=== block 1 ===
**Block 1: wiring by layer**

The bar under the picture is 20 µm long.
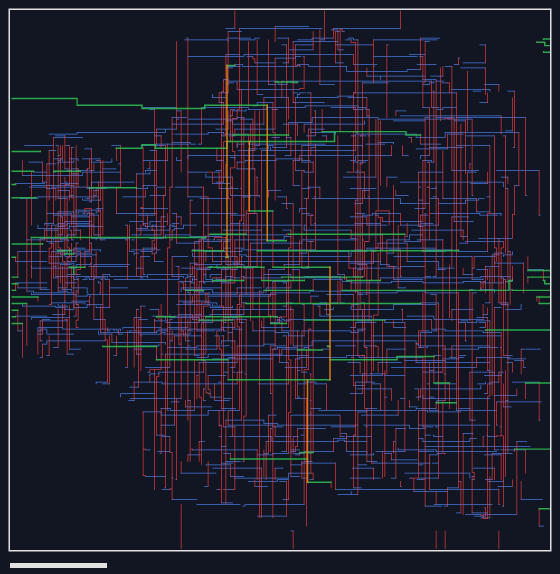

`config.mk`:
```
export PLATFORM = sky130hd
export DESIGN_NAME = uart_rx_fifo
export DESIGN_NICKNAME = d
export VERILOG_FILES = /design/src/rtl/uart_rx_fifo.sv
export SDC_FILE = /design/constraint.sdc
export NUM_CORES = 1
export LEC_CHECK = 0
export CORE_UTILIZATION = 50
export CTS_BUF_LIST = sky130_fd_sc_hd__clkbuf_4
export CTS_CLUSTER_DIAMETER = 100
export DETAILED_ROUTE_END_ITERATION = 12
export PLACE_DENSITY = 0.78
export SLEW_MARGIN = 20
export SYNTH_ARGS = -nofsm -noshare
export SYNTH_HDL_FRONTEND = slang
export SYNTH_SLANG_ARGS = --single-unit
```
`constraint.sdc`:
```
create_clock -name CLK_100MHz -period 7.3 [get_ports CLK_100MHz]
set_input_delay 0.73 -clock CLK_100MHz [delete_from_list [all_inputs] [get_ports CLK_100MHz]]
set_output_delay 0.73 -clock CLK_100MHz [all_outputs]
set_load 0.005 [all_outputs]
```
`src/rtl/uart_rx_fifo.sv`:
```
// uart_rx_fifo: byte FIFO between a UART receiver and a CPU read port.
// A byte is captured once per rising edge of rx_ready. The CPU sees the head
// byte (or the empty marker 16'h8000) on out and removes it with pop.
// A byte that arrives while the FIFO is full and not being popped is dropped,
// and the drop is recorded in a sticky overflow flag.

module uart_rx_fifo #(
  parameter int DEPTH  = 16,
  parameter int ADDR_W = 4
) (
  input  logic              CLK_100MHz,
  input  logic              clear,
  input  logic              rx_ready,
  input  logic [7:0]        rx_data,
  input  logic              pop,
  input  logic              ovf_clr,
  output logic [15:0]       out,
  output logic [ADDR_W:0]   count,
  output logic              full,
  output logic              overflow
);

  localparam logic [ADDR_W:0] DEPTH_C = (ADDR_W+1)'(DEPTH);

  logic [7:0]        mem [DEPTH];
  logic [ADDR_W-1:0] wr_ptr;
  logic [ADDR_W-1:0] rd_ptr;
  logic              rx_ready_q;
  logic              empty;
  logic              push;
  logic              do_push;
  logic              do_pop;
  logic              drop;

  assign empty   = (count == '0);
  assign full    = (count == DEPTH_C);
  assign push    = rx_ready & ~rx_ready_q;
  assign do_pop  = pop & ~empty;
  // A pop in the same cycle frees the slot, so a full FIFO can still accept.
  assign do_push = push & (~full | do_pop);
  assign drop    = push & full & ~pop;

  // Edge detector history; held high by clear so a level across reset is not a push.
  always_ff @(posedge CLK_100MHz) begin
    if (clear) rx_ready_q <= 1'b1;
    else       rx_ready_q <= rx_ready;
  end

  // Pointer and occupancy bookkeeping; pointers wrap naturally at DEPTH.
  always_ff @(posedge CLK_100MHz) begin
    if (clear) begin
      wr_ptr <= '0;
      rd_ptr <= '0;
      count  <= '0;
    end else begin
      if (do_push) wr_ptr <= wr_ptr + 1'b1;
      if (do_pop)  rd_ptr <= rd_ptr + 1'b1;
      case ({do_push, do_pop})
        2'b10:   count <= count + 1'b1;
        2'b01:   count <= count - 1'b1;
        default: count <= count;
      endcase
    end
  end

  // Sticky overflow; a drop in the same cycle as ovf_clr wins so no loss goes unreported.
  always_ff @(posedge CLK_100MHz) begin
    if (clear)        overflow <= 1'b0;
    else if (drop)    overflow <= 1'b1;
    else if (ovf_clr) overflow <= 1'b0;
  end

  // Storage array, no reset: stale contents are never visible because count gates out.
  always_ff @(posedge CLK_100MHz) begin
    if (do_push && !clear) mem[wr_ptr] <= rx_data;
  end

  // CPU-visible word: bit 15 flags empty, otherwise the head byte zero-extended.
  always_comb begin
    out = 16'h8000;
    if (!empty) out = {8'h00, mem[rd_ptr]};
  end

endmodule

```
=== block 2 ===
File: config.mk
export PLATFORM = sky130hd
export DESIGN_NAME = stream_mux_rr
export DESIGN_NICKNAME = d
export VERILOG_FILES = /design/src/rtl/stream_mux_pkg.sv /design/src/rtl/rr_arbiter.sv /design/src/rtl/stream_mux_rr.sv
export SDC_FILE = /design/constraint.sdc
export NUM_CORES = 1
export LEC_CHECK = 0
export CAP_MARGIN = 10
export CORE_MARGIN = 2
export CORE_UTILIZATION = 45
export DETAILED_ROUTE_END_ITERATION = 10
export PLACE_DENSITY = 0.93
export SLEW_MARGIN = 25
export SYNTH_ARGS = -nofsm -noshare
export SYNTH_HDL_FRONTEND = slang
export SYNTH_HIERARCHICAL = 1
export SYNTH_SLANG_ARGS = --single-unit
File: constraint.sdc
create_clock -name CLK -period 6.4 [get_ports CLK]
set_input_delay 1.28 -clock CLK [delete_from_list [all_inputs] [get_ports CLK]]
set_output_delay 1.28 -clock CLK [all_outputs]
set_load 0.01 [all_outputs]
File: src/rtl/stream_mux_pkg.sv
// Shared definitions for the round-robin stream mux: arbitration mode codes
// and the channel-index width derivation.
package stream_mux_pkg;

  localparam logic MODE_RR    = 1'b0;
  localparam logic MODE_FIXED = 1'b1;

  function automatic int clog2(input int value);
    int result;
    int v;
    result = 0;
    v = value - 1;
    while (v > 0) begin
      result++;
      v = v >> 1;
    end
    return result;
  endfunction

  // A single channel still needs a one-bit index so O_SEL is never zero-width.
  function automatic int sel_width(input int n);
    return (n <= 1) ? 1 : clog2(n);
  endfunction

endpackage

File: src/rtl/rr_arbiter.sv
// Combinational request arbiter: round-robin from ptr, or fixed priority with
// the lowest index winning. Searches a doubled request vector to handle wrap.
module rr_arbiter
  import stream_mux_pkg::*;
#(
  parameter int N     = 8,
  parameter int SEL_W = sel_width(N)
) (
  input  logic [N-1:0]     req,
  input  logic [SEL_W-1:0] ptr,
  input  logic             mode,
  output logic             gnt_valid,
  output logic [SEL_W-1:0] gnt_idx
);

  logic [2*N-1:0] req2;
  int             start;
  int             pos;

  assign req2 = {req, req};

  always_comb begin
    // NOTE: every output gets a default first so no path leaves it unassigned,
    // which would otherwise infer a latch.
    gnt_valid = 1'b0;
    gnt_idx   = '0;
    start     = 0;
    pos       = 0;
    case (mode)
      MODE_RR:    start = (int'(ptr) < N) ? int'(ptr) : 0;
      MODE_FIXED: start = 0;
      default:    start = 0;
    endcase
    // Scan from the far end so the closest request to start is written last.
    for (int i = N - 1; i >= 0; i--) begin
      if (req2[start + i]) begin
        pos = start + i;
        if (pos >= N) pos = pos - N;
        gnt_valid = 1'b1;
        gnt_idx   = SEL_W'(pos);
      end
    end
  end

endmodule

File: src/rtl/stream_mux_rr.sv
// N:1 valid/ready stream mux with internal round-robin / fixed-priority
// arbitration, packet locking until LAST, and a single registered output stage.
module stream_mux_rr
  import stream_mux_pkg::*;
#(
  parameter  int N     = 8,
  parameter  int WIDTH = 8,
  localparam int SEL_W = sel_width(N)
) (
  input  logic               CLK,
  input  logic               RESET,
  input  logic               MODE,
  input  logic [N*WIDTH-1:0] I_DATA,
  input  logic [N-1:0]       I_VALID,
  input  logic [N-1:0]       I_LAST,
  output logic [N-1:0]       I_READY,
  output logic [WIDTH-1:0]   O_DATA,
  output logic               O_LAST,
  output logic [SEL_W-1:0]   O_SEL,
  output logic               O_VALID,
  input  logic               O_READY
);

  logic             load;
  logic             accept;
  logic             arb_valid;
  logic [SEL_W-1:0] arb_idx;
  logic             gnt_valid;
  logic [SEL_W-1:0] gnt_idx;
  logic             lock_q;
  logic [SEL_W-1:0] lock_ch_q;
  logic [SEL_W-1:0] ptr_q;

  rr_arbiter #(
    .N     (N),
    .SEL_W (SEL_W)
  ) u_arb (
    .req       (I_VALID),
    .ptr       (ptr_q),
    .mode      (MODE),
    .gnt_valid (arb_valid),
    .gnt_idx   (arb_idx)
  );

  assign load = !O_VALID || O_READY;

  // While locked only the packet owner may be granted; an idle owner yields a bubble.
  assign gnt_valid = lock_q ? I_VALID[lock_ch_q] : arb_valid;
  assign gnt_idx   = lock_q ? lock_ch_q : arb_idx;

  // Nothing is accepted during reset since the register would discard it anyway.
  assign accept = load && gnt_valid && !RESET;

  always_comb begin
    I_READY = '0;
    if (accept) I_READY[gnt_idx] = 1'b1;
  end

  always_ff @(posedge CLK) begin
    // NOTE: state is updated with non-blocking assignments so every register
    // samples the pre-edge values regardless of statement order.
    if (RESET) begin
      O_VALID   <= 1'b0;
      O_DATA    <= '0;
      O_LAST    <= 1'b0;
      O_SEL     <= '0;
      ptr_q     <= '0;
      lock_q    <= 1'b0;
      lock_ch_q <= '0;
    end else if (load) begin
      O_VALID <= accept;
      if (accept) begin
        O_DATA <= I_DATA[gnt_idx*WIDTH +: WIDTH];
        O_LAST <= I_LAST[gnt_idx];
        O_SEL  <= gnt_idx;
        if (I_LAST[gnt_idx]) begin
          lock_q <= 1'b0;
          ptr_q  <= (gnt_idx == SEL_W'(N - 1)) ? '0 : gnt_idx + 1'b1;
        end else begin
          lock_q    <= 1'b1;
          lock_ch_q <= gnt_idx;
        end
      end
    end
  end

endmodule

=== block 3 ===
File: src/rtl/serial_pkg.sv
// -----------------------------------------------------------------------------
// serial_pkg
//
// Definitions shared by the UART receiver and transmitter: the frame FSM
// state encoding, the oversampling ratio, the majority-vote sample points
// within one bit period, and the tick at which a stop bit is decided.
// -----------------------------------------------------------------------------
package serial_pkg;

    // Frame-level FSM states. The transmitter walks the same sequence.
    typedef enum logic [2:0] {
        S_IDLE,
        S_START,
        S_DATA,
        S_PARITY,
        S_STOP
    } serial_state_t;

    // Ticks of the oversampling strobe per bit period.
    localparam int OVERSAMPLE  = 16;

    // Three samples around mid-bit feed the majority vote.
    localparam int SAMPLE_A    = 7;
    localparam int SAMPLE_B    = 8;
    localparam int SAMPLE_C    = 9;

    // The stop bit is decided at its last sample point, not at its end,
    // so a following start edge is never missed.
    localparam int STOP_DECIDE = 9;

endpackage

File: src/rtl/serial_sync.sv
// -----------------------------------------------------------------------------
// serial_sync
//
// Two-flop synchronizer for a single asynchronous input. Both flops reset to
// RESET_VALUE (default 1, the idle level of a serial line), so leaving reset
// never produces a spurious edge on the synchronized output.
//
// Ports
//   CLK       input   destination clock
//   RST       input   asynchronous, active-high reset
//   async_in  input   raw asynchronous signal
//   sync_out  output  async_in delayed by two CLK cycles, metastability-filtered
// -----------------------------------------------------------------------------
module serial_sync #(
    parameter logic RESET_VALUE = 1'b1
) (
    input  logic CLK,
    input  logic RST,
    input  logic async_in,
    output logic sync_out
);

    logic meta_q;
    logic sync_q;

    always_ff @(posedge CLK or posedge RST) begin
        if (RST) begin
            meta_q <= RESET_VALUE;
            sync_q <= RESET_VALUE;
        end else begin
            meta_q <= async_in;
            sync_q <= meta_q;
        end
    end

    assign sync_out = sync_q;

endmodule

File: src/rtl/serial_rx.sv
// -----------------------------------------------------------------------------
// serial_rx
//
// Asynchronous serial receiver, 16x oversampled. Recovers 8N1 frames
// (DATA_BITS payload bits, LSB first) and hands each byte to the host in a
// holding register with a full flag, a read-acknowledge and error flags.
//
// Build option
//   SERIAL_RX_PARITY_EN  when defined, an even-parity bit follows the data
//                        bits and is checked; otherwise PARITY_ERR is 0.
//
// Parameters
//   DATA_BITS   payload bits per frame, 5..8
//
// Ports
//   CLK         input   system clock
//   RST         input   asynchronous, active-high reset
//   TICK_16X    input   one-cycle strobe at 16x the baud rate
//   RXD         input   raw serial line, idle high
//   RD_ACK      input   one-cycle pulse: host consumed DATA
//   DATA        output  last accepted byte
//   RX_FULL     output  DATA holds an unread byte
//   FRAME_ERR   output  stop bit of the last accepted frame was low
//   PARITY_ERR  output  parity mismatch on the last accepted frame
//   OVERRUN     output  sticky: a frame was dropped because RX_FULL was set
// -----------------------------------------------------------------------------
module serial_rx
    import serial_pkg::*;
#(
    parameter int DATA_BITS = 8
) (
    input  logic                 CLK,
    input  logic                 RST,
    input  logic                 TICK_16X,
    input  logic                 RXD,
    input  logic                 RD_ACK,
    output logic [DATA_BITS-1:0] DATA,
    output logic                 RX_FULL,
    output logic                 FRAME_ERR,
    output logic                 PARITY_ERR,
    output logic                 OVERRUN
);

    localparam logic [3:0] CNT_LAST = 4'(OVERSAMPLE - 1);
    localparam logic [3:0] CNT_A    = 4'(SAMPLE_A);
    localparam logic [3:0] CNT_B    = 4'(SAMPLE_B);
    localparam logic [3:0] CNT_C    = 4'(SAMPLE_C);
    localparam logic [3:0] CNT_STOP = 4'(STOP_DECIDE);
    localparam logic [2:0] BIT_LAST = 3'(DATA_BITS - 1);

    logic                 rxd_s;
    serial_state_t        state_q;
    serial_state_t        state_d;
    logic [3:0]           cnt_q;
    logic [2:0]           bit_idx_q;
    logic [DATA_BITS-1:0] shift_q;
    logic                 samp_a_q;
    logic                 samp_b_q;
    logic                 samp_c_q;
    logic                 bit_vote;
    logic                 stop_vote;
    logic                 bit_end;
    logic                 frame_done;
    logic                 accept;

    serial_sync #(
        .RESET_VALUE (1'b1)
    ) u_sync (
        .CLK      (CLK),
        .RST      (RST),
        .async_in (RXD),
        .sync_out (rxd_s)
    );

    // Majority of the three mid-bit samples. The stop bit is decided at its
    // third sample point, so its vote takes the live synchronized line as
    // the third sample instead of a stored one.
    assign bit_vote  = (samp_a_q & samp_b_q) | (samp_a_q & samp_c_q) | (samp_b_q & samp_c_q);
    assign stop_vote = (samp_a_q & samp_b_q) | (samp_a_q & rxd_s)    | (samp_b_q & rxd_s);

    assign bit_end    = TICK_16X && (cnt_q == CNT_LAST);
    assign frame_done = TICK_16X && (state_q == S_STOP) && (cnt_q == CNT_STOP);
    assign accept     = !RX_FULL || RD_ACK;

    // State register.
    always_ff @(posedge CLK or posedge RST) begin
        if (RST) begin
            state_q <= S_IDLE;
        end else begin
            state_q <= state_d;
        end
    end

    // Next-state logic; every transition happens on a tick.
    always_comb begin
        state_d = state_q;
        if (TICK_16X) begin
            case (state_q)
                S_IDLE: begin
                    if (!rxd_s) begin
                        state_d = S_START;
                    end
                end
                S_START: begin
                    if (cnt_q == CNT_LAST) begin
                        state_d = bit_vote ? S_IDLE : S_DATA;
                    end
                end
                S_DATA: begin
                    if ((cnt_q == CNT_LAST) && (bit_idx_q == BIT_LAST)) begin
`ifdef SERIAL_RX_PARITY_EN
                        state_d = S_PARITY;
`else
                        state_d = S_STOP;
`endif
                    end
                end
`ifdef SERIAL_RX_PARITY_EN
                S_PARITY: begin
                    if (cnt_q == CNT_LAST) begin
                        state_d = S_STOP;
                    end
                end
`endif
                S_STOP: begin
                    if (cnt_q == CNT_STOP) begin
                        state_d = S_IDLE;
                    end
                end
                default: begin
                    state_d = S_IDLE;
                end
            endcase
        end
    end

    // Tick counter within a bit. It is held at zero in IDLE and cleared on
    // any return to IDLE, so START always begins counting from zero.
    always_ff @(posedge CLK or posedge RST) begin
        if (RST) begin
            cnt_q <= '0;
        end else if (TICK_16X) begin
            if ((state_q == S_IDLE) || (state_d == S_IDLE)) begin
                cnt_q <= '0;
            end else begin
                cnt_q <= cnt_q + 4'd1;
            end
        end
    end

    // Mid-bit samples for the majority vote.
    always_ff @(posedge CLK or posedge RST) begin
        if (RST) begin
            samp_a_q <= 1'b1;
            samp_b_q <= 1'b1;
            samp_c_q <= 1'b1;
        end else if (TICK_16X && (state_q != S_IDLE)) begin
            if (cnt_q == CNT_A) begin
                samp_a_q <= rxd_s;
            end
            if (cnt_q == CNT_B) begin
                samp_b_q <= rxd_s;
            end
            if (cnt_q == CNT_C) begin
                samp_c_q <= rxd_s;
            end
        end
    end

    // Data shift register and bit index. Bits arrive LSB first and enter at
    // the MSB, so after DATA_BITS shifts the first bit sits at bit 0.
    always_ff @(posedge CLK or posedge RST) begin
        if (RST) begin
            shift_q   <= '0;
            bit_idx_q <= '0;
        end else if (bit_end) begin
            if (state_q == S_START) begin
                bit_idx_q <= '0;
            end else if (state_q == S_DATA) begin
                shift_q   <= {bit_vote, shift_q[DATA_BITS-1:1]};
                bit_idx_q <= bit_idx_q + 3'd1;
            end
        end
    end

    // Holding register and host handshake. A frame completing in the same
    // cycle as RD_ACK is loaded, since the host has just freed the register.
    always_ff @(posedge CLK or posedge RST) begin
        if (RST) begin
            DATA      <= '0;
            RX_FULL   <= 1'b0;
            FRAME_ERR <= 1'b0;
            OVERRUN   <= 1'b0;
        end else if (frame_done) begin
            if (accept) begin
                DATA      <= shift_q;
                RX_FULL   <= 1'b1;
                FRAME_ERR <= !stop_vote;
            end else begin
                OVERRUN   <= 1'b1;
            end
        end else if (RD_ACK && RX_FULL) begin
            RX_FULL <= 1'b0;
            OVERRUN <= 1'b0;
        end
    end

`ifdef SERIAL_RX_PARITY_EN
    logic parity_bad_q;
    logic parity_err_q;

    // Even parity: data bits plus parity bit must have an even number of ones.
    always_ff @(posedge CLK or posedge RST) begin
        if (RST) begin
            parity_bad_q <= 1'b0;
        end else if (bit_end && (state_q == S_PARITY)) begin
            parity_bad_q <= (^shift_q) ^ bit_vote;
        end
    end

    always_ff @(posedge CLK or posedge RST) begin
        if (RST) begin
            parity_err_q <= 1'b0;
        end else if (frame_done && accept) begin
            parity_err_q <= parity_bad_q;
        end
    end

    assign PARITY_ERR = parity_err_q;
`else
    assign PARITY_ERR = 1'b0;
`endif

endmodule

File: config.mk
export PLATFORM = sky130hd
export DESIGN_NAME = serial_rx
export DESIGN_NICKNAME = d
export VERILOG_FILES = /design/src/rtl/serial_pkg.sv /design/src/rtl/serial_sync.sv /design/src/rtl/serial_rx.sv
export SDC_FILE = /design/constraint.sdc
export NUM_CORES = 1
export LEC_CHECK = 0
export CAP_MARGIN = 20
export CORE_MARGIN = 3
export CORE_UTILIZATION = 59
export CTS_CLUSTER_SIZE = 30
export DETAILED_ROUTE_END_ITERATION = 7
export PLACE_DENSITY = 0.83
export SYNTH_ARGS = -nofsm -noshare
export SYNTH_HDL_FRONTEND = slang
export SYNTH_SLANG_ARGS = --single-unit
File: constraint.sdc
create_clock -name CLK -period 2.6 [get_ports CLK]
set_input_delay 0.52 -clock CLK [delete_from_list [all_inputs] [get_ports CLK]]
set_output_delay 0.52 -clock CLK [all_outputs]
set_load 0.02 [all_outputs]
=== block 4 ===
<file path="src/rtl/mem_req_arbiter_pkg.sv">
// Shared constants and helpers for the instruction/data memory request arbiter.
//   - FSM state encodings, owner encodings, access size codes
//   - kseg segment prefixes and the fixed virtual-to-physical translation
package mem_req_arbiter_pkg;

  localparam int unsigned BUS_W = 32;

  localparam logic [1:0] ST_IDLE = 2'd0;
  localparam logic [1:0] ST_ADDR = 2'd1;
  localparam logic [1:0] ST_DATA = 2'd2;

  localparam logic OWN_INST = 1'b0;
  localparam logic OWN_DATA = 1'b1;

  localparam logic [1:0] SZ_B = 2'd0;
  localparam logic [1:0] SZ_H = 2'd1;
  localparam logic [1:0] SZ_W = 2'd2;

  localparam logic [2:0] KSEG0 = 3'b100;
  localparam logic [2:0] KSEG1 = 3'b101;

  typedef struct packed {
    logic [BUS_W-1:0] addr;
    logic             uncache;
  } xlate_t;

  // kseg0 drops bit 31, kseg1 drops bits 31:29 and bypasses the cache,
  // every other segment is mapped 1:1.
  function automatic xlate_t xlate(input logic [BUS_W-1:0] vaddr);
    xlate_t r;
    r.addr    = vaddr;
    r.uncache = 1'b0;
    if (vaddr[31:29] == KSEG0) begin
      r.addr[31] = 1'b0;
    end else if (vaddr[31:29] == KSEG1) begin
      r.addr[31:29] = 3'b000;
      r.uncache     = 1'b1;
    end
    return r;
  endfunction

endpackage

</file>
<file path="src/rtl/mem_req_arbiter_if.sv">
// SRAM-like request/response bus used for both requesters and the downstream port.
//   req/wr/size/addr/wdata/uncache : request side, driven by the master
//   addr_ok/data_ok/rdata          : response side, driven by the slave
interface mem_req_arbiter_if;
  import mem_req_arbiter_pkg::*;

  logic             req;
  logic             wr;
  logic [1:0]       size;
  logic [BUS_W-1:0] addr;
  logic [BUS_W-1:0] wdata;
  logic             uncache;
  logic             addr_ok;
  logic             data_ok;
  logic [BUS_W-1:0] rdata;

  modport master (
    output req, wr, size, addr, wdata, uncache,
    input  addr_ok, data_ok, rdata
  );

  modport slave (
    input  req, wr, size, addr, wdata, uncache,
    output addr_ok, data_ok, rdata
  );

endinterface

</file>
<file path="src/rtl/mem_req_arbiter_arb_pick.sv">
// Combinational 2-way grant selector.
//   inst_req, data_req : pending requests
//   last_grant         : owner of the previous grant
//   gnt_valid          : some requester is granted
//   gnt_owner          : OWN_INST / OWN_DATA
// FAIR = 1 alternates on a tie, FAIR = 0 always favours data.
module arb_pick
  import mem_req_arbiter_pkg::*;
#(
  parameter bit FAIR = 1'b1
) (
  input  logic inst_req,
  input  logic data_req,
  input  logic last_grant,
  output logic gnt_valid,
  output logic gnt_owner
);

  always_comb begin
    gnt_valid = inst_req | data_req;
    if (inst_req && data_req) begin
      gnt_owner = FAIR ? ~last_grant : OWN_DATA;
    end else if (data_req) begin
      gnt_owner = OWN_DATA;
    end else begin
      gnt_owner = OWN_INST;
    end
  end

endmodule

</file>
<file path="src/rtl/mem_req_arbiter.sv">
// Arbitrates one downstream memory port between instruction fetch and data access,
// translating the granted virtual address through the fixed kseg map.
//   clk, resetn : clock, asynchronous active-low reset
//   inst        : fetch requester (read-only; wr/size/wdata ignored)
//   data        : data requester (read/write)
//   mem         : downstream port, physical address plus uncache flag
// One transaction in flight: IDLE -> ADDR -> DATA -> IDLE.
module mem_req_arbiter
  import mem_req_arbiter_pkg::*;
#(
  parameter bit          FAIR   = 1'b1,
  parameter int unsigned DATA_W = 32
) (
  input logic               clk,
  input logic               resetn,
  mem_req_arbiter_if.slave  inst,
  mem_req_arbiter_if.slave  data,
  mem_req_arbiter_if.master mem
);

  logic [1:0]        state_q, state_d;
  logic              owner_q, owner_d;
  logic              last_grant_q, last_grant_d;
  logic              wr_q, wr_d;
  logic [1:0]        size_q, size_d;
  logic [BUS_W-1:0]  addr_q, addr_d;
  logic [DATA_W-1:0] wdata_q, wdata_d;
  logic              uncache_q, uncache_d;

  logic   gnt_valid, gnt_owner;
  xlate_t xl;
  logic   addr_hit, data_hit;

  // Fetch-side write fields and requester-side uncache have no meaning here.
  logic unused_bus;
  assign unused_bus = ^{inst.wr, inst.size, inst.wdata, inst.uncache, data.uncache};

  arb_pick #(
    .FAIR(FAIR)
  ) u_arb_pick (
    .inst_req  (inst.req),
    .data_req  (data.req),
    .last_grant(last_grant_q),
    .gnt_valid (gnt_valid),
    .gnt_owner (gnt_owner)
  );

  assign xl = xlate((gnt_owner == OWN_DATA) ? data.addr : inst.addr);

  always_comb begin
    state_d      = state_q;
    owner_d      = owner_q;
    last_grant_d = last_grant_q;
    wr_d         = wr_q;
    size_d       = size_q;
    addr_d       = addr_q;
    wdata_d      = wdata_q;
    uncache_d    = uncache_q;
    unique case (state_q)
      ST_IDLE: begin
        if (gnt_valid) begin
          state_d      = ST_ADDR;
          owner_d      = gnt_owner;
          last_grant_d = gnt_owner;
          addr_d       = xl.addr;
          uncache_d    = xl.uncache;
          if (gnt_owner == OWN_DATA) begin
            wr_d    = data.wr;
            size_d  = data.size;
            wdata_d = data.wdata;
          end else begin
            wr_d    = 1'b0;
            size_d  = SZ_W;
            wdata_d = '0;
          end
        end
      end
      ST_ADDR: if (mem.addr_ok) state_d = ST_DATA;
      ST_DATA: if (mem.data_ok) state_d = ST_IDLE;
      default: state_d = ST_IDLE;
    endcase
  end

  always_ff @(posedge clk or negedge resetn) begin
    if (!resetn) begin
      state_q      <= ST_IDLE;
      owner_q      <= OWN_INST;
      last_grant_q <= OWN_INST;
      wr_q         <= 1'b0;
      size_q       <= '0;
      addr_q       <= '0;
      wdata_q      <= '0;
      uncache_q    <= 1'b0;
    end else begin
      state_q      <= state_d;
      owner_q      <= owner_d;
      last_grant_q <= last_grant_d;
      wr_q         <= wr_d;
      size_q       <= size_d;
      addr_q       <= addr_d;
      wdata_q      <= wdata_d;
      uncache_q    <= uncache_d;
    end
  end

  // Downstream request fields come straight from registers so they stay stable under stalls.
  assign mem.req     = (state_q == ST_ADDR);
  assign mem.wr      = wr_q;
  assign mem.size    = size_q;
  assign mem.addr    = addr_q;
  assign mem.wdata   = wdata_q;
  assign mem.uncache = uncache_q;

  assign addr_hit = (state_q == ST_ADDR) && mem.addr_ok;
  assign data_hit = (state_q == ST_DATA) && mem.data_ok;

  assign inst.addr_ok = addr_hit && (owner_q == OWN_INST);
  assign data.addr_ok = addr_hit && (owner_q == OWN_DATA);
  assign inst.data_ok = data_hit && (owner_q == OWN_INST);
  assign data.data_ok = data_hit && (owner_q == OWN_DATA);
  assign inst.rdata   = (data_hit && (owner_q == OWN_INST)) ? mem.rdata : '0;
  assign data.rdata   = (data_hit && (owner_q == OWN_DATA)) ? mem.rdata : '0;

endmodule

</file>
<file path="src/flat_wrapper.sv">
// flat-port wrapper written by rule: the top's interface ports become plain ports
module mem_req_arbiter_flat import mem_req_arbiter_pkg::*;
#(
  parameter bit          FAIR   = 1'b1,
  parameter int unsigned DATA_W = 32
)
  (clk, resetn, inst_req, inst_wr, inst_size, inst_addr, inst_wdata, inst_uncache, inst_addr_ok, inst_data_ok, inst_rdata, data_req, data_wr, data_size, data_addr, data_wdata, data_uncache, data_addr_ok, data_data_ok, data_rdata, mem_req, mem_wr, mem_size, mem_addr, mem_wdata, mem_uncache, mem_addr_ok, mem_data_ok, mem_rdata);
  mem_req_arbiter_if inst_i ();
  mem_req_arbiter_if data_i ();
  mem_req_arbiter_if mem_i ();
  input logic clk;
  input logic resetn;
  input wire logic [$bits(inst_i.req)-1:0] inst_req;
  input wire logic [$bits(inst_i.wr)-1:0] inst_wr;
  input wire logic [$bits(inst_i.size)-1:0] inst_size;
  input wire logic [$bits(inst_i.addr)-1:0] inst_addr;
  input wire logic [$bits(inst_i.wdata)-1:0] inst_wdata;
  input wire logic [$bits(inst_i.uncache)-1:0] inst_uncache;
  output wire logic [$bits(inst_i.addr_ok)-1:0] inst_addr_ok;
  output wire logic [$bits(inst_i.data_ok)-1:0] inst_data_ok;
  output wire logic [$bits(inst_i.rdata)-1:0] inst_rdata;
  input wire logic [$bits(data_i.req)-1:0] data_req;
  input wire logic [$bits(data_i.wr)-1:0] data_wr;
  input wire logic [$bits(data_i.size)-1:0] data_size;
  input wire logic [$bits(data_i.addr)-1:0] data_addr;
  input wire logic [$bits(data_i.wdata)-1:0] data_wdata;
  input wire logic [$bits(data_i.uncache)-1:0] data_uncache;
  output wire logic [$bits(data_i.addr_ok)-1:0] data_addr_ok;
  output wire logic [$bits(data_i.data_ok)-1:0] data_data_ok;
  output wire logic [$bits(data_i.rdata)-1:0] data_rdata;
  output wire logic [$bits(mem_i.req)-1:0] mem_req;
  output wire logic [$bits(mem_i.wr)-1:0] mem_wr;
  output wire logic [$bits(mem_i.size)-1:0] mem_size;
  output wire logic [$bits(mem_i.addr)-1:0] mem_addr;
  output wire logic [$bits(mem_i.wdata)-1:0] mem_wdata;
  output wire logic [$bits(mem_i.uncache)-1:0] mem_uncache;
  input wire logic [$bits(mem_i.addr_ok)-1:0] mem_addr_ok;
  input wire logic [$bits(mem_i.data_ok)-1:0] mem_data_ok;
  input wire logic [$bits(mem_i.rdata)-1:0] mem_rdata;
  assign inst_i.req = inst_req;
  assign inst_i.wr = inst_wr;
  assign inst_i.size = inst_size;
  assign inst_i.addr = inst_addr;
  assign inst_i.wdata = inst_wdata;
  assign inst_i.uncache = inst_uncache;
  assign inst_addr_ok = inst_i.addr_ok;
  assign inst_data_ok = inst_i.data_ok;
  assign inst_rdata = inst_i.rdata;
  assign data_i.req = data_req;
  assign data_i.wr = data_wr;
  assign data_i.size = data_size;
  assign data_i.addr = data_addr;
  assign data_i.wdata = data_wdata;
  assign data_i.uncache = data_uncache;
  assign data_addr_ok = data_i.addr_ok;
  assign data_data_ok = data_i.data_ok;
  assign data_rdata = data_i.rdata;
  assign mem_req = mem_i.req;
  assign mem_wr = mem_i.wr;
  assign mem_size = mem_i.size;
  assign mem_addr = mem_i.addr;
  assign mem_wdata = mem_i.wdata;
  assign mem_uncache = mem_i.uncache;
  assign mem_i.addr_ok = mem_addr_ok;
  assign mem_i.data_ok = mem_data_ok;
  assign mem_i.rdata = mem_rdata;
  mem_req_arbiter #(.FAIR(FAIR), .DATA_W(DATA_W)) u_core (.clk(clk), .resetn(resetn), .inst(inst_i), .data(data_i), .mem(mem_i));
endmodule
</file>
<file path="config.mk">
export PLATFORM = sky130hd
export DESIGN_NAME = mem_req_arbiter_flat
export DESIGN_NICKNAME = d
export VERILOG_FILES = /design/src/rtl/mem_req_arbiter_pkg.sv /design/src/rtl/mem_req_arbiter_if.sv /design/src/rtl/mem_req_arbiter_arb_pick.sv /design/src/rtl/mem_req_arbiter.sv /design/src/flat_wrapper.sv
export SDC_FILE = /design/constraint.sdc
export NUM_CORES = 1
export LEC_CHECK = 0
export CAP_MARGIN = 20
export CORE_AREA = 5 5 118 120
export CTS_CLUSTER_DIAMETER = 200
export DETAILED_ROUTE_END_ITERATION = 8
export DIE_AREA = 0 0 123 125
export MAX_ROUTING_LAYER = met4
export PLACE_DENSITY = 0.73
export SLEW_MARGIN = 15
export SYNTH_ARGS = -nofsm -noshare
export SYNTH_HDL_FRONTEND = slang
export SYNTH_SLANG_ARGS = --single-unit
</file>
<file path="constraint.sdc">
create_clock -name clk -period 4.07 [get_ports clk]
set_input_delay 0.407 -clock clk [delete_from_list [all_inputs] [get_ports clk]]
set_output_delay 0.407 -clock clk [all_outputs]
set_load 0.1 [all_outputs]
</file>

==> screenshots <==
Cell classes on the final placement.
(a)
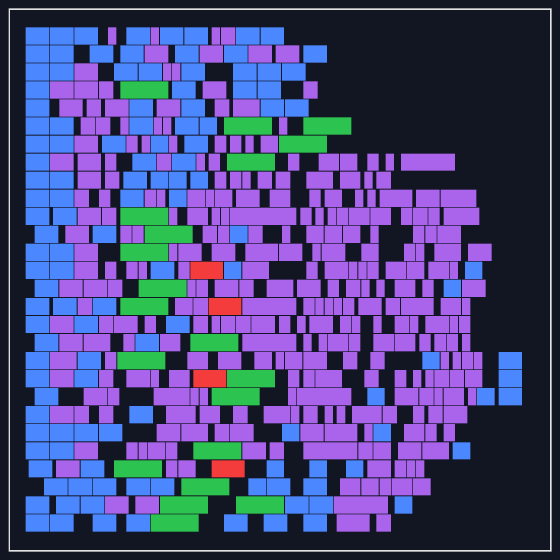
(b)
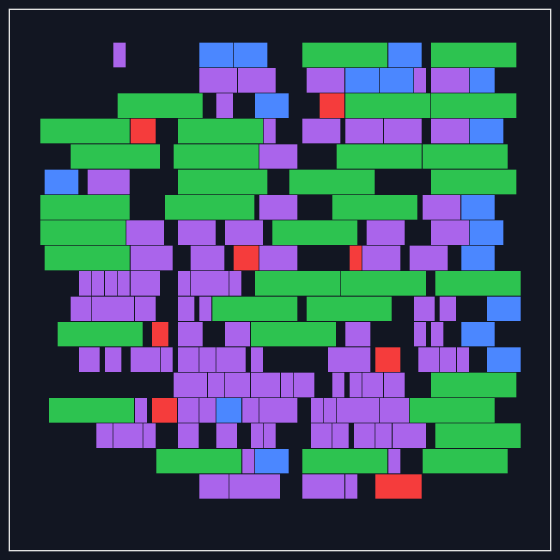
(c)
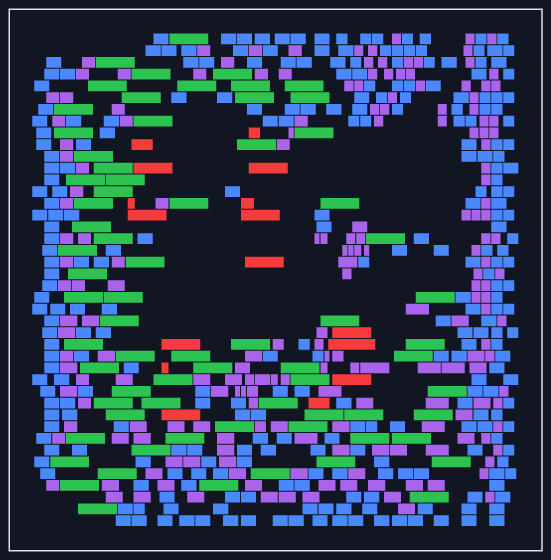
(d)
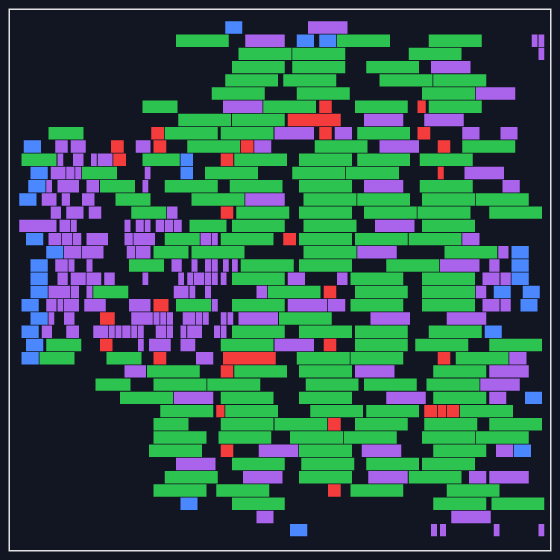
- fewest sequential cells: (a)
- most sequential cells: (d)
(d) is block 1.
(a) is block 2.
(c) is block 4.
(b) is block 3.

**Block 4: clock routing**

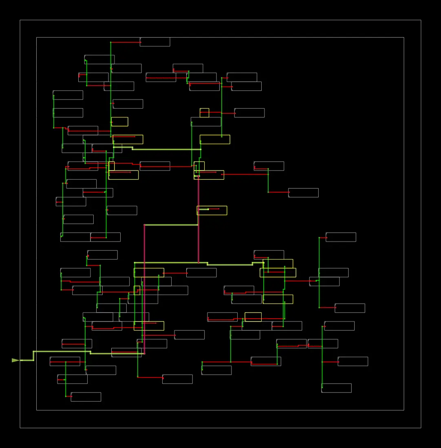
Seq cells: 71
worst clock skew: 5.709 ps
Late-Pin Clk Latency: 320 ps
clock buf count: 11

==> flow_summary.ini, block 4 <==
; physical design summary
[outcome]
status = finished, final reports clean

[route]
drt_pass1_iterations = 4
drt-total-wl_mm = 12.22
dr_wl_met3_mm = 1.259

[worst_setup_path]
worst_setup_path_start_kind = flip-flop
critPathCapture = data_addr_ok
rr_worst_depth = 4
timing.rr.start = u_core.last_grant_q
crit_slowest_cell = clkdlybuf4s50_1
crit_fanout = 4

[die]
die_width_um = 123
io_pins = 311

[global_route]
grt_pass1_wl_mm = 18.31

[yosys]
postSynthSeqShare_pct = 50.46
synthArstFlopShare_pct = 100.0
topCellsByArea = dfrtp_1 (50%), and2_1 (12%), mux2_1 (11%), a22o_1 (8.5%), mux2_2 (6.7%)
yosysTopAreaCell = dfrtp_1
top_cell = dfrtp_1
netlist_area_um2 = 3521

[cts]
clk_pin_slew_ps = 60

[sta]
timing.setup.tns_ps = 0
fmax_mhz = 365.0

[placed_design]
dp.cells = 715
dp_hpwl_mm = 9.518
place_congestion = 0.7312
## block 4: area by class of cell
cell class,instances,area share (%)
Clock buffer,11,3.868
Clock inverter,5,0.8616
Inverter,2,0.1149
Multi-Input combinational cell,189,24.89
Sequential cell,71,27.19
Tap cell,176,3.370
Timing Repair Buffer,277,39.71
## block 4: flip-flops by register name, summed over array words and instances, names as in the netlist
name                 flops
u_core.mem.wdata        32
u_core.mem.wr            1
u_core.mem.uncache       1
u_core.mem.size          2
u_core.mem.addr         32
u_core.last_grant_q      1
u_core.state_q           2
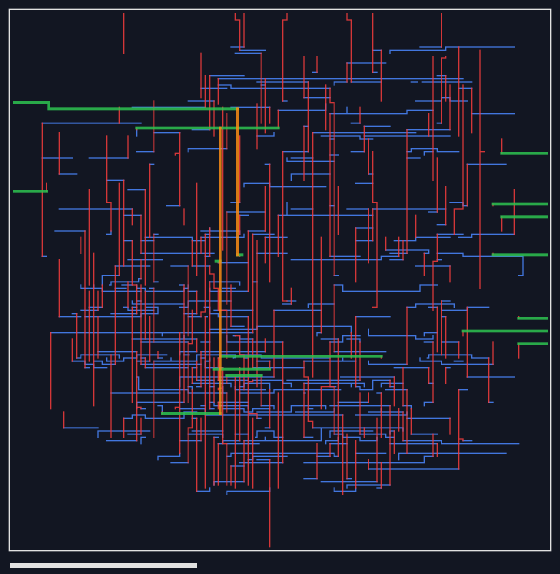
**Above:** block 3 (wiring by layer).
The bar under the picture is 20 µm long.
legend:
  green:
    layer: met3
    wire_length: 113 µm
  red:
    layer: met2
    wire_length: 1260 µm
  blue:
    layer: met1
    wire_length: 1130 µm
  orange:
    layer: met4
    wire_length: 46.2 µm
routed wire length: 2.551 mm
WL per Instance: 13.86 µm
all-layer global routing usage: 18.04%
number of vias in the routed layout: 1053

**Block 3: clock routing**

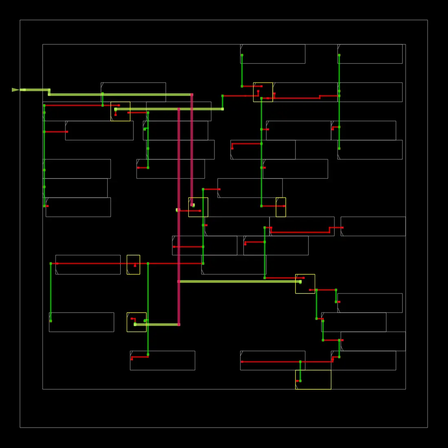
Seq cells: 34
worst clock skew: 9.741 ps
Late-Pin Clk Latency: 330 ps
clock buf count: 7

==> flow_summary.ini, block 3 <==
; physical design summary
[placed_design]
placed_area_um2 = 1757
dp_hpwl_mm = 1.938
port_buffers = 15

[final_layout]
clockNetworkAreaShare_pct = 3.306
n_multi_input_combinational_cell = 89
reg_top3 = DATA (8), shift_q (8), cnt_q (4)
n_antenna_cell = 0
n_all_buffers = 17
buffer_area_share_pct = 9.091

[route]
drtAntennaViolNets = 0
drt-initial-drc-count = 35

[outcome]
status = finished, final reports clean

[min_path]
hold_path.class = reg2reg

[yosys]
synth_cells = 134
synth.cells.most_frequent = dfrtp_1 (29), mux2_2 (19), nand2_1 (16)
fp_nets = 144

[die]
die_width_um = 57.86

[run]
maxCapViolations = 0

[cts]
cts_setup_buffers = 0

[worst_setup_path]
rr_worst_depth = 5
==> block 3: routing by layer <==
| metal | vias to the layer above | wire, µm | track usage (%) |
|---|---|---|---|
| met4 | 0 | 46 | 5.960 |
| met1 | 516 | 1132 | 21.67 |
| met5 | - | 0 | 0 |
| met2 | 18 | 1259 | 30.48 |
| met3 | 6 | 112 | 6.013 |
| li1 | 513 | - | - |
==> block 3: worst max-delay path, cell delays in order <==
cell             delay (ps)
clkdlybuf4s50_1         650
and3_4                  270
and3_1                  370
mux2_2                  380
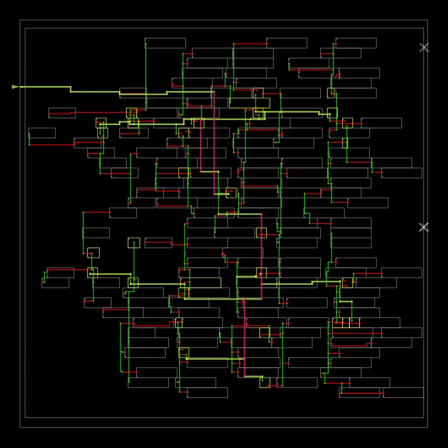
**Above:** block 1 (clock routing).
Seq cells: 147
TritonCTS sink count: 147
total CTS buffers: 17
clock buf count: 21

**Block 1: PDN straps and rails**

The bar under the picture is 20 µm long. Pins as bars on the die edge.
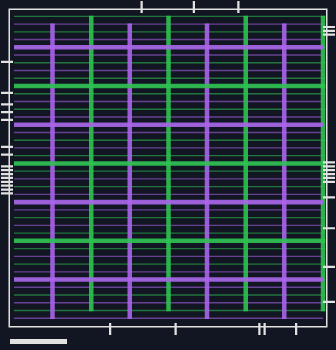
legend:
  purple:
    net: VSS
  green:
    net: VDD
met5 straps: 7
met1 rails: 40

Notes on 'wiring by layer' of block 1 above:
legend:
  orange:
    layer: met4
    wire_length: 126 µm
  red:
    layer: met2
    wire_length: 5240 µm
  green:
    layer: met3
    wire_length: 683 µm
  blue:
    layer: met1
    wire_length: 4330 µm
number of vias in the routed layout: 2942
WL per Instance: 20.07 µm
routed wire length: 10.38 mm
all-layer global routing usage: 18.66%

==> flow_summary.ini, block 1 <==
; physical design summary
[die]
dieArea_um2 = 12330
rows = 39
io_pins = 36

[min_path]
hold_path.class = reg2reg
worstHoldStart = rd_ptr[3]

[final_layout]
flop_area_um2 = 4227
finalNonFillerCells = 517
drive_gt1_share_pct = 19.79

[yosys]
ff_type = edfxtp_1
mux_area_share_pct = 14.82
netlist_area_um2 = 5943
synth_cells = 329
yosys.area_share.aoi_pct = 3.411

[worst_setup_path]
timing.rr.start = count[3]
path_class = reg2out
crit_slowest_cell = mux4_2

[cts]
clockBufferDepth = 2

[outcome]
status = finished, violations left
failed_checks = design-rule violations

[route]
drc = 5
-- block 1: final timing paths --
path	endpoint	slack, ps	depth (start not counted)
max reg2reg	count[4]	4550	8
max	out[7]	3740	5
min reg2reg	flip-flop	490	2
min	flip-flop	490	2
-- block 1: registers in the layout, indices dropped and copies added (netlist names), named ones only --
signal / flops
mem: 128
rd_ptr: 4
wr_ptr: 4
rx_ready_q: 1
overflow: 1
count: 5
-- block 1: per-layer routing --
metal  share of wire, %  vias to the layer above
met2                 50                      112
met3                6.6                       13
li1                   -                     1351
met1                 42                     1466
met5                  0                        -
met4                1.2                        0
**Block 2: clock routing**

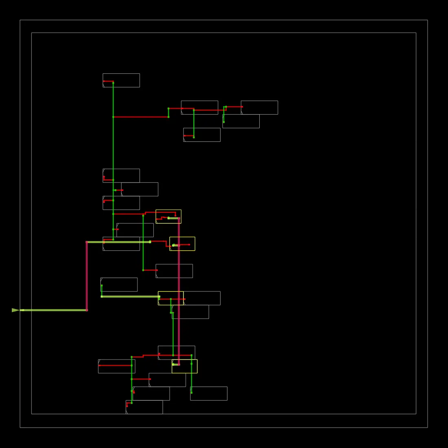
Late-Pin Clk Latency: 270 ps

==> flow_summary.ini, block 2 <==
; physical design summary
[outcome]
status = finished, final reports clean

[final_layout]
clockNetworkAreaShare_pct = 1.413
buffer_area_share_pct = 30.76
finalNonFillerCells = 519
sequential_cell_total = 20

[global_route]
grtUsageMet2_pct = 51.89
grt-ovfl-total = 0

[route]
drtAntennaViolNets = 0
drt-total-wl_mm = 9.038

[worst_setup_path]
worstPathRequired_ps = 5120

[sta]
fmax_mhz = 162.2
max-slew-margin-rel_pct = 39.92
period_needed_ps = 6165

[yosys]
mux_area_share_pct = 31.73
synthArstFlopShare_pct = 0
yosys_cells = 341
ys_sh_simple_pct = 23.14
synth.distinct_cells = 64
edf_count = 0

[cts]
clockBufferDepth = 2
==> block 2: worst max-delay path, cell delays in order <==
cell             delay (ps)
clkdlybuf4s50_1         500
nor2b_1                 180
inv_1                    70
ha_1                    410
o211a_1                 260
o41ai_1                 450
o21ai_0                 150
a31oi_1                 200
a32oi_1                 120
nor2b_1                 220
a21boi_0                420
nor2_1                  110
clkdlybuf4s50_1         500
==> block 2: sequential cells by signal, summed over array words and instances (netlist names) <==
signal and flops:
lock_q 1, lock_ch_q 3, O_VALID 1, O_LAST 1, ptr_q 3, O_DATA 8, O_SEL 3

=== block 5 ===
**Block 5: clock routing**

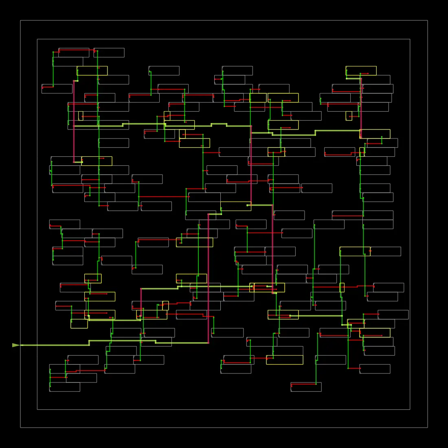

<file path="config.mk">
export PLATFORM = sky130hd
export DESIGN_NAME = mem_responder
export DESIGN_NICKNAME = d
export VERILOG_FILES = /design/src/rtl/mem_responder_pkg.sv /design/src/rtl/mem_responder_extend.sv /design/src/rtl/mem_responder.sv
export SDC_FILE = /design/constraint.sdc
export NUM_CORES = 1
export LEC_CHECK = 0
export CORE_MARGIN = 5
export CORE_UTILIZATION = 51
export DETAILED_ROUTE_END_ITERATION = 10
export PLACE_DENSITY = 0.89
export SLEW_MARGIN = 20
export SYNTH_ARGS = -nofsm -noshare
export SYNTH_HDL_FRONTEND = slang
export SYNTH_HIERARCHICAL = 1
export SYNTH_SLANG_ARGS = --single-unit
</file>
<file path="constraint.sdc">
create_clock -name clk -period 3.95 [get_ports clk]
set_input_delay 0.5925 -clock clk [delete_from_list [all_inputs] [get_ports clk]]
set_output_delay 0.5925 -clock clk [all_outputs]
set_load 0.01 [all_outputs]
</file>
<file path="src/rtl/mem_responder_pkg.sv">
// mem_responder_pkg
//   Load/store op encodings shared between the core control path and the
//   memory responder, plus helpers that turn an op into a byte count.
//   Ports: none (package).
package mem_responder_pkg;

  // Load op encodings (read_op)
  localparam logic [2:0] LB    = 3'b000;
  localparam logic [2:0] LH    = 3'b001;
  localparam logic [2:0] LW    = 3'b010;
  localparam logic [2:0] LNONE = 3'b011;
  localparam logic [2:0] LBU   = 3'b100;
  localparam logic [2:0] LHU   = 3'b101;

  // Store op encodings (write_op)
  localparam logic [1:0] SB    = 2'b00;
  localparam logic [1:0] SH    = 2'b01;
  localparam logic [1:0] SW    = 2'b10;
  localparam logic [1:0] SNONE = 2'b11;

  // 3'b110, 3'b111 and LNONE are not loads.
  function automatic logic load_valid(input logic [2:0] op);
    return (op == LB) || (op == LH) || (op == LW) || (op == LBU) || (op == LHU);
  endfunction

  // Index of the final byte slot of a load (byte count minus one).
  function automatic logic [1:0] load_last(input logic [2:0] op);
    case (op)
      LH, LHU: return 2'd1;
      LW:      return 2'd3;
      default: return 2'd0;
    endcase
  endfunction

  // Index of the final byte slot of a store (byte count minus one).
  function automatic logic [1:0] store_last(input logic [1:0] op);
    case (op)
      SH:      return 2'd1;
      SW:      return 2'd3;
      default: return 2'd0;
    endcase
  endfunction

endpackage

</file>
<file path="src/rtl/mem_responder_extend.sv">
// mem_extend
//   Combinational sign/zero extension of an assembled little-endian load.
//   Ports:
//     op     in  3   load op (LB/LH/LW/LBU/LHU)
//     raw    in  32  assembled bytes, byte 0 in [7:0]
//     result out 32  extended load value
module mem_extend
  import mem_responder_pkg::*;
(
  input  logic [2:0]  op,
  input  logic [31:0] raw,
  output logic [31:0] result
);

  always_comb begin
    result = raw;
    case (op)
      LB:      result = {{24{raw[7]}}, raw[7:0]};
      LBU:     result = {24'h000000, raw[7:0]};
      LH:      result = {{16{raw[15]}}, raw[15:0]};
      LHU:     result = {16'h0000, raw[15:0]};
      default: result = raw;
    endcase
  end

endmodule

</file>
<file path="src/rtl/mem_responder.sv">
// mem_responder
//   Serves core load/store requests from an 8-bit SRAM, one byte per slot
//   of WAIT+1 cycles. Reads are assembled little-endian and extended;
//   misaligned halfword/word requests are rejected without touching SRAM.
//   Ports:
//     clk, reset_n             clock, asynchronous active-low reset
//     addr, read_op, write_op  request (write wins if both present)
//     write_data               store data, LSB-aligned
//     read_data                extended load result, held until next load
//     busy, done, misaligned   handshake; misaligned qualifies done
//     sram_*                   external byte-wide SRAM interface
module mem_responder
  import mem_responder_pkg::*;
#(
  parameter int ADDR_W = 16,
  parameter int WAIT   = 1
) (
  input  logic              clk,
  input  logic              reset_n,
  input  logic [ADDR_W-1:0] addr,
  input  logic [2:0]        read_op,
  input  logic [1:0]        write_op,
  input  logic [31:0]       write_data,
  output logic [31:0]       read_data,
  output logic              busy,
  output logic              done,
  output logic              misaligned,
  output logic [ADDR_W-1:0] sram_addr,
  output logic [7:0]        sram_wdata,
  input  logic [7:0]        sram_rdata,
  output logic              sram_ce,
  output logic              sram_we
);

  typedef enum logic [1:0] {IDLE, ACCESS, DONE} state_t;

  localparam logic [2:0] WAIT_LAST = 3'(WAIT);

  state_t            state_reg, state_next;
  logic [ADDR_W-1:0] base_reg, base_next;
  logic              is_write_reg, is_write_next;
  logic [2:0]        rop_reg, rop_next;
  logic [31:0]       wdata_reg, wdata_next;
  logic [1:0]        last_reg, last_next;
  logic [1:0]        idx_reg, idx_next;
  logic [2:0]        wait_reg, wait_next;
  logic [31:0]       lanes_reg, lanes_next;
  logic [31:0]       rdata_reg, rdata_next;
  logic              mis_reg, mis_next;

  logic              wr_req, rd_req;
  logic [1:0]        req_last;
  logic              req_mis;
  logic [31:0]       lanes_merged;
  logic [31:0]       extended;

  assign wr_req   = (write_op != SNONE);
  assign rd_req   = load_valid(read_op);
  assign req_last = wr_req ? store_last(write_op) : load_last(read_op);
  assign req_mis  = ((req_last == 2'd1) && addr[0]) ||
                    ((req_last == 2'd3) && (addr[1:0] != 2'b00));

  // The last byte of a read arrives in the same cycle the FSM leaves
  // ACCESS, so the extender sees the lanes with the live SRAM byte merged in.
  generate
    for (genvar gi = 0; gi < 4; gi++) begin : g_lane
      assign lanes_merged[gi*8 +: 8] = (idx_reg == 2'(gi)) ? sram_rdata
                                                            : lanes_reg[gi*8 +: 8];
    end
  endgenerate

  mem_extend u_extend (
    .op     (rop_reg),
    .raw    (lanes_merged),
    .result (extended)
  );

  always_ff @(posedge clk or negedge reset_n) begin
    if (!reset_n) begin
      state_reg    <= IDLE;
      base_reg     <= '0;
      is_write_reg <= 1'b0;
      rop_reg      <= LNONE;
      wdata_reg    <= '0;
      last_reg     <= '0;
      idx_reg      <= '0;
      wait_reg     <= '0;
      lanes_reg    <= '0;
      rdata_reg    <= '0;
      mis_reg      <= 1'b0;
    end else begin
      state_reg    <= state_next;
      base_reg     <= base_next;
      is_write_reg <= is_write_next;
      rop_reg      <= rop_next;
      wdata_reg    <= wdata_next;
      last_reg     <= last_next;
      idx_reg      <= idx_next;
      wait_reg     <= wait_next;
      lanes_reg    <= lanes_next;
      rdata_reg    <= rdata_next;
      mis_reg      <= mis_next;
    end
  end

  always_comb begin
    state_next    = state_reg;
    base_next     = base_reg;
    is_write_next = is_write_reg;
    rop_next      = rop_reg;
    wdata_next    = wdata_reg;
    last_next     = last_reg;
    idx_next      = idx_reg;
    wait_next     = wait_reg;
    lanes_next    = lanes_reg;
    rdata_next    = rdata_reg;
    mis_next      = mis_reg;
    busy          = 1'b0;
    done          = 1'b0;
    misaligned    = 1'b0;
    sram_ce       = 1'b0;
    sram_we       = 1'b0;
    sram_addr     = '0;
    sram_wdata    = '0;

    case (state_reg)
      IDLE: begin
        if (wr_req || rd_req) begin
          base_next     = addr;
          is_write_next = wr_req;
          rop_next      = read_op;
          wdata_next    = write_data;
          last_next     = req_last;
          idx_next      = 2'd0;
          wait_next     = 3'd0;
          mis_next      = req_mis;
          state_next    = req_mis ? DONE : ACCESS;
        end
      end

      ACCESS: begin
        busy      = 1'b1;
        sram_ce   = 1'b1;
        sram_addr = base_reg + {{(ADDR_W-2){1'b0}}, idx_reg};
        sram_we   = is_write_reg;
        if (is_write_reg) begin
          sram_wdata = wdata_reg[{idx_reg, 3'b000} +: 8];
        end
        if (wait_reg == WAIT_LAST) begin
          wait_next = 3'd0;
          if (!is_write_reg) begin
            lanes_next = lanes_merged;
          end
          if (idx_reg == last_reg) begin
            state_next = DONE;
            if (!is_write_reg) begin
              rdata_next = extended;
            end
          end else begin
            idx_next = idx_reg + 2'd1;
          end
        end else begin
          wait_next = wait_reg + 3'd1;
        end
      end

      DONE: begin
        busy       = 1'b1;
        done       = 1'b1;
        misaligned = mis_reg;
        state_next = IDLE;
      end

      default: state_next = IDLE;
    endcase
  end

  assign read_data = rdata_reg;

endmodule
</file>
=== block 6 ===
==> src/rtl/dlx_pkg.sv <==
// Shared DLX definitions: NOP word, IF state encoding, IF/ID bundle
// and the default reset PC.
package dlx_pkg;

    localparam logic [31:0] NOP              = 32'h0000_0000;
    localparam logic [31:0] DEFAULT_RESET_PC = 32'h0000_0000;

    typedef enum logic [1:0] {
        FETCH = 2'd0,
        BUF   = 2'd1,
        DRAIN = 2'd2
    } if_state_e;

    typedef struct packed {
        logic [31:0] instr;
        logic [31:0] pc_plus4;
        logic        valid;
    } if_id_t;

endpackage

==> src/rtl/if_skid_buf.sv <==
// One-entry {instr, pc_plus4} holding buffer for the fetch stage.
// Ports: clk, rst_n, load/drain/flush controls, load data, held data.
module if_skid_buf (
    input  logic        clk,
    input  logic        rst_n,
    input  logic        load,
    input  logic        drain,
    input  logic        flush,
    input  logic [31:0] load_instr,
    input  logic [31:0] load_pc_plus4,
    output logic [31:0] instr,
    output logic [31:0] pc_plus4
);

    always_ff @(posedge clk or negedge rst_n) begin
        if (!rst_n) begin
            instr    <= '0;
            pc_plus4 <= '0;
        end else if (flush || drain) begin
            instr    <= '0;
            pc_plus4 <= '0;
        end else if (load) begin
            instr    <= load_instr;
            pc_plus4 <= load_pc_plus4;
        end
    end

endmodule

==> src/rtl/if_stage.sv <==
// DLX instruction fetch: PC, imem request/ready port, skid buffer,
// branch redirect and IF/ID register (instr_out, pc_plus4_out,
// valid_out). Inputs: clk, reset (async, active-low), stall,
// branch_taken/branch_target, imem_ready/imem_rdata. Outputs:
// imem_req/imem_addr plus IF/ID. Define IF_STATS_EN to add
// stall_cycles and squash_count saturating counters.
module if_stage
    import dlx_pkg::*;
#(
    parameter logic [31:0] RESET_PC = DEFAULT_RESET_PC
) (
    input  logic        clk,
    input  logic        reset,
    input  logic        stall,
    input  logic        branch_taken,
    input  logic [31:0] branch_target,
    output logic        imem_req,
    output logic [31:0] imem_addr,
    input  logic        imem_ready,
    input  logic [31:0] imem_rdata,
    output logic [31:0] instr_out,
    output logic [31:0] pc_plus4_out,
    output logic        valid_out
`ifdef IF_STATS_EN
    ,
    output logic [31:0] stall_cycles,
    output logic [31:0] squash_count
`endif
);

    if_state_e   state, state_next;
    logic [31:0] pc, pc_next;
    logic [31:0] pend, pend_next;
    if_id_t      ifid, ifid_next;
    if_id_t      bubble;

    logic        buf_load, buf_drain, buf_flush;
    logic [31:0] buf_instr, buf_pc_plus4;

    logic [31:0] pc_inc;
    logic [31:0] tgt;
    logic        unused_tgt_bits;

    assign pc_inc          = pc + 32'd4;
    assign tgt             = {branch_target[31:2], 2'b00};
    assign unused_tgt_bits = ^branch_target[1:0];
    assign bubble          = '{instr: NOP, pc_plus4: ifid.pc_plus4, valid: 1'b0};

    assign imem_req     = reset && (state != BUF);
    assign imem_addr    = pc;
    assign instr_out    = ifid.instr;
    assign pc_plus4_out = ifid.pc_plus4;
    assign valid_out    = ifid.valid;

    if_skid_buf u_skid (
        .clk          (clk),
        .rst_n        (reset),
        .load         (buf_load),
        .drain        (buf_drain),
        .flush        (buf_flush),
        .load_instr   (imem_rdata),
        .load_pc_plus4(pc_inc),
        .instr        (buf_instr),
        .pc_plus4     (buf_pc_plus4)
    );

    always_comb begin
        state_next = state;
        pc_next    = pc;
        pend_next  = pend;
        ifid_next  = ifid;
        buf_load   = 1'b0;
        buf_drain  = 1'b0;
        buf_flush  = 1'b0;
        unique case (state)
            FETCH: begin
                if (branch_taken) begin
                    ifid_next = bubble;
                    if (imem_ready) begin
                        pc_next = tgt;
                    end else begin
                        // old address stays on the bus until accepted
                        pend_next  = tgt;
                        state_next = DRAIN;
                    end
                end else if (imem_ready) begin
                    pc_next = pc_inc;
                    if (stall) begin
                        buf_load   = 1'b1;
                        state_next = BUF;
                    end else begin
                        ifid_next = '{instr: imem_rdata,
                                      pc_plus4: pc_inc,
                                      valid: 1'b1};
                    end
                end else if (!stall) begin
                    ifid_next = bubble;
                end
            end
            BUF: begin
                if (branch_taken) begin
                    buf_flush  = 1'b1;
                    pc_next    = tgt;
                    ifid_next  = bubble;
                    state_next = FETCH;
                end else if (!stall) begin
                    buf_drain  = 1'b1;
                    ifid_next  = '{instr: buf_instr,
                                   pc_plus4: buf_pc_plus4,
                                   valid: 1'b1};
                    state_next = FETCH;
                end
            end
            DRAIN: begin
                if (branch_taken) begin
                    pend_next = tgt;
                    ifid_next = bubble;
                end
                // stale word is dropped; newest target wins
                if (imem_ready) begin
                    pc_next    = branch_taken ? tgt : pend;
                    state_next = FETCH;
                end
            end
            default: begin
                state_next = FETCH;
            end
        endcase
    end

    always_ff @(posedge clk or negedge reset) begin
        if (!reset) begin
            state <= FETCH;
            pc    <= RESET_PC;
            pend  <= '0;
            ifid  <= '{instr: NOP, pc_plus4: 32'h0, valid: 1'b0};
        end else begin
            state <= state_next;
            pc    <= pc_next;
            pend  <= pend_next;
            ifid  <= ifid_next;
        end
    end

`ifdef IF_STATS_EN
    always_ff @(posedge clk or negedge reset) begin
        if (!reset) begin
            stall_cycles <= '0;
            squash_count <= '0;
        end else begin
            if (stall && (stall_cycles != '1)) begin
                stall_cycles <= stall_cycles + 32'd1;
            end
            if (branch_taken && (squash_count != '1)) begin
                squash_count <= squash_count + 32'd1;
            end
        end
    end
`endif

endmodule

==> config.mk <==
export PLATFORM = sky130hd
export DESIGN_NAME = if_stage
export DESIGN_NICKNAME = d
export VERILOG_FILES = /design/src/rtl/dlx_pkg.sv /design/src/rtl/if_skid_buf.sv /design/src/rtl/if_stage.sv
export SDC_FILE = /design/constraint.sdc
export NUM_CORES = 1
export LEC_CHECK = 0
export ABC_AREA = 1
export CORE_MARGIN = 2
export CORE_UTILIZATION = 50
export CTS_CLUSTER_DIAMETER = 60
export DETAILED_ROUTE_END_ITERATION = 8
export PLACE_DENSITY = 0.76
export SYNTH_ARGS = -nofsm -noshare
export SYNTH_HDL_FRONTEND = slang
export SYNTH_SLANG_ARGS = --single-unit
==> constraint.sdc <==
create_clock -name clk -period 4 [get_ports clk]
set_clock_uncertainty 0.1 [all_clocks]
set_input_delay 1 -clock clk [delete_from_list [all_inputs] [get_ports clk]]
set_output_delay 1 -clock clk [all_outputs]
set_load 0.01 [all_outputs]
=== block 7 ===
<file path="src/rtl/rotor_step_ctrl_if.sv">
// ============================================================================
// Module   : rotor_step_ctrl_if
// Brief    : Load / keypress / position bundle for the rotor stepping controller.
// Revision : 1.0  initial release
// ============================================================================
`default_nettype none

interface rotor_step_ctrl_if #(
    parameter int WIDTH = 8
);
    logic             load;
    logic [WIDTH-1:0] load_pos_l;
    logic [WIDTH-1:0] load_pos_m;
    logic [WIDTH-1:0] load_pos_r;
    logic [WIDTH-1:0] notch_m;
    logic [WIDTH-1:0] notch_r;
    logic             key_valid;
    logic             key_ready;
    logic [WIDTH-1:0] pos_l;
    logic [WIDTH-1:0] pos_m;
    logic [WIDTH-1:0] pos_r;
    logic             step_valid;
    logic             busy;

    modport master (
        output load, load_pos_l, load_pos_m, load_pos_r,
        output notch_m, notch_r, key_valid,
        input  key_ready, pos_l, pos_m, pos_r, step_valid, busy
    );

    modport slave (
        input  load, load_pos_l, load_pos_m, load_pos_r,
        input  notch_m, notch_r, key_valid,
        output key_ready, pos_l, pos_m, pos_r, step_valid, busy
    );
endinterface

`default_nettype wire

</file>
<file path="src/rtl/rotor_step_ctrl.sv">
// ============================================================================
// Module   : rotor_step_ctrl
// Brief    : Three-rotor odometer stepping controller (IDLE/EVAL/STEP/DONE).
//            Define DOUBLE_STEP_EN to reproduce middle-rotor double-stepping.
// Revision : 1.0  initial release
// ============================================================================
`default_nettype none

module rotor_step_ctrl #(
    parameter int WIDTH = 8,
    parameter int ALPHA = 26
) (
    input  logic              clk,
    input  logic              rst,
    rotor_step_ctrl_if.slave  bus
);

    localparam logic [WIDTH-1:0] C_ALPHA = WIDTH'(ALPHA);
    localparam logic [WIDTH-1:0] C_LAST  = WIDTH'(ALPHA - 1);

    typedef enum logic [1:0] {
        S_IDLE = 2'd0,
        S_EVAL = 2'd1,
        S_STEP = 2'd2,
        S_DONE = 2'd3
    } state_t;

    state_t           state_q, state_d;
    logic [WIDTH-1:0] pos_l_q, pos_l_d;
    logic [WIDTH-1:0] pos_m_q, pos_m_d;
    logic [WIDTH-1:0] pos_r_q, pos_r_d;
    logic             step_l_q, step_l_d;
    logic             step_m_q, step_m_d;
    logic             step_r_q, step_r_d;
    logic             step_valid_q, step_valid_d;

    logic             hit_r;
    logic             hit_m;

    function automatic logic [WIDTH-1:0] f_inc(input logic [WIDTH-1:0] p);
        return (p == C_LAST) ? '0 : p + 1'b1;
    endfunction

    function automatic logic [WIDTH-1:0] f_clean(input logic [WIDTH-1:0] p);
        return (p >= C_ALPHA) ? '0 : p;
    endfunction

    // An out-of-range notch can never equal a legal position, but is gated
    // explicitly so the carry is suppressed even if a position were corrupt.
    assign hit_r = (pos_r_q == bus.notch_r) && (bus.notch_r < C_ALPHA);
    assign hit_m = (pos_m_q == bus.notch_m) && (bus.notch_m < C_ALPHA);

    always_comb begin
        state_d      = state_q;
        pos_l_d      = pos_l_q;
        pos_m_d      = pos_m_q;
        pos_r_d      = pos_r_q;
        step_l_d     = step_l_q;
        step_m_d     = step_m_q;
        step_r_d     = step_r_q;
        step_valid_d = 1'b0;

        case (state_q)
            S_IDLE: begin
                if (bus.load) begin
                    pos_l_d = f_clean(bus.load_pos_l);
                    pos_m_d = f_clean(bus.load_pos_m);
                    pos_r_d = f_clean(bus.load_pos_r);
                end else if (bus.key_valid) begin
                    state_d = S_EVAL;
                end
            end
            S_EVAL: begin
                step_r_d = 1'b1;
`ifdef DOUBLE_STEP_EN
                step_m_d = hit_r || hit_m;
                step_l_d = hit_m;
`else
                step_m_d = hit_r;
                step_l_d = hit_r && hit_m;
`endif
                state_d  = S_STEP;
            end
            S_STEP: begin
                if (step_r_q) pos_r_d = f_inc(pos_r_q);
                if (step_m_q) pos_m_d = f_inc(pos_m_q);
                if (step_l_q) pos_l_d = f_inc(pos_l_q);
                step_valid_d = 1'b1;
                state_d      = S_DONE;
            end
            S_DONE: begin
                state_d = S_IDLE;
            end
            default: begin
                state_d = S_IDLE;
            end
        endcase
    end

    always_ff @(posedge clk or posedge rst) begin
        if (rst) begin
            state_q      <= S_IDLE;
            pos_l_q      <= '0;
            pos_m_q      <= '0;
            pos_r_q      <= '0;
            step_l_q     <= 1'b0;
            step_m_q     <= 1'b0;
            step_r_q     <= 1'b0;
            step_valid_q <= 1'b0;
        end else begin
            state_q      <= state_d;
            pos_l_q      <= pos_l_d;
            pos_m_q      <= pos_m_d;
            pos_r_q      <= pos_r_d;
            step_l_q     <= step_l_d;
            step_m_q     <= step_m_d;
            step_r_q     <= step_r_d;
            step_valid_q <= step_valid_d;
        end
    end

    // A pending load takes priority, so the key is refused in that cycle.
    assign bus.key_ready  = (state_q == S_IDLE) && !bus.load;
    assign bus.busy       = (state_q != S_IDLE);
    assign bus.step_valid = step_valid_q;
    assign bus.pos_l      = pos_l_q;
    assign bus.pos_m      = pos_m_q;
    assign bus.pos_r      = pos_r_q;

endmodule

`default_nettype wire

</file>
<file path="src/flat_wrapper.sv">
// flat-port wrapper written by rule: the top's interface ports become plain ports
module rotor_step_ctrl_flat 
#(
    parameter int WIDTH = 8,
    parameter int ALPHA = 26
)
  (clk, rst, bus_load, bus_load_pos_l, bus_load_pos_m, bus_load_pos_r, bus_notch_m, bus_notch_r, bus_key_valid, bus_key_ready, bus_pos_l, bus_pos_m, bus_pos_r, bus_step_valid, bus_busy);
  rotor_step_ctrl_if #(.WIDTH(WIDTH)) bus_i ();
  input  logic clk;
  input  logic rst;
  input wire logic [$bits(bus_i.load)-1:0] bus_load;
  input wire logic [$bits(bus_i.load_pos_l)-1:0] bus_load_pos_l;
  input wire logic [$bits(bus_i.load_pos_m)-1:0] bus_load_pos_m;
  input wire logic [$bits(bus_i.load_pos_r)-1:0] bus_load_pos_r;
  input wire logic [$bits(bus_i.notch_m)-1:0] bus_notch_m;
  input wire logic [$bits(bus_i.notch_r)-1:0] bus_notch_r;
  input wire logic [$bits(bus_i.key_valid)-1:0] bus_key_valid;
  output wire logic [$bits(bus_i.key_ready)-1:0] bus_key_ready;
  output wire logic [$bits(bus_i.pos_l)-1:0] bus_pos_l;
  output wire logic [$bits(bus_i.pos_m)-1:0] bus_pos_m;
  output wire logic [$bits(bus_i.pos_r)-1:0] bus_pos_r;
  output wire logic [$bits(bus_i.step_valid)-1:0] bus_step_valid;
  output wire logic [$bits(bus_i.busy)-1:0] bus_busy;
  assign bus_i.load = bus_load;
  assign bus_i.load_pos_l = bus_load_pos_l;
  assign bus_i.load_pos_m = bus_load_pos_m;
  assign bus_i.load_pos_r = bus_load_pos_r;
  assign bus_i.notch_m = bus_notch_m;
  assign bus_i.notch_r = bus_notch_r;
  assign bus_i.key_valid = bus_key_valid;
  assign bus_key_ready = bus_i.key_ready;
  assign bus_pos_l = bus_i.pos_l;
  assign bus_pos_m = bus_i.pos_m;
  assign bus_pos_r = bus_i.pos_r;
  assign bus_step_valid = bus_i.step_valid;
  assign bus_busy = bus_i.busy;
  rotor_step_ctrl #(.WIDTH(WIDTH), .ALPHA(ALPHA)) u_core (.clk(clk), .rst(rst), .bus(bus_i));
endmodule
</file>
<file path="config.mk">
export PLATFORM = sky130hd
export DESIGN_NAME = rotor_step_ctrl_flat
export DESIGN_NICKNAME = d
export VERILOG_FILES = /design/src/rtl/rotor_step_ctrl_if.sv /design/src/rtl/rotor_step_ctrl.sv /design/src/flat_wrapper.sv
export SDC_FILE = /design/constraint.sdc
export NUM_CORES = 1
export LEC_CHECK = 0
export CAP_MARGIN = 40
export CORE_MARGIN = 5
export CORE_UTILIZATION = 35
export DETAILED_ROUTE_END_ITERATION = 8
export PLACE_DENSITY_LB_ADDON = 0.15
export SLEW_MARGIN = 20
export SYNTH_ARGS = -nofsm -noshare
export SYNTH_HDL_FRONTEND = slang
export SYNTH_SLANG_ARGS = --single-unit
export TNS_END_PERCENT = 30
</file>
<file path="constraint.sdc">
create_clock -name clk -period 2.1 [get_ports clk]
set_clock_uncertainty 0.1 [all_clocks]
set_input_delay 0.42 -clock clk [delete_from_list [all_inputs] [get_ports clk]]
set_output_delay 0.42 -clock clk [all_outputs]
set_load 0.01 [all_outputs]
</file>
**Block 7: clock network drawn from the DEF**

The bar under the picture is 20 µm long.
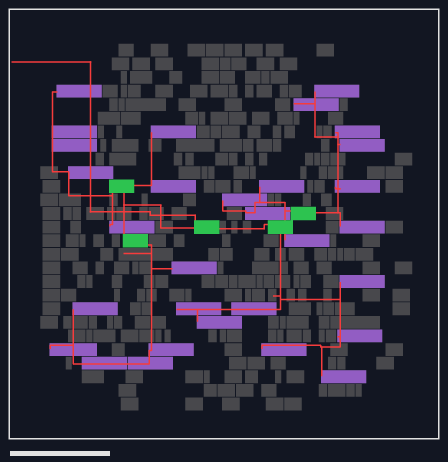
legend:
  purple:
    item: flip-flops
    count: 30
  red:
    item: clock wires
    length: 420 µm
  green:
    item: cells driving clock nets
    count: 5
routed clock nets: 6
Late-Pin Clk Latency: 280 ps
clk pwr: 569 µW
clock share of power: 18.9%

**Block 7: cell classes on the final placement**

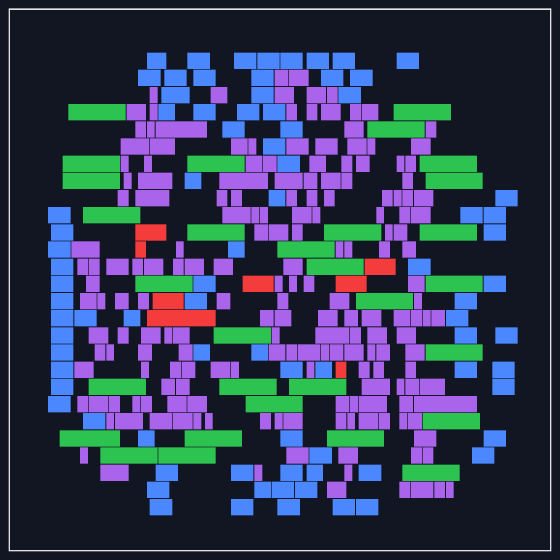
legend:
  green:
    class: flip-flops
    cells: 30
  blue:
    class: other buffers and delay cells
    cells: 81
  red:
    class: clock drivers and dummy loads
    cells: 8
  purple:
    class: all other logic
    cells: 186

==> flow_summary.ini, block 7 <==
; physical design summary
[die]
io_pins = 71

[final_layout]
finalInstanceArea_um2 = 3003
fin_nets = 357
fin_util_pct = 54.20
buffer_area_share_pct = 26.12
finalNonFillerCells = 377

[route]
drt-total-wl_mm = 5.821
drt_pass1_iterations = 4

[cts]
cts_tree = built
cts_resized = 2
clk_pin_slew_ps = 60

[yosys]
ys_sh_simple_pct = 21.10
ys_chip_area_um2 = 1998
synth.cells.most_frequent = dfrtp_1 (30), o21ai_0 (19), inv_1 (18)
yosys.area_share.aoi_pct = 25.49
ff_type = dfrtp_1

[worst_setup_path]
worst_setup_path_start_kind = flip-flop
rr_worst_depth = 6
worst_setup_path_end_kind = primary output

[global_route]
track_usage_pct = 16.15
met1_usage_pct = 19.74

[placed_design]
dpl_worst_slack_ps = -184.1
port_buffers = 70

[power_and_ir_drop]
internal_power_uw = 1820

[min_path]
hold_path.class = reg2reg

[run]
warning_count = 31

[sta]
period_needed_ps = 1964

[outcome]
status = finished, final reports clean
-- block 7: cell usage in the layout, fill, tap and decap left out, drive strengths merged, types with 6 or more instances in the layout --
cell and count:
a21oi 9, buf 11, clkdlybuf4s50 68, dfrtp 30
ha 9, inv 18, nand2 12, nand3 11
nor2 14, nor3 7, nor4 9, o21ai 20
xor2 6
-- block 7: power by group through the flow --
stage	clock (µW)	sequential [µW]	combinational [µW]
5_1_grt	610	910	1730
2_1_floorplan	0	889	833
3_5_place_dp	0	885	1540
4_1_cts	581	878	1550
6_report	569	883	1560
3_3_place_gp	0	884	1520
**Block 6: cell classes on the final placement**

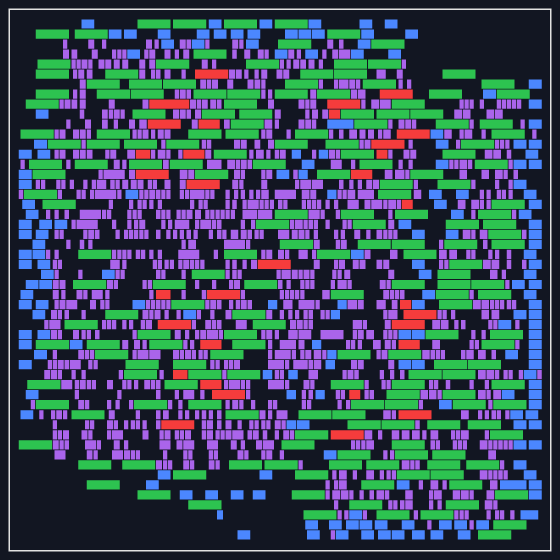
legend:
  purple:
    class: all other logic
    cells: 1068
  red:
    class: clock drivers and dummy loads
    cells: 32
  green:
    class: flip-flops
    cells: 195
  blue:
    class: other buffers and delay cells
    cells: 181
Site Rows: 52
Final Instance Area: 12580 µm²

**Block 6: PDN straps and rails**

The bar under the picture is 50 µm long. Pins as bars on the die edge.
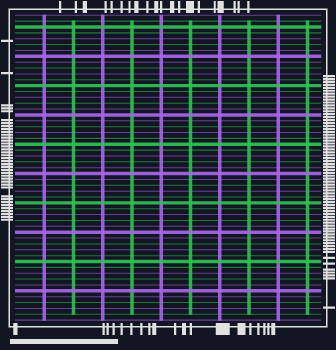
legend:
  green:
    net: VDD
  purple:
    net: VSS
rows: 52
signal pins: 167
met4 straps: 10
met5 straps: 10
met1 rails: 53

==> flow_summary.ini, block 6 <==
; physical design summary
[worst_setup_path]
crit_arrival_ps = 2000
crit_buf_inv = 3

[cts]
hold_buffers = 0
clk_pin_slew_ps = 80

[final_layout]
drive_gt1_share_pct = 5.759
flop_area_um2 = 4880
buffer_area_share_pct = 14.25

[route]
drt_pass1_iterations = 5

[yosys]
postSynthSeqShare_pct = 47.99

[power_and_ir_drop]
powerDensity_nw_per_um2 = 761.8
p_seq_uw = 3450
switching_share_pct = 42.67
p_comb_share_pct = 45.2

[outcome]
status = finished, final reports clean

[sta]
worst_pin_slew_ps = 1033

[run]
maxCapViolations = 0
[block 6: flip-flops by register name, summed over array words and instances, names as in the netlist]
register / count
imem_addr: 32
instr_out: 32
pc_plus4_out: 32
pend: 32
u_skid.instr: 32
u_skid.pc_plus4: 32
state: 2
valid_out: 1
[block 6: how the worst max path moves through the flow]
| stage | slack, ps | to | cells past startpoint |
|---|---|---|---|
| floorplan | 1720 | imem_req | 2 |
| global placement | 740 | u_skid.instr[2] | 7 |
| detailed placement | 720 | u_skid.instr[15] | 7 |
| CTS | 870 | imem_req | 4 |
| global route | 770 | imem_req | 4 |
| finish | 900 | imem_req | 4 |
**Block 5: cell classes on the final placement**

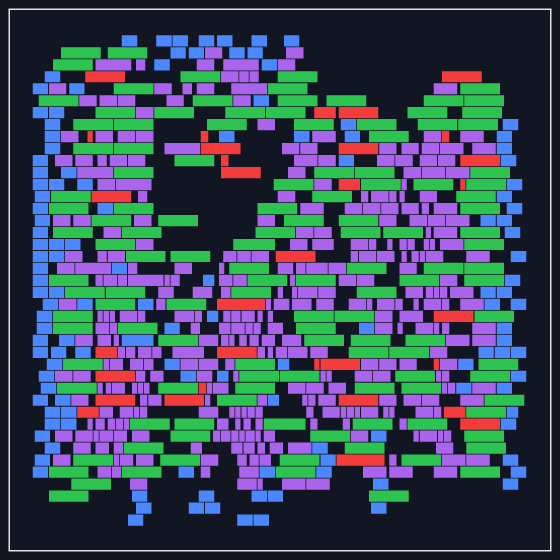
legend:
  blue:
    class: other buffers and delay cells
    cells: 129
  purple:
    class: all other logic
    cells: 341
  green:
    class: flip-flops
    cells: 126
  red:
    class: clock drivers and dummy loads
    cells: 32

About 'clock routing' of block 5:
clk pwr: 1530 µW
Seq cells: 126
TritonCTS sink count: 126
total CTS buffers: 17

==> flow_summary.ini, block 5 <==
; physical design summary
[yosys]
yosys_cells = 506
ys_chip_area_um2 = 6466
fp_nets = 581
netlist_area_um2 = 6466

[worst_setup_path]
crit_arrival_ps = 2810
crit_path_cell_trace = ha_1, a21oi_1, nor3_1, nand4_1, mux2i_1, clkdlybuf4s50_1
critPathCapture = sram_addr[15]

[sta]
timing.setup.tns_ps = 0
finalCritPeriodShare_pct = 86.08
setup_viol = 0

[placed_design]
dp.cells = 768

[global_route]
grt_max_degree = 65

[die]
io_pins = 124

[cts]
clock_latency_ps = 420

[final_layout]
fin_nets = 690
inverters = 10

[outcome]
status = finished, final reports clean
## block 5: layout by cell type, fill, tap and decap left out, types with 8 or more instances in the layout
master and n:
mux2_2 116, dfrtp_1 124, nor2_1 14, inv_1 10, mux2_4 30, ha_1 11, nand2_1 35, clkdlybuf4s50_1 122
a21oi_1 8, mux4_2 8, o21ai_0 31, clkbuf_16 17, and2_1 12, xor2_1 8
## block 5: report_power, final
| part | total, µW | switching, µW | internal, µW |
|---|---|---|---|
| clock | 1530 | 526 | 1010 |
| sequential | 2180 | 386 | 1800 |
| combinational | 2290 | 969 | 1320 |
| total | 6000 | 1880 | 4120 |

## Gallery

Wiring by layer.
shot_01.png
The bar under the picture is 20 µm long.
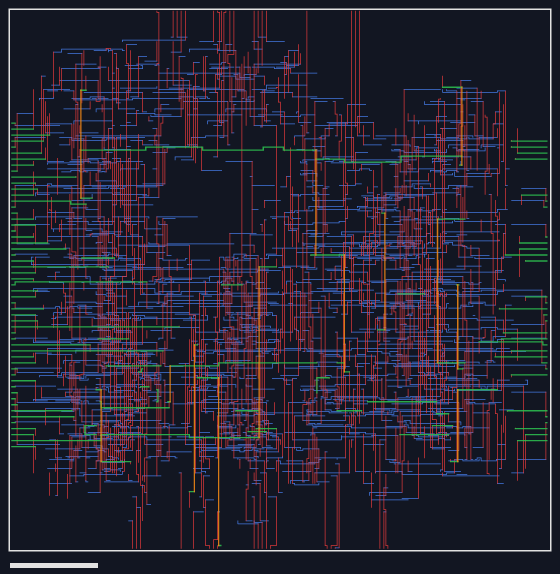
shot_02.png
The bar under the picture is 20 µm long.
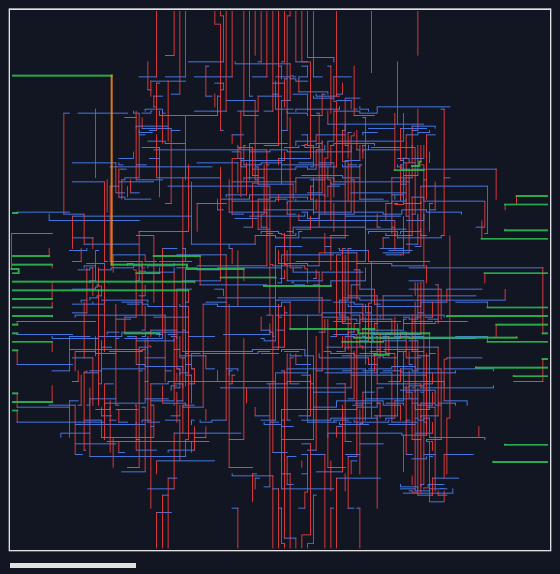
shot_03.png
The bar under the picture is 50 µm long.
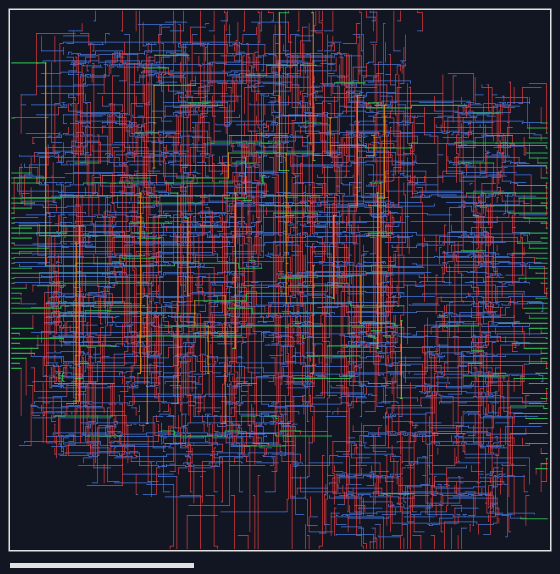
| picture | from |
|---|---|
| shot_01.png | block 5 |
| shot_02.png | block 7 |
| shot_03.png | block 6 |
The one with the largest die is shot_03.png.

Key to shot_02.png:
legend:
  blue:
    layer: met1
    wire_length: 2510 µm
  green:
    layer: met3
    wire_length: 360 µm
  red:
    layer: met2
    wire_length: 2920 µm
  orange:
    layer: met4
    wire_length: 29.9 µm


=== block 8 ===
**Block 8: wiring by layer**

The bar under the picture is 100 µm long.
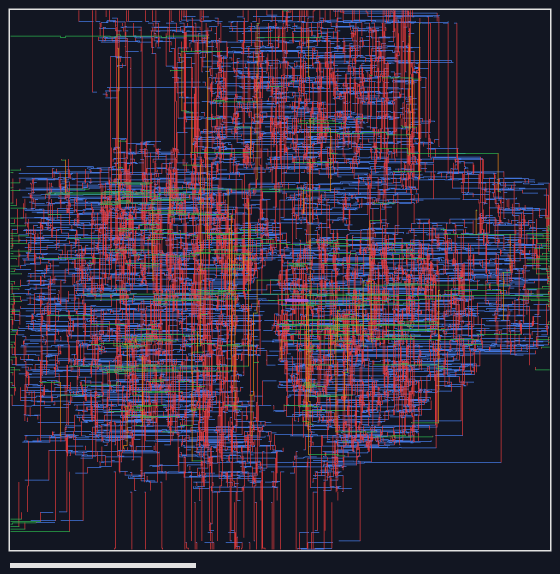

**config.mk**
```make
export PLATFORM = sky130hd
export DESIGN_NAME = pulse_seq_gen
export DESIGN_NICKNAME = d
export VERILOG_FILES = /design/src/rtl/pulse_seq_gen.sv
export SDC_FILE = /design/constraint.sdc
export NUM_CORES = 1
export LEC_CHECK = 0
export CAP_MARGIN = 25
export CORE_UTILIZATION = 30
export CTS_BUF_LIST = sky130_fd_sc_hd__clkbuf_2 sky130_fd_sc_hd__clkbuf_4 sky130_fd_sc_hd__clkbuf_8
export DETAILED_ROUTE_END_ITERATION = 6
export PLACE_DENSITY = 0.56
export SYNTH_ARGS = -nofsm -noshare
export SYNTH_HDL_FRONTEND = slang
export SYNTH_SLANG_ARGS = --single-unit
```
**constraint.sdc**
```tcl
create_clock -name clk -period 11.55 [get_ports clk]
set_clock_uncertainty 0.2 [all_clocks]
set_input_delay 3.465 -clock clk [delete_from_list [all_inputs] [get_ports clk]]
set_output_delay 3.465 -clock clk [all_outputs]
set_load 0.1 [all_outputs]
```
**src/rtl/pulse_seq_gen.sv**
```systemverilog
// rtl/pulse_seq_gen.sv - period-locked P1 + CPMG echo sequencer with sync, inhibit and attenuator outputs
// Optional feature macro: PULSE_PHASE_EN (adds cfg_alt input and phase_out output).
module pulse_seq_gen #(
    parameter int CW     = 32,
    parameter int NW     = 8,
    parameter int AW     = 7,
    parameter int SYNC_W = 16
) (
    input  logic          clk,
    input  logic          resetn,
    input  logic          enable,
    input  logic          cfg_load,
    input  logic [CW-1:0] cfg_period,
    input  logic [CW-1:0] cfg_p1width,
    input  logic [CW-1:0] cfg_delay,
    input  logic [CW-1:0] cfg_p2width,
    input  logic [NW-1:0] cfg_npulse,
    input  logic [CW-1:0] cfg_block_off,
    input  logic [AW-1:0] cfg_pre_att,
    input  logic [AW-1:0] cfg_post_att,
    output logic          sync_out,
    output logic          pulse_out,
    output logic          inhib_out,
    output logic [AW-1:0] att_out,
    output logic          cycle_done,
`ifdef PULSE_PHASE_EN
    input  logic          cfg_alt,
    output logic [1:0]    phase_out,
`endif
    output logic          err_overrun
);
    typedef enum logic [2:0] {S_IDLE, S_P1, S_GAP, S_P2, S_GAP2, S_WAIT} state_t;
    typedef struct packed {
        state_t      st;
        logic [CW:0] left;
    } step_t;

    logic [CW-1:0] r_s_period, r_s_p1width, r_s_delay, r_s_p2width, r_s_block_off;
    logic [NW-1:0] r_s_npulse;
    logic [AW-1:0] r_s_pre_att, r_s_post_att;
    logic [CW-1:0] r_a_period, r_a_p1width, r_a_delay, r_a_p2width, r_a_block_off;
    logic [NW-1:0] r_a_npulse;
    logic [AW-1:0] r_a_pre_att, r_a_post_att;

    logic          r_running;
    logic [CW-1:0] r_cnt;
    state_t        r_state;
    logic [CW:0]   r_left;
    logic [NW-1:0] r_echo;
    logic [CW-1:0] r_boff;
    logic          r_sync, r_pulse, r_inhib, r_done, r_err;
    logic [AW-1:0] r_att;

    logic          w_wrap, w_take, w_run_nx, w_ovr;
    logic [CW-1:0] w_period, w_p1width, w_delay, w_p2width, w_block_off;
    logic [NW-1:0] w_npulse;
    logic [AW-1:0] w_pre_att, w_post_att;
    logic [CW-1:0] w_cnt_nx, w_boff_nx;
    step_t         w_adv, w_nx;
    logic [NW-1:0] w_adv_echo, w_echo_nx;

    // Zero-width echoes count as no echoes, so the whole train (and its lead-in gap) vanishes.
    function automatic step_t after_p1(input logic [NW-1:0] np, input logic [CW-1:0] dly,
                                       input logic [CW-1:0] p2w);
        step_t s;
        s.st   = S_WAIT;
        s.left = '0;
        if (np != '0 && p2w != '0) begin
            if (dly != '0) begin
                s.st   = S_GAP;
                s.left = {1'b0, dly};
            end else begin
                s.st   = S_P2;
                s.left = {1'b0, p2w};
            end
        end
        return s;
    endfunction

    assign w_wrap      = r_running && (r_cnt == r_a_period - CW'(1));
    assign w_take      = !r_running || w_wrap;
    assign w_period    = w_take ? r_s_period    : r_a_period;
    assign w_p1width   = w_take ? r_s_p1width   : r_a_p1width;
    assign w_delay     = w_take ? r_s_delay     : r_a_delay;
    assign w_p2width   = w_take ? r_s_p2width   : r_a_p2width;
    assign w_npulse    = w_take ? r_s_npulse    : r_a_npulse;
    assign w_block_off = w_take ? r_s_block_off : r_a_block_off;
    assign w_pre_att   = w_take ? r_s_pre_att   : r_a_pre_att;
    assign w_post_att  = w_take ? r_s_post_att  : r_a_post_att;
    assign w_run_nx    = enable && (w_period >= CW'(2));
    assign w_ovr       = w_wrap && (w_adv.st != S_WAIT);

    always_comb begin
        w_adv.st   = r_state;
        w_adv.left = r_left - (CW+1)'(1);
        w_adv_echo = r_echo;
        if (r_state != S_IDLE && r_state != S_WAIT && r_left <= (CW+1)'(1)) begin
            case (r_state)
                S_P1: w_adv = after_p1(r_a_npulse, r_a_delay, r_a_p2width);
                S_GAP: begin
                    w_adv.st   = S_P2;
                    w_adv.left = {1'b0, r_a_p2width};
                end
                S_P2: begin
                    if ({1'b0, r_echo} + (NW+1)'(1) < {1'b0, r_a_npulse}) begin
                        if (r_a_delay != '0) begin
                            w_adv.st   = S_GAP2;
                            w_adv.left = {r_a_delay, 1'b0};
                        end else begin
                            w_adv.st   = S_P2;
                            w_adv.left = {1'b0, r_a_p2width};
                            w_adv_echo = r_echo + NW'(1);
                        end
                    end else begin
                        w_adv.st   = S_WAIT;
                        w_adv.left = '0;
                    end
                end
                S_GAP2: begin
                    w_adv.st   = S_P2;
                    w_adv.left = {1'b0, r_a_p2width};
                    w_adv_echo = r_echo + NW'(1);
                end
                default: ;
            endcase
        end
    end

    always_comb begin
        w_nx.st   = S_IDLE;
        w_nx.left = '0;
        w_echo_nx = '0;
        w_cnt_nx  = '0;
        if (w_run_nx) begin
            if (w_take) begin
                if (w_p1width != '0) begin
                    w_nx.st   = S_P1;
                    w_nx.left = {1'b0, w_p1width};
                end else begin
                    w_nx = after_p1(w_npulse, w_delay, w_p2width);
                end
            end else begin
                w_nx      = w_adv;
                w_echo_nx = w_adv_echo;
                w_cnt_nx  = r_cnt + CW'(1);
            end
        end
        w_boff_nx = '0;
        if (w_nx.st == S_WAIT) begin
            if (w_take || r_state != S_WAIT) w_boff_nx = w_block_off;
            else if (r_boff != '0)           w_boff_nx = r_boff - CW'(1);
        end
    end

`ifdef PULSE_PHASE_EN
    logic       r_s_alt, r_a_alt, w_alt;
    logic [1:0] r_phase, w_phase_nx;

    assign w_alt = w_take ? r_s_alt : r_a_alt;

    // Gaps hold the phase of the preceding pulse so it is already settled at the next edge.
    always_comb begin
        w_phase_nx = 2'd0;
        case (w_nx.st)
            S_P2:         w_phase_nx = (w_alt && w_echo_nx[0]) ? 2'd3 : 2'd1;
            S_GAP, S_GAP2: w_phase_nx = w_take ? 2'd0 : r_phase;
            default:      w_phase_nx = 2'd0;
        endcase
    end

    always_ff @(posedge clk) begin
        if (!resetn) begin
            r_s_alt <= 1'b0;
            r_a_alt <= 1'b0;
            r_phase <= 2'd0;
        end else begin
            if (cfg_load) r_s_alt <= cfg_alt;
            if (w_take)   r_a_alt <= w_alt;
            r_phase <= w_phase_nx;
        end
    end

    assign phase_out = r_phase;
`endif

    always_ff @(posedge clk) begin
        if (!resetn) begin
            r_s_period <= '0; r_s_p1width <= '0; r_s_delay <= '0; r_s_p2width <= '0;
            r_s_block_off <= '0; r_s_npulse <= '0; r_s_pre_att <= '0; r_s_post_att <= '0;
            r_a_period <= '0; r_a_p1width <= '0; r_a_delay <= '0; r_a_p2width <= '0;
            r_a_block_off <= '0; r_a_npulse <= '0; r_a_pre_att <= '0; r_a_post_att <= '0;
            r_running <= 1'b0;
            r_cnt     <= '0;
            r_state   <= S_IDLE;
            r_left    <= '0;
            r_echo    <= '0;
            r_boff    <= '0;
            r_sync    <= 1'b0;
            r_pulse   <= 1'b0;
            r_inhib   <= 1'b0;
            r_att     <= '0;
            r_done    <= 1'b0;
            r_err     <= 1'b0;
        end else begin
            if (cfg_load) begin
                r_s_period <= cfg_period; r_s_p1width <= cfg_p1width; r_s_delay <= cfg_delay;
                r_s_p2width <= cfg_p2width; r_s_block_off <= cfg_block_off; r_s_npulse <= cfg_npulse;
                r_s_pre_att <= cfg_pre_att; r_s_post_att <= cfg_post_att;
            end
            if (w_take) begin
                r_a_period <= w_period; r_a_p1width <= w_p1width; r_a_delay <= w_delay;
                r_a_p2width <= w_p2width; r_a_block_off <= w_block_off; r_a_npulse <= w_npulse;
                r_a_pre_att <= w_pre_att; r_a_post_att <= w_post_att;
            end
            r_running <= w_run_nx;
            r_cnt     <= w_cnt_nx;
            r_state   <= w_nx.st;
            r_left    <= w_nx.left;
            r_echo    <= w_echo_nx;
            r_boff    <= w_boff_nx;
            r_pulse   <= (w_nx.st == S_P1) || (w_nx.st == S_P2);
            r_sync    <= w_run_nx && (w_cnt_nx < CW'(SYNC_W));
            r_inhib   <= (w_nx.st != S_IDLE && w_nx.st != S_WAIT) || (w_boff_nx != '0);
            r_att     <= (w_nx.st == S_WAIT) ? w_post_att : (w_nx.st == S_IDLE) ? '0 : w_pre_att;
            r_done    <= w_run_nx && (w_cnt_nx == w_period - CW'(1));
            if (w_ovr)         r_err <= 1'b1;
            else if (cfg_load) r_err <= 1'b0;
        end
    end

    assign sync_out    = r_sync;
    assign pulse_out   = r_pulse;
    assign inhib_out   = r_inhib;
    assign att_out     = r_att;
    assign cycle_done  = r_done;
    assign err_overrun = r_err;
endmodule

```
=== block 9 ===
<file path="src/rtl/alu_pkg.sv">
// Shared types for the ALU decode stage: ALU operation encoding, opcode
// constants, operand selects and the registered control word.
package alu_pkg;

  localparam int XLEN = 32;

  typedef enum logic [3:0] {
    ALU_ADD  = 4'b0000,
    ALU_SUB  = 4'b0001,
    ALU_AND  = 4'b0010,
    ALU_OR   = 4'b0011,
    ALU_XOR  = 4'b0100,
    ALU_SLL  = 4'b0101,
    ALU_SRL  = 4'b0110,
    ALU_SRA  = 4'b0111,
    ALU_SLT  = 4'b1000,
    ALU_SLTU = 4'b1001
  } aluctrl_t;

  localparam logic [6:0] OPC_OP    = 7'b0110011;
  localparam logic [6:0] OPC_OPIMM = 7'b0010011;
  localparam logic [6:0] OPC_LUI   = 7'b0110111;
  localparam logic [6:0] OPC_AUIPC = 7'b0010111;

  localparam logic [6:0] F7_BASE = 7'b0000000;
  localparam logic [6:0] F7_ALT  = 7'b0100000;

  typedef enum logic [1:0] {
    OP1_RS1  = 2'b00,
    OP1_PC   = 2'b01,
    OP1_ZERO = 2'b10
  } op1_sel_t;

  typedef enum logic {
    OP2_RS2 = 1'b0,
    OP2_IMM = 1'b1
  } op2_sel_t;

  typedef struct packed {
    aluctrl_t        aluctrl;
    op1_sel_t        op1_sel;
    op2_sel_t        op2_sel;
    logic [XLEN-1:0] imm;
    logic [4:0]      rs1;
    logic [4:0]      rs2;
    logic [4:0]      rd;
    logic            reg_we;
    logic            illegal;
    logic [XLEN-1:0] pc;
  } ctrl_t;

  // Base (funct7 = 0) operation selected by funct3, shared by OP and OP-IMM.
  function automatic aluctrl_t funct3_op(input logic [2:0] f3);
    aluctrl_t op;
    op = ALU_ADD;
    case (f3)
      3'b000: op = ALU_ADD;
      3'b001: op = ALU_SLL;
      3'b010: op = ALU_SLT;
      3'b011: op = ALU_SLTU;
      3'b100: op = ALU_XOR;
      3'b101: op = ALU_SRL;
      3'b110: op = ALU_OR;
      3'b111: op = ALU_AND;
    endcase
    return op;
  endfunction

endpackage

</file>
<file path="src/rtl/alu_decode_stage_imm_gen.sv">
// Immediate generator: I-type, U-type and zero-extended shift amount,
// chosen by opcode and funct3. Purely combinational.
module imm_gen
  import alu_pkg::*;
(
  input  logic [31:0]     instr_i,
  output logic [XLEN-1:0] imm_o
);

  logic [6:0] opc;
  logic [2:0] f3;
  logic       unused_rd_bits;

  assign opc = instr_i[6:0];
  assign f3  = instr_i[14:12];
  assign unused_rd_bits = ^instr_i[11:7];

  always_comb begin
    imm_o = '0;
    case (opc)
      OPC_OPIMM: begin
        if (f3 == 3'b001 || f3 == 3'b101) begin
          imm_o = {{(XLEN-5){1'b0}}, instr_i[24:20]};
        end else begin
          imm_o = {{(XLEN-12){instr_i[31]}}, instr_i[31:20]};
        end
      end
      OPC_LUI, OPC_AUIPC: imm_o = {instr_i[31:12], 12'b0};
      default:            imm_o = '0;
    endcase
  end

endmodule

</file>
<file path="src/rtl/alu_decode_stage.sv">
// One-entry decode pipeline register: RV32I integer ops into the ALU control
// word, with valid/ready on both sides and a redirect flush.
module alu_decode_stage
  import alu_pkg::*;
(
  input  logic            clk,
  input  logic            rst,
  input  logic            in_valid,
  output logic            in_ready,
  input  logic [31:0]     in_instr,
  input  logic [XLEN-1:0] in_pc,
  input  logic            flush,
  output logic            out_valid,
  input  logic            out_ready,
  output logic [3:0]      out_aluctrl,
  output logic [1:0]      out_op1_sel,
  output logic            out_op2_sel,
  output logic [XLEN-1:0] out_imm,
  output logic [4:0]      out_rs1,
  output logic [4:0]      out_rs2,
  output logic [4:0]      out_rd,
  output logic            out_reg_we,
  output logic            out_illegal,
  output logic [XLEN-1:0] out_pc
);

  logic [6:0]      opc;
  logic [2:0]      f3;
  logic [6:0]      f7;
  logic [XLEN-1:0] imm_w;
  logic            legal;
  aluctrl_t        alu;
  op1_sel_t        op1;
  op2_sel_t        op2;
  ctrl_t           ctrl_d, ctrl_q;
  logic            valid_q;
  logic            capture;

  assign opc = in_instr[6:0];
  assign f3  = in_instr[14:12];
  assign f7  = in_instr[31:25];

  imm_gen u_imm_gen (
    .instr_i (in_instr),
    .imm_o   (imm_w)
  );

  always_comb begin
    legal = 1'b0;
    alu   = ALU_ADD;
    op1   = OP1_RS1;
    op2   = OP2_RS2;
    case (opc)
      OPC_OP: begin
        if (f7 == F7_BASE) begin
          legal = 1'b1;
          alu   = funct3_op(f3);
        end else if (f7 == F7_ALT && f3 == 3'b000) begin
          legal = 1'b1;
          alu   = ALU_SUB;
        end else if (f7 == F7_ALT && f3 == 3'b101) begin
          legal = 1'b1;
          alu   = ALU_SRA;
        end
      end
      OPC_OPIMM: begin
        op2 = OP2_IMM;
        // Shift-immediates reuse the funct7 field; everything else carries imm[11:5] there.
        case (f3)
          3'b001: begin
            legal = (f7 == F7_BASE);
            alu   = ALU_SLL;
          end
          3'b101: begin
            legal = (f7 == F7_BASE) || (f7 == F7_ALT);
            alu   = in_instr[30] ? ALU_SRA : ALU_SRL;
          end
          default: begin
            legal = 1'b1;
            alu   = funct3_op(f3);
          end
        endcase
      end
      OPC_LUI: begin
        legal = 1'b1;
        op1   = OP1_ZERO;
        op2   = OP2_IMM;
      end
      OPC_AUIPC: begin
        legal = 1'b1;
        op1   = OP1_PC;
        op2   = OP2_IMM;
      end
      default: legal = 1'b0;
    endcase
  end

  always_comb begin
    ctrl_d         = '0;
    ctrl_d.rs1     = in_instr[19:15];
    ctrl_d.rs2     = in_instr[24:20];
    ctrl_d.rd      = in_instr[11:7];
    ctrl_d.pc      = in_pc;
    ctrl_d.illegal = !legal;
    if (legal) begin
      ctrl_d.aluctrl = alu;
      ctrl_d.op1_sel = op1;
      ctrl_d.op2_sel = op2;
      ctrl_d.imm     = imm_w;
      ctrl_d.reg_we  = (in_instr[11:7] != 5'd0);
    end
  end

  assign in_ready = !valid_q || out_ready;
  assign capture  = in_valid && in_ready && !flush;

  always_ff @(posedge clk or posedge rst) begin
    if (rst) begin
      valid_q <= 1'b0;
      ctrl_q  <= '0;
    end else begin
      if (flush) begin
        valid_q <= 1'b0;
      end else if (capture) begin
        valid_q <= 1'b1;
        ctrl_q  <= ctrl_d;
      end else if (out_ready) begin
        valid_q <= 1'b0;
      end
    end
  end

  assign out_valid   = valid_q;
  assign out_aluctrl = ctrl_q.aluctrl;
  assign out_op1_sel = ctrl_q.op1_sel;
  assign out_op2_sel = ctrl_q.op2_sel;
  assign out_imm     = ctrl_q.imm;
  assign out_rs1     = ctrl_q.rs1;
  assign out_rs2     = ctrl_q.rs2;
  assign out_rd      = ctrl_q.rd;
  assign out_reg_we  = ctrl_q.reg_we;
  assign out_illegal = ctrl_q.illegal;
  assign out_pc      = ctrl_q.pc;

endmodule

</file>
<file path="config.mk">
export PLATFORM = sky130hd
export DESIGN_NAME = alu_decode_stage
export DESIGN_NICKNAME = d
export VERILOG_FILES = /design/src/rtl/alu_pkg.sv /design/src/rtl/alu_decode_stage_imm_gen.sv /design/src/rtl/alu_decode_stage.sv
export SDC_FILE = /design/constraint.sdc
export NUM_CORES = 1
export LEC_CHECK = 0
export ABC_AREA = 1
export CORE_MARGIN = 3
export CORE_UTILIZATION = 43
export DETAILED_ROUTE_END_ITERATION = 10
export PLACE_DENSITY = 0.89
export SETUP_SLACK_MARGIN = 0.02
export SLEW_MARGIN = 20
export SYNTH_ARGS = -nofsm -noshare
export SYNTH_HDL_FRONTEND = slang
export SYNTH_SLANG_ARGS = --single-unit
</file>
<file path="constraint.sdc">
create_clock -name clk -period 3.9 [get_ports clk]
set_input_delay 0.78 -clock clk [delete_from_list [all_inputs] [get_ports clk]]
set_output_delay 0.78 -clock clk [all_outputs]
set_load 0.05 [all_outputs]
</file>
=== block 10 ===
File: config.mk
export PLATFORM = sky130hd
export DESIGN_NAME = fwd_scoreboard
export DESIGN_NICKNAME = d
export VERILOG_FILES = /design/src/rtl/fwd_pkg.sv /design/src/rtl/fwd_resolve.sv /design/src/rtl/fwd_scoreboard.sv
export SDC_FILE = /design/constraint.sdc
export NUM_CORES = 1
export LEC_CHECK = 0
export ABC_AREA = 1
export CAP_MARGIN = 20
export CORE_ASPECT_RATIO = 0.7
export CORE_MARGIN = 5
export CORE_UTILIZATION = 35
export CTS_CLUSTER_DIAMETER = 150
export DETAILED_ROUTE_END_ITERATION = 7
export PLACE_DENSITY_LB_ADDON = 0.3
export SLEW_MARGIN = 0
export SYNTH_ARGS = -nofsm -noshare
export SYNTH_HDL_FRONTEND = slang
export SYNTH_HIERARCHICAL = 1
export SYNTH_SLANG_ARGS = --single-unit
File: constraint.sdc
create_clock -name clk -period 1.7 [get_ports clk]
set_input_delay 0.17 -clock clk [delete_from_list [all_inputs] [get_ports clk]]
set_output_delay 0.17 -clock clk [all_outputs]
set_load 0.1 [all_outputs]
File: src/rtl/fwd_pkg.sv
// Shared types and helpers for the forwarding scoreboard.
// Destination fields are stored at MAX_REG_AW bits so the package needs no parameters.
package fwd_pkg;

    localparam int unsigned MAX_REG_AW = 8;
    localparam int unsigned FWD_SEL_RF = 0;

    typedef struct packed {
        logic                  vld;
        logic                  we;
        logic                  load;
        logic [MAX_REG_AW-1:0] dst;
    } fwd_entry_t;

    function automatic int unsigned sel_w(input int unsigned depth);
        return $clog2(depth + 1);
    endfunction

endpackage

File: src/rtl/fwd_resolve.sv
// Per-source priority resolver: the youngest matching in-flight write wins.
// A winner that is a load still short of LOAD_RDY reports not_ready instead of forwarding.
module fwd_resolve
    import fwd_pkg::*;
#(
    parameter int unsigned REG_AW   = 5,
    parameter int unsigned DATA_W   = 32,
    parameter int unsigned DEPTH    = 3,
    parameter int unsigned LOAD_RDY = 1,
    parameter int unsigned SEL_W    = 2
) (
    input  fwd_entry_t [DEPTH-1:0]  entries,
    input  logic [REG_AW-1:0]       src,
    input  logic [DEPTH*DATA_W-1:0] stage_data,
    output logic [SEL_W-1:0]        sel,
    output logic [DATA_W-1:0]       data,
    output logic                    not_ready
);

    logic [MAX_REG_AW-1:0] src_ext;
    logic                  found;

    assign src_ext = MAX_REG_AW'(src);

    always_comb begin
        sel       = SEL_W'(FWD_SEL_RF);
        data      = '0;
        not_ready = 1'b0;
        found     = 1'b0;
        for (int unsigned i = 0; i < DEPTH; i++) begin
            if (!found && entries[i].vld && entries[i].we &&
                entries[i].dst != '0 && entries[i].dst == src_ext) begin
                found = 1'b1;
                if (!entries[i].load || i >= LOAD_RDY) begin
                    sel  = SEL_W'(i + 1);
                    data = stage_data[i*DATA_W +: DATA_W];
                end else begin
                    not_ready = 1'b1;
                end
            end
        end
    end

endmodule

File: src/rtl/fwd_scoreboard.sv
// Forwarding/hazard unit: shift-register scoreboard of in-flight writes plus per-source resolvers.
// Optional macro FWD_STALL_CNT_EN adds a saturating 32-bit stall_cnt output.
module fwd_scoreboard
    import fwd_pkg::*;
#(
    parameter int unsigned REG_AW   = 5,
    parameter int unsigned DATA_W   = 32,
    parameter int unsigned DEPTH    = 3,
    parameter int unsigned NUM_SRC  = 2,
    parameter int unsigned LOAD_RDY = 1,
    localparam int unsigned SEL_W   = sel_w(DEPTH)
) (
    input  logic                      clk,
    input  logic                      rst,
    input  logic                      flush,
    input  logic                      issue_valid,
    input  logic                      issue_we,
    input  logic                      issue_is_load,
    input  logic [REG_AW-1:0]         issue_dst,
    input  logic [NUM_SRC*REG_AW-1:0] src_addr,
    input  logic [DEPTH*DATA_W-1:0]   stage_data,
    output logic [NUM_SRC*SEL_W-1:0]  fwd_sel,
    output logic [NUM_SRC*DATA_W-1:0] fwd_data,
    output logic                      stall
`ifdef FWD_STALL_CNT_EN
    ,
    output logic [31:0]               stall_cnt
`endif
);

    fwd_entry_t [DEPTH-1:0] entries_q, entries_d;
    logic [NUM_SRC-1:0]     not_ready;

    for (genvar k = 0; k < NUM_SRC; k++) begin : g_src
        fwd_resolve #(
            .REG_AW  (REG_AW),
            .DATA_W  (DATA_W),
            .DEPTH   (DEPTH),
            .LOAD_RDY(LOAD_RDY),
            .SEL_W   (SEL_W)
        ) u_resolve (
            .entries   (entries_q),
            .src       (src_addr[k*REG_AW +: REG_AW]),
            .stage_data(stage_data),
            .sel       (fwd_sel[k*SEL_W +: SEL_W]),
            .data      (fwd_data[k*DATA_W +: DATA_W]),
            .not_ready (not_ready[k])
        );
    end

    assign stall = issue_valid && (|not_ready);

    // Older entries always advance; a stalled issue inserts a bubble at entry 0.
    always_comb begin
        entries_d = entries_q;
        if (flush) begin
            for (int unsigned i = 0; i < DEPTH; i++) begin
                entries_d[i].vld = 1'b0;
            end
        end else begin
            for (int unsigned i = 1; i < DEPTH; i++) begin
                entries_d[i] = entries_q[i-1];
            end
            entries_d[0] = '0;
            if (issue_valid && !stall) begin
                entries_d[0].vld  = 1'b1;
                entries_d[0].we   = issue_we;
                entries_d[0].load = issue_is_load;
                entries_d[0].dst  = MAX_REG_AW'(issue_dst);
            end
        end
    end

    always_ff @(posedge clk or posedge rst) begin
        if (rst) begin
            entries_q <= '0;
        end else begin
            entries_q <= entries_d;
        end
    end

`ifdef FWD_STALL_CNT_EN
    logic [31:0] stall_cnt_q;

    always_ff @(posedge clk or posedge rst) begin
        if (rst) begin
            stall_cnt_q <= '0;
        end else if (stall && stall_cnt_q != '1) begin
            stall_cnt_q <= stall_cnt_q + 32'd1;
        end
    end

    assign stall_cnt = stall_cnt_q;
`endif

endmodule

=== block 11 ===
## src/rtl/shifter_pipe.sv

```systemverilog
// Pipelined multi-mode shifter with valid/ready flow control.
// Supports logical/arithmetic shifts and rotates, an over-range amount
// shortcut, a sticky flag for shifted-out bits and a pass-through tag.

package math_pkg;
  typedef enum logic [2:0] {
    SLL = 3'b000,
    SRL = 3'b100,
    SRA = 3'b101,
    SLB = 3'b011,
    SRB = 3'b111
  } shift_mode_e;
endpackage

module shifter_pipe
  import math_pkg::*;
#(
  parameter int Dw        = 8,
  parameter int NumStages = 1,
  parameter int TagW      = 1,
  localparam int Sw       = $clog2(Dw)
) (
  input  logic            clk_i,
  input  logic            rst_ni,
  input  logic            in_valid_i,
  output logic            in_ready_o,
  input  logic [Dw-1:0]   data_i,
  input  logic [Sw:0]     shamt_i,
  input  logic [2:0]      shift_mode_i,
  input  logic [TagW-1:0] tag_i,
  output logic            out_valid_o,
  input  logic            out_ready_i,
  output logic [Dw-1:0]   data_o,
  output logic            sticky_o,
  output logic [TagW-1:0] tag_o
);

  // Internal operation kinds: every mode is reduced to one of these at entry.
  localparam logic [1:0] K_SHL = 2'd0;
  localparam logic [1:0] K_SHR = 2'd1;
  localparam logic [1:0] K_SRA = 2'd2;
  localparam logic [1:0] K_ROL = 2'd3;

  logic [Dw-1:0]        pre_data_s;
  logic [1:0]           pre_kind_s;
  logic [Sw-1:0]        pre_amt_s;
  logic                 pre_sticky_s;

  logic [Dw-1:0]        data_r   [NumStages];
  logic [1:0]           kind_r   [NumStages];
  logic [Sw-1:0]        amt_r    [NumStages];
  logic [TagW-1:0]      tag_r    [NumStages];
  logic                 sticky_r [NumStages];
  logic [NumStages-1:0] valid_r;

  logic [Dw-1:0]        src_data_s   [NumStages];
  logic [1:0]           src_kind_s   [NumStages];
  logic [Sw-1:0]        src_amt_s    [NumStages];
  logic [TagW-1:0]      src_tag_s    [NumStages];
  logic                 src_sticky_s [NumStages];
  logic [NumStages-1:0] src_valid_s;

  logic [Dw-1:0]        nxt_data_s   [NumStages];
  logic                 nxt_sticky_s [NumStages];
  logic [NumStages-1:0] rdy_s;

  // Decode the mode: over-range logical/arith shifts resolve here, SRB becomes a left rotate.
  always_comb begin
    pre_data_s   = data_i;
    pre_kind_s   = K_ROL;
    pre_amt_s    = '0;
    pre_sticky_s = 1'b0;
    case (shift_mode_i)
      SLL, SRL: begin
        pre_kind_s = (shift_mode_i == SLL) ? K_SHL : K_SHR;
        if (shamt_i[Sw]) begin
          pre_data_s   = '0;
          pre_sticky_s = |data_i;
        end else begin
          pre_amt_s = shamt_i[Sw-1:0];
        end
      end
      SRA: begin
        pre_kind_s = K_SRA;
        if (shamt_i[Sw]) begin
          pre_data_s   = {Dw{data_i[Dw-1]}};
          pre_sticky_s = |data_i;
        end else begin
          pre_amt_s = shamt_i[Sw-1:0];
        end
      end
      SLB: begin
        pre_amt_s = shamt_i[Sw-1:0];
      end
      SRB: begin
        pre_amt_s = -shamt_i[Sw-1:0];
      end
      default: begin
        pre_amt_s = '0;
      end
    endcase
  end

  // Present each stage with its upstream operand: the decoder for stage 0, else the previous slice.
  always_comb begin
    src_data_s[0]   = pre_data_s;
    src_kind_s[0]   = pre_kind_s;
    src_amt_s[0]    = pre_amt_s;
    src_tag_s[0]    = tag_i;
    src_sticky_s[0] = pre_sticky_s;
    src_valid_s[0]  = in_valid_i;
    for (int s = 1; s < NumStages; s++) begin
      src_data_s[s]   = data_r[s-1];
      src_kind_s[s]   = kind_r[s-1];
      src_amt_s[s]    = amt_r[s-1];
      src_tag_s[s]    = tag_r[s-1];
      src_sticky_s[s] = sticky_r[s-1];
      src_valid_s[s]  = valid_r[s-1];
    end
  end

  // Apply the mux levels owned by each stage, folding shifted-out bits into sticky.
  always_comb begin
    logic [Dw-1:0] d_s;
    logic          st_s;
    d_s  = '0;
    st_s = 1'b0;
    for (int s = 0; s < NumStages; s++) begin
      d_s  = src_data_s[s];
      st_s = src_sticky_s[s];
      for (int i = 0; i < Sw; i++) begin
        if ((((i * NumStages) / Sw) == s) && src_amt_s[s][i]) begin
          case (src_kind_s[s])
            K_SHL: begin
              st_s = st_s | (|(d_s & ~({Dw{1'b1}} >> (32'd1 << i))));
              d_s  = d_s << (32'd1 << i);
            end
            K_SHR: begin
              st_s = st_s | (|(d_s & ~({Dw{1'b1}} << (32'd1 << i))));
              d_s  = d_s >> (32'd1 << i);
            end
            K_SRA: begin
              st_s = st_s | (|(d_s & ~({Dw{1'b1}} << (32'd1 << i))));
              d_s  = $unsigned($signed(d_s) >>> (32'd1 << i));
            end
            default: begin
              d_s = (d_s << (32'd1 << i)) | (d_s >> (Dw - (32'd1 << i)));
            end
          endcase
        end else begin
          d_s = d_s;
        end
      end
      nxt_data_s[s]   = d_s;
      nxt_sticky_s[s] = st_s;
    end
  end

  // Ready ripples back from the consumer: a stage can take data if empty or draining.
  always_comb begin
    logic chain_s;
    chain_s = out_ready_i;
    for (int s = NumStages - 1; s >= 0; s--) begin
      chain_s  = !valid_r[s] || chain_s;
      rdy_s[s] = chain_s;
    end
  end

  // Pipeline slices: load on ready with valid upstream data, hold otherwise.
  always_ff @(posedge clk_i) begin
    if (!rst_ni) begin
      valid_r <= '0;
      for (int s = 0; s < NumStages; s++) begin
        data_r[s]   <= '0;
        kind_r[s]   <= K_SHL;
        amt_r[s]    <= '0;
        tag_r[s]    <= '0;
        sticky_r[s] <= 1'b0;
      end
    end else begin
      for (int s = 0; s < NumStages; s++) begin
        if (rdy_s[s]) begin
          valid_r[s] <= src_valid_s[s];
          if (src_valid_s[s]) begin
            data_r[s]   <= nxt_data_s[s];
            kind_r[s]   <= src_kind_s[s];
            amt_r[s]    <= src_amt_s[s];
            tag_r[s]    <= src_tag_s[s];
            sticky_r[s] <= nxt_sticky_s[s];
          end
        end
      end
    end
  end

  assign in_ready_o  = rdy_s[0];
  assign out_valid_o = valid_r[NumStages-1];
  assign data_o      = data_r[NumStages-1];
  assign sticky_o    = sticky_r[NumStages-1];
  assign tag_o       = tag_r[NumStages-1];

`ifndef MATH_CHECK_OFF
  shifter_pipe_chk #(.Dw(Dw), .NumStages(NumStages), .TagW(TagW)) u_chk (
    .clk       (clk_i),
    .rst_n     (rst_ni),
    .out_valid (out_valid_o),
    .out_ready (out_ready_i),
    .data      (data_o),
    .tag       (tag_o)
  );
`endif

endmodule

// Protocol and parameter checks for shifter_pipe.
module shifter_pipe_chk #(
  parameter int Dw        = 8,
  parameter int NumStages = 1,
  parameter int TagW      = 1
) (
  input logic            clk,
  input logic            rst_n,
  input logic            out_valid,
  input logic            out_ready,
  input logic [Dw-1:0]   data,
  input logic [TagW-1:0] tag
);
  localparam int Sw = $clog2(Dw);

  a_params: assert property (@(posedge clk)
    (((Dw & (Dw - 1)) == 0) && (NumStages >= 1) && (NumStages <= Sw)));

  a_hold: assert property (@(posedge clk) disable iff (!rst_n)
    (out_valid && !out_ready) |=> ($stable(data) && $stable(tag)));

  a_keep_valid: assert property (@(posedge clk) disable iff (!rst_n)
    (out_valid && !out_ready) |=> out_valid);
endmodule

```

## config.mk

```make
export PLATFORM = sky130hd
export DESIGN_NAME = shifter_pipe
export DESIGN_NICKNAME = d
export VERILOG_FILES = /design/src/rtl/shifter_pipe.sv
export SDC_FILE = /design/constraint.sdc
export NUM_CORES = 1
export LEC_CHECK = 0
export CAP_MARGIN = 20
export CORE_MARGIN = 5
export CORE_UTILIZATION = 48
export CTS_BUF_LIST = sky130_fd_sc_hd__clkbuf_4 sky130_fd_sc_hd__clkbuf_8
export DETAILED_ROUTE_END_ITERATION = 16
export PLACE_DENSITY = 0.76
export SYNTH_ARGS = -nofsm -noshare
export SYNTH_HDL_FRONTEND = slang
export SYNTH_SLANG_ARGS = --single-unit
```

## constraint.sdc

```tcl
create_clock -name clk_i -period 3.9 [get_ports clk_i]
set_clock_uncertainty 0.2 [all_clocks]
set_input_delay 0.78 -clock clk_i [delete_from_list [all_inputs] [get_ports clk_i]]
set_output_delay 0.78 -clock clk_i [all_outputs]
set_load 0.05 [all_outputs]
```

**Block 8: PDN straps and rails**

The bar under the picture is 100 µm long. Pins as bars on the die edge.
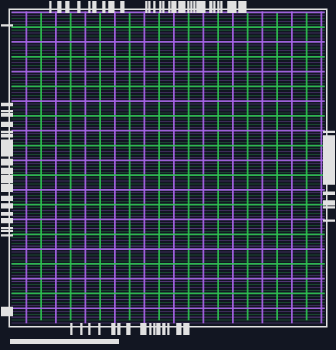
legend:
  green:
    net: VDD
  purple:
    net: VSS
met1 rails: 106
met5 straps: 21
rows: 105
met4 straps: 21
signal pins: 198

About 'wiring by layer' of block 8:
legend:
  blue:
    layer: met1
    wire_length: 38.2 mm
  green:
    layer: met3
    wire_length: 4620 µm
  purple:
    layer: met5
    wire_length: 11.0 µm
  red:
    layer: met2
    wire_length: 35.5 mm
  orange:
    layer: met4
    wire_length: 2020 µm

==> flow_summary.ini, block 8 <==
; physical design summary
[outcome]
status = finished, final reports clean

[final_layout]
syn_to_final_growth_pct = 18.96
n_antenna_cell = 1
flop_area_um2 = 9709
sequential_cell_total = 485
n_all_buffers = 227
largestClassByArea = combinational gates

[route]
dr_wl_met3_mm = 4.619
drt-total-wl_mm = 80.37
wl_met2_mm = 35.53

[worst_setup_path]
worst_setup_path_end_kind = flip-flop

[power_and_ir_drop]
internal_power_uw = 3041
powerDensity_nw_per_um2 = 145.0

[yosys]
yosysTopAreaCell = dfxtp_1
edf_count = 0
top_cell = nand2_1

[min_path]
worstHoldStart = r_a_block_off[3]

[sta]
fmax_mhz = 145.9
layout_setup_ws_ps = 4694
final-max-slew-violation-count = 0

[die]
dieArea_um2 = 84400
core_um2 = 82240
fp_util_pct = 30.36

[global_route]
grt-ovfl-total = 0

[placed_design]
dp.cells = 4066
-- block 8: power by group through the flow --
stage | combinational [µW] | sequential (µW) | clock [µW]
6_report | 698 | 1840 | 1770
4_1_cts | 698 | 1840 | 1810
3_3_place_gp | 693 | 1880 | 0
5_1_grt | 765 | 1850 | 1880
2_1_floorplan | 473 | 1840 | 0
3_5_place_dp | 694 | 1880 | 0
**Block 9: clock routing**

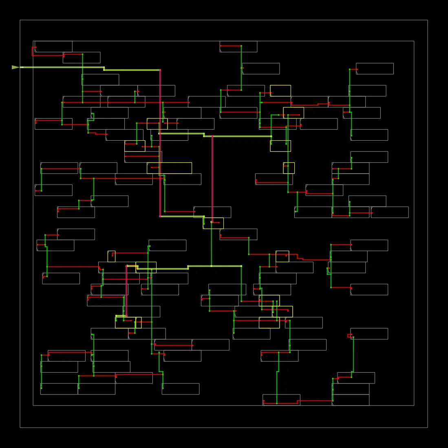
clk pwr: 648 µW
Late-Pin Clk Latency: 340 ps

**Block 9: cell classes on the final placement**

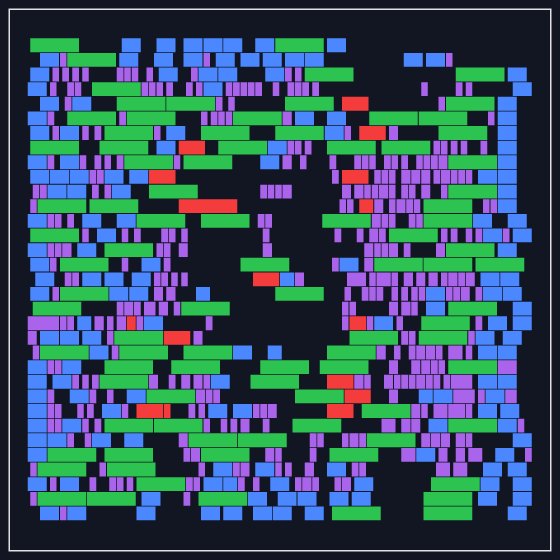
legend:
  red:
    class: clock drivers and dummy loads
    cells: 16
  purple:
    class: all other logic
    cells: 356
  blue:
    class: other buffers and delay cells
    cells: 164
  green:
    class: flip-flops
    cells: 89

==> flow_summary.ini, block 9 <==
; physical design summary
[final_layout]
inverters = 30
n_multi_input_combinational_cell = 326
fin_nets = 689

[yosys]
synth.ff_latch_count = 89
ys_chip_area_um2 = 3831
fp_nets = 536
syn_area_per_cell_um2 = 8.204

[die]
io_pins = 159
die_h_um = 100.4
dieArea_um2 = 10080

[global_route]
first_global_vias = 3704
antenna_found_initial = 0
grt-ovfl-total = 0

[worst_setup_path]
path_class = in2out
crit_arrival_ps = 2210

[sta]
finClkSkew_ps = 4.929
period_needed_ps = 2986

[min_path]
min_delay_path_depth = 2
hold_path.class = reg2reg

[power_and_ir_drop]
powerDensity_nw_per_um2 = 415.1
power_switching_uw = 803.4

[run]
warning_count = 26

[route]
drtAntennaViolNets = 0
viasPerCell = 4.996

[outcome]
status = finished, final reports clean
==> block 9: cells in the mapped netlist, drive strengths merged <==
| library cell | instances |
|---|---|
| o21ai | 38 |
| dfrtp | 89 |
| a21oi | 10 |
| a21o | 6 |
| buf | 10 |
| o31ai | 1 |
| nor2 | 18 |
| nand2 | 222 |
| nor3 | 6 |
| nand4 | 2 |
| nand3b | 1 |
| inv | 30 |
| clkbuf | 12 |
| o41ai | 1 |
| nand3 | 21 |
**Block 11: cell classes on the final placement**

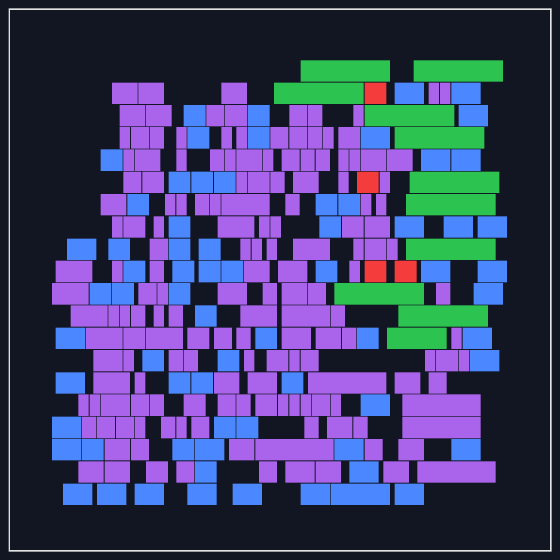
legend:
  red:
    class: clock drivers and dummy loads
    cells: 4
  purple:
    class: all other logic
    cells: 162
  blue:
    class: other buffers and delay cells
    cells: 69
  green:
    class: flip-flops
    cells: 11
core box area: 3028 µm²
Site Rows: 20
Layout Utilization: 70.95%
flop share of the area: 14.91%

==> flow_summary.ini, block 11 <==
; physical design summary
[outcome]
status = finished, final reports clean

[sta]
worst_pin_slew_ps = 524.9
finalCritPeriodShare_pct = 97.72
layout_setup_ws_ps = 88.80
fmax_mhz = 262.4

[power_and_ir_drop]
clockPowerShare_pct = 15.5
p_leak_uw = 0.0008794
seqPwrFrac_pct = 26.3

[worst_setup_path]
worst_setup_path_end_kind = flip-flop
timing.rr.start = out_valid_o

[yosys]
synth_cells = 184
ys_sh_simple_pct = 24.42
netlist_area_um2 = 1501
yosys_cells = 184

[cts]
cts.sinks = 11
clk_pin_slew_ps = 60

[final_layout]
final_cell_mix = buf_4 (37), clkdlybuf4s50_1 (31), nor2_1 (24), nand2_1 (16), inv_1 (12)
layout_top_cell = buf_4
finalNonFillerCells = 290

[route]
drc = 0
drt-initial-drc-count = 129

[min_path]
hold_path.class = reg2reg
==> block 11: state kept, by name, summed over array words and instances, names as in the netlist <==
signal,count
data_r,8
out_valid_o,1
tag_r,1
sticky_r,1
==> block 11: layout make-up <==
class,instances,share of cell area [%]
flip-flops and latches,11,14.91
repair buffers,69,28.31
inverters,12,2.097
multi-input cells,150,50.73
clock buffers,4,1.398
well taps,44,2.563
==> block 11: routing by layer <==
metal	part of all wire, %	up-vias	global-route usage (%)
li1	-	841	-
met1	43	820	30.95
met2	46	111	39.42
met3	7.7	25	1.701
met4	3.9	0	11.17
met5	0	-	0
**Block 10: clock routing**

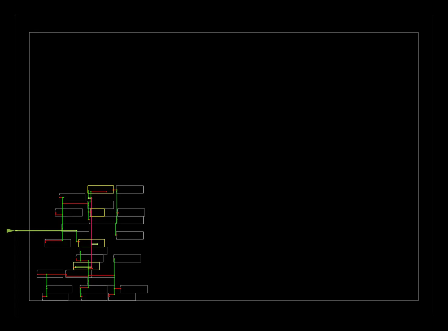
TritonCTS sink count: 22
clk pwr: 530 µW
worst clock skew: 1.571 ps

==> flow_summary.ini, block 10 <==
; physical design summary
[power_and_ir_drop]
powerDensity_nw_per_um2 = 238.7

[route]
wl_met1_mm = 8.738
drt-initial-drc-count = 463

[sta]
layout_setup_ws_ps = -603.8
rsz0062_at_grt = true
setup_viol = 77

[worst_setup_path]
critPathCapture = fwd_data[32]
reg2reg_to = entries_q[1]

[run]
warning_count = 29

[outcome]
failed_checks = negative setup slack
status = finished, violations left

[final_layout]
flop_area_um2 = 568.0

[die]
die_width_um = 148.3
io_pins = 186

[cts]
cts_tree = built

[yosys]
synth_cells = 829
[block 10: what timing repair did]
item,CTS,global route
buffers inserted,2,12
gates cloned,1,7
pin swaps,16,38
resized,57,82
endpoints found under the setup margin,77,77
hold endpoints to repair,0,0
[block 10: stage by stage]
step	instance area (µm²)	worst slack [ps]	power, µW
global route	9156	-713.9	2311
floorplan	5316	-286.9	1061
finish	9156	-603.8	2185
CTS	8576	-596.1	2123
global placement	8284	-617.6	1562
detailed placement	8284	-635.3	1581


==> screenshots <==
Clock routing.
panel A
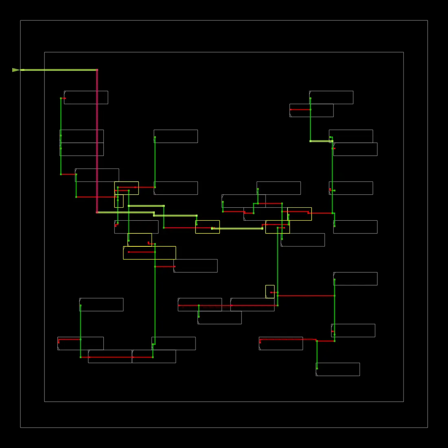
panel B
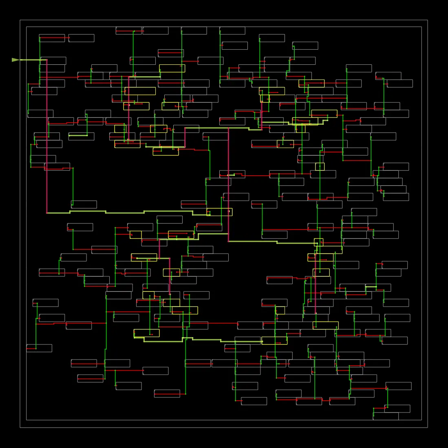
panel C
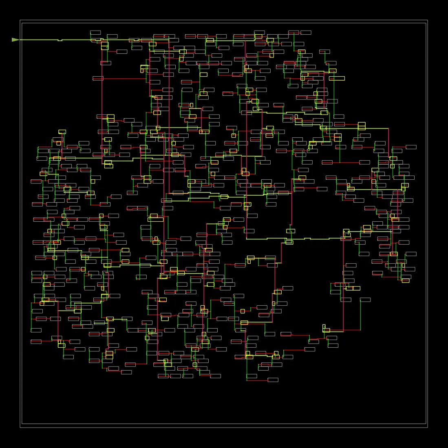
panel D
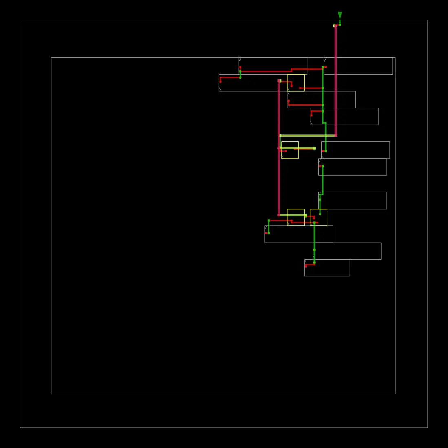
- block 11 = panel D
- block 7 = panel A
- block 8 = panel C
- block 6 = panel B
The one with the fewest sequential cells is panel D.


==> gallery <==
Clock network drawn from the DEF.
picture 1
The bar under the picture is 50 µm long.
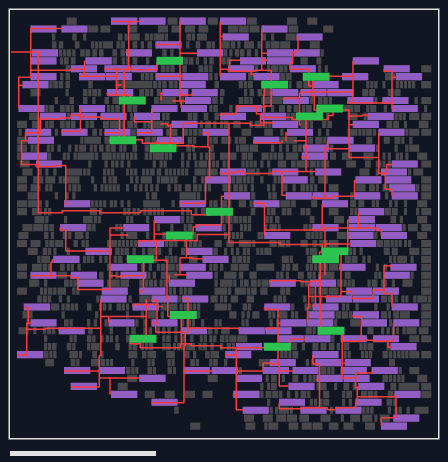
picture 2
The bar under the picture is 20 µm long.
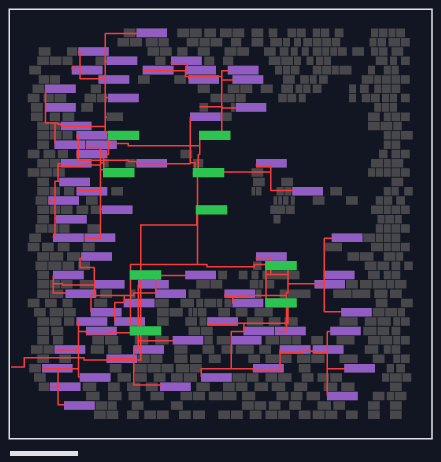
picture 3
The bar under the picture is 20 µm long.
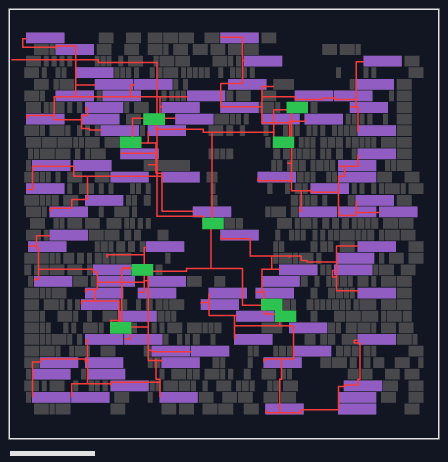
picture 4
The bar under the picture is 20 µm long.
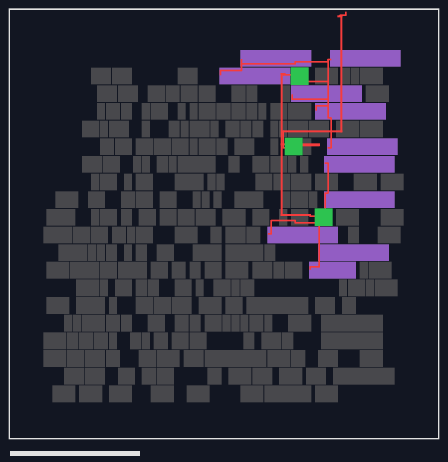
picture 5
The bar under the picture is 20 µm long.
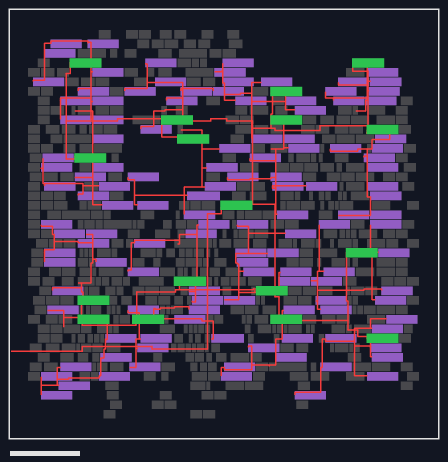
picture 6
The bar under the picture is 100 µm long.
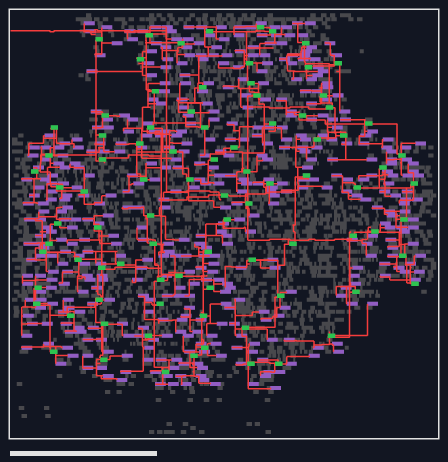
Block 5 is picture 5.
Block 6 is picture 1.
Block 9 is picture 3.
Block 11 is picture 4.
Block 8 is picture 6.
Block 4 is picture 2.

Key to picture 5:
legend:
  green:
    item: cells driving clock nets
    count: 17
  red:
    item: clock wires
    length: 1500 µm
  purple:
    item: flip-flops
    count: 126
routed clock nets: 18
flops lie: all over the die

Power is estimated from default activity; no workload was simulated.
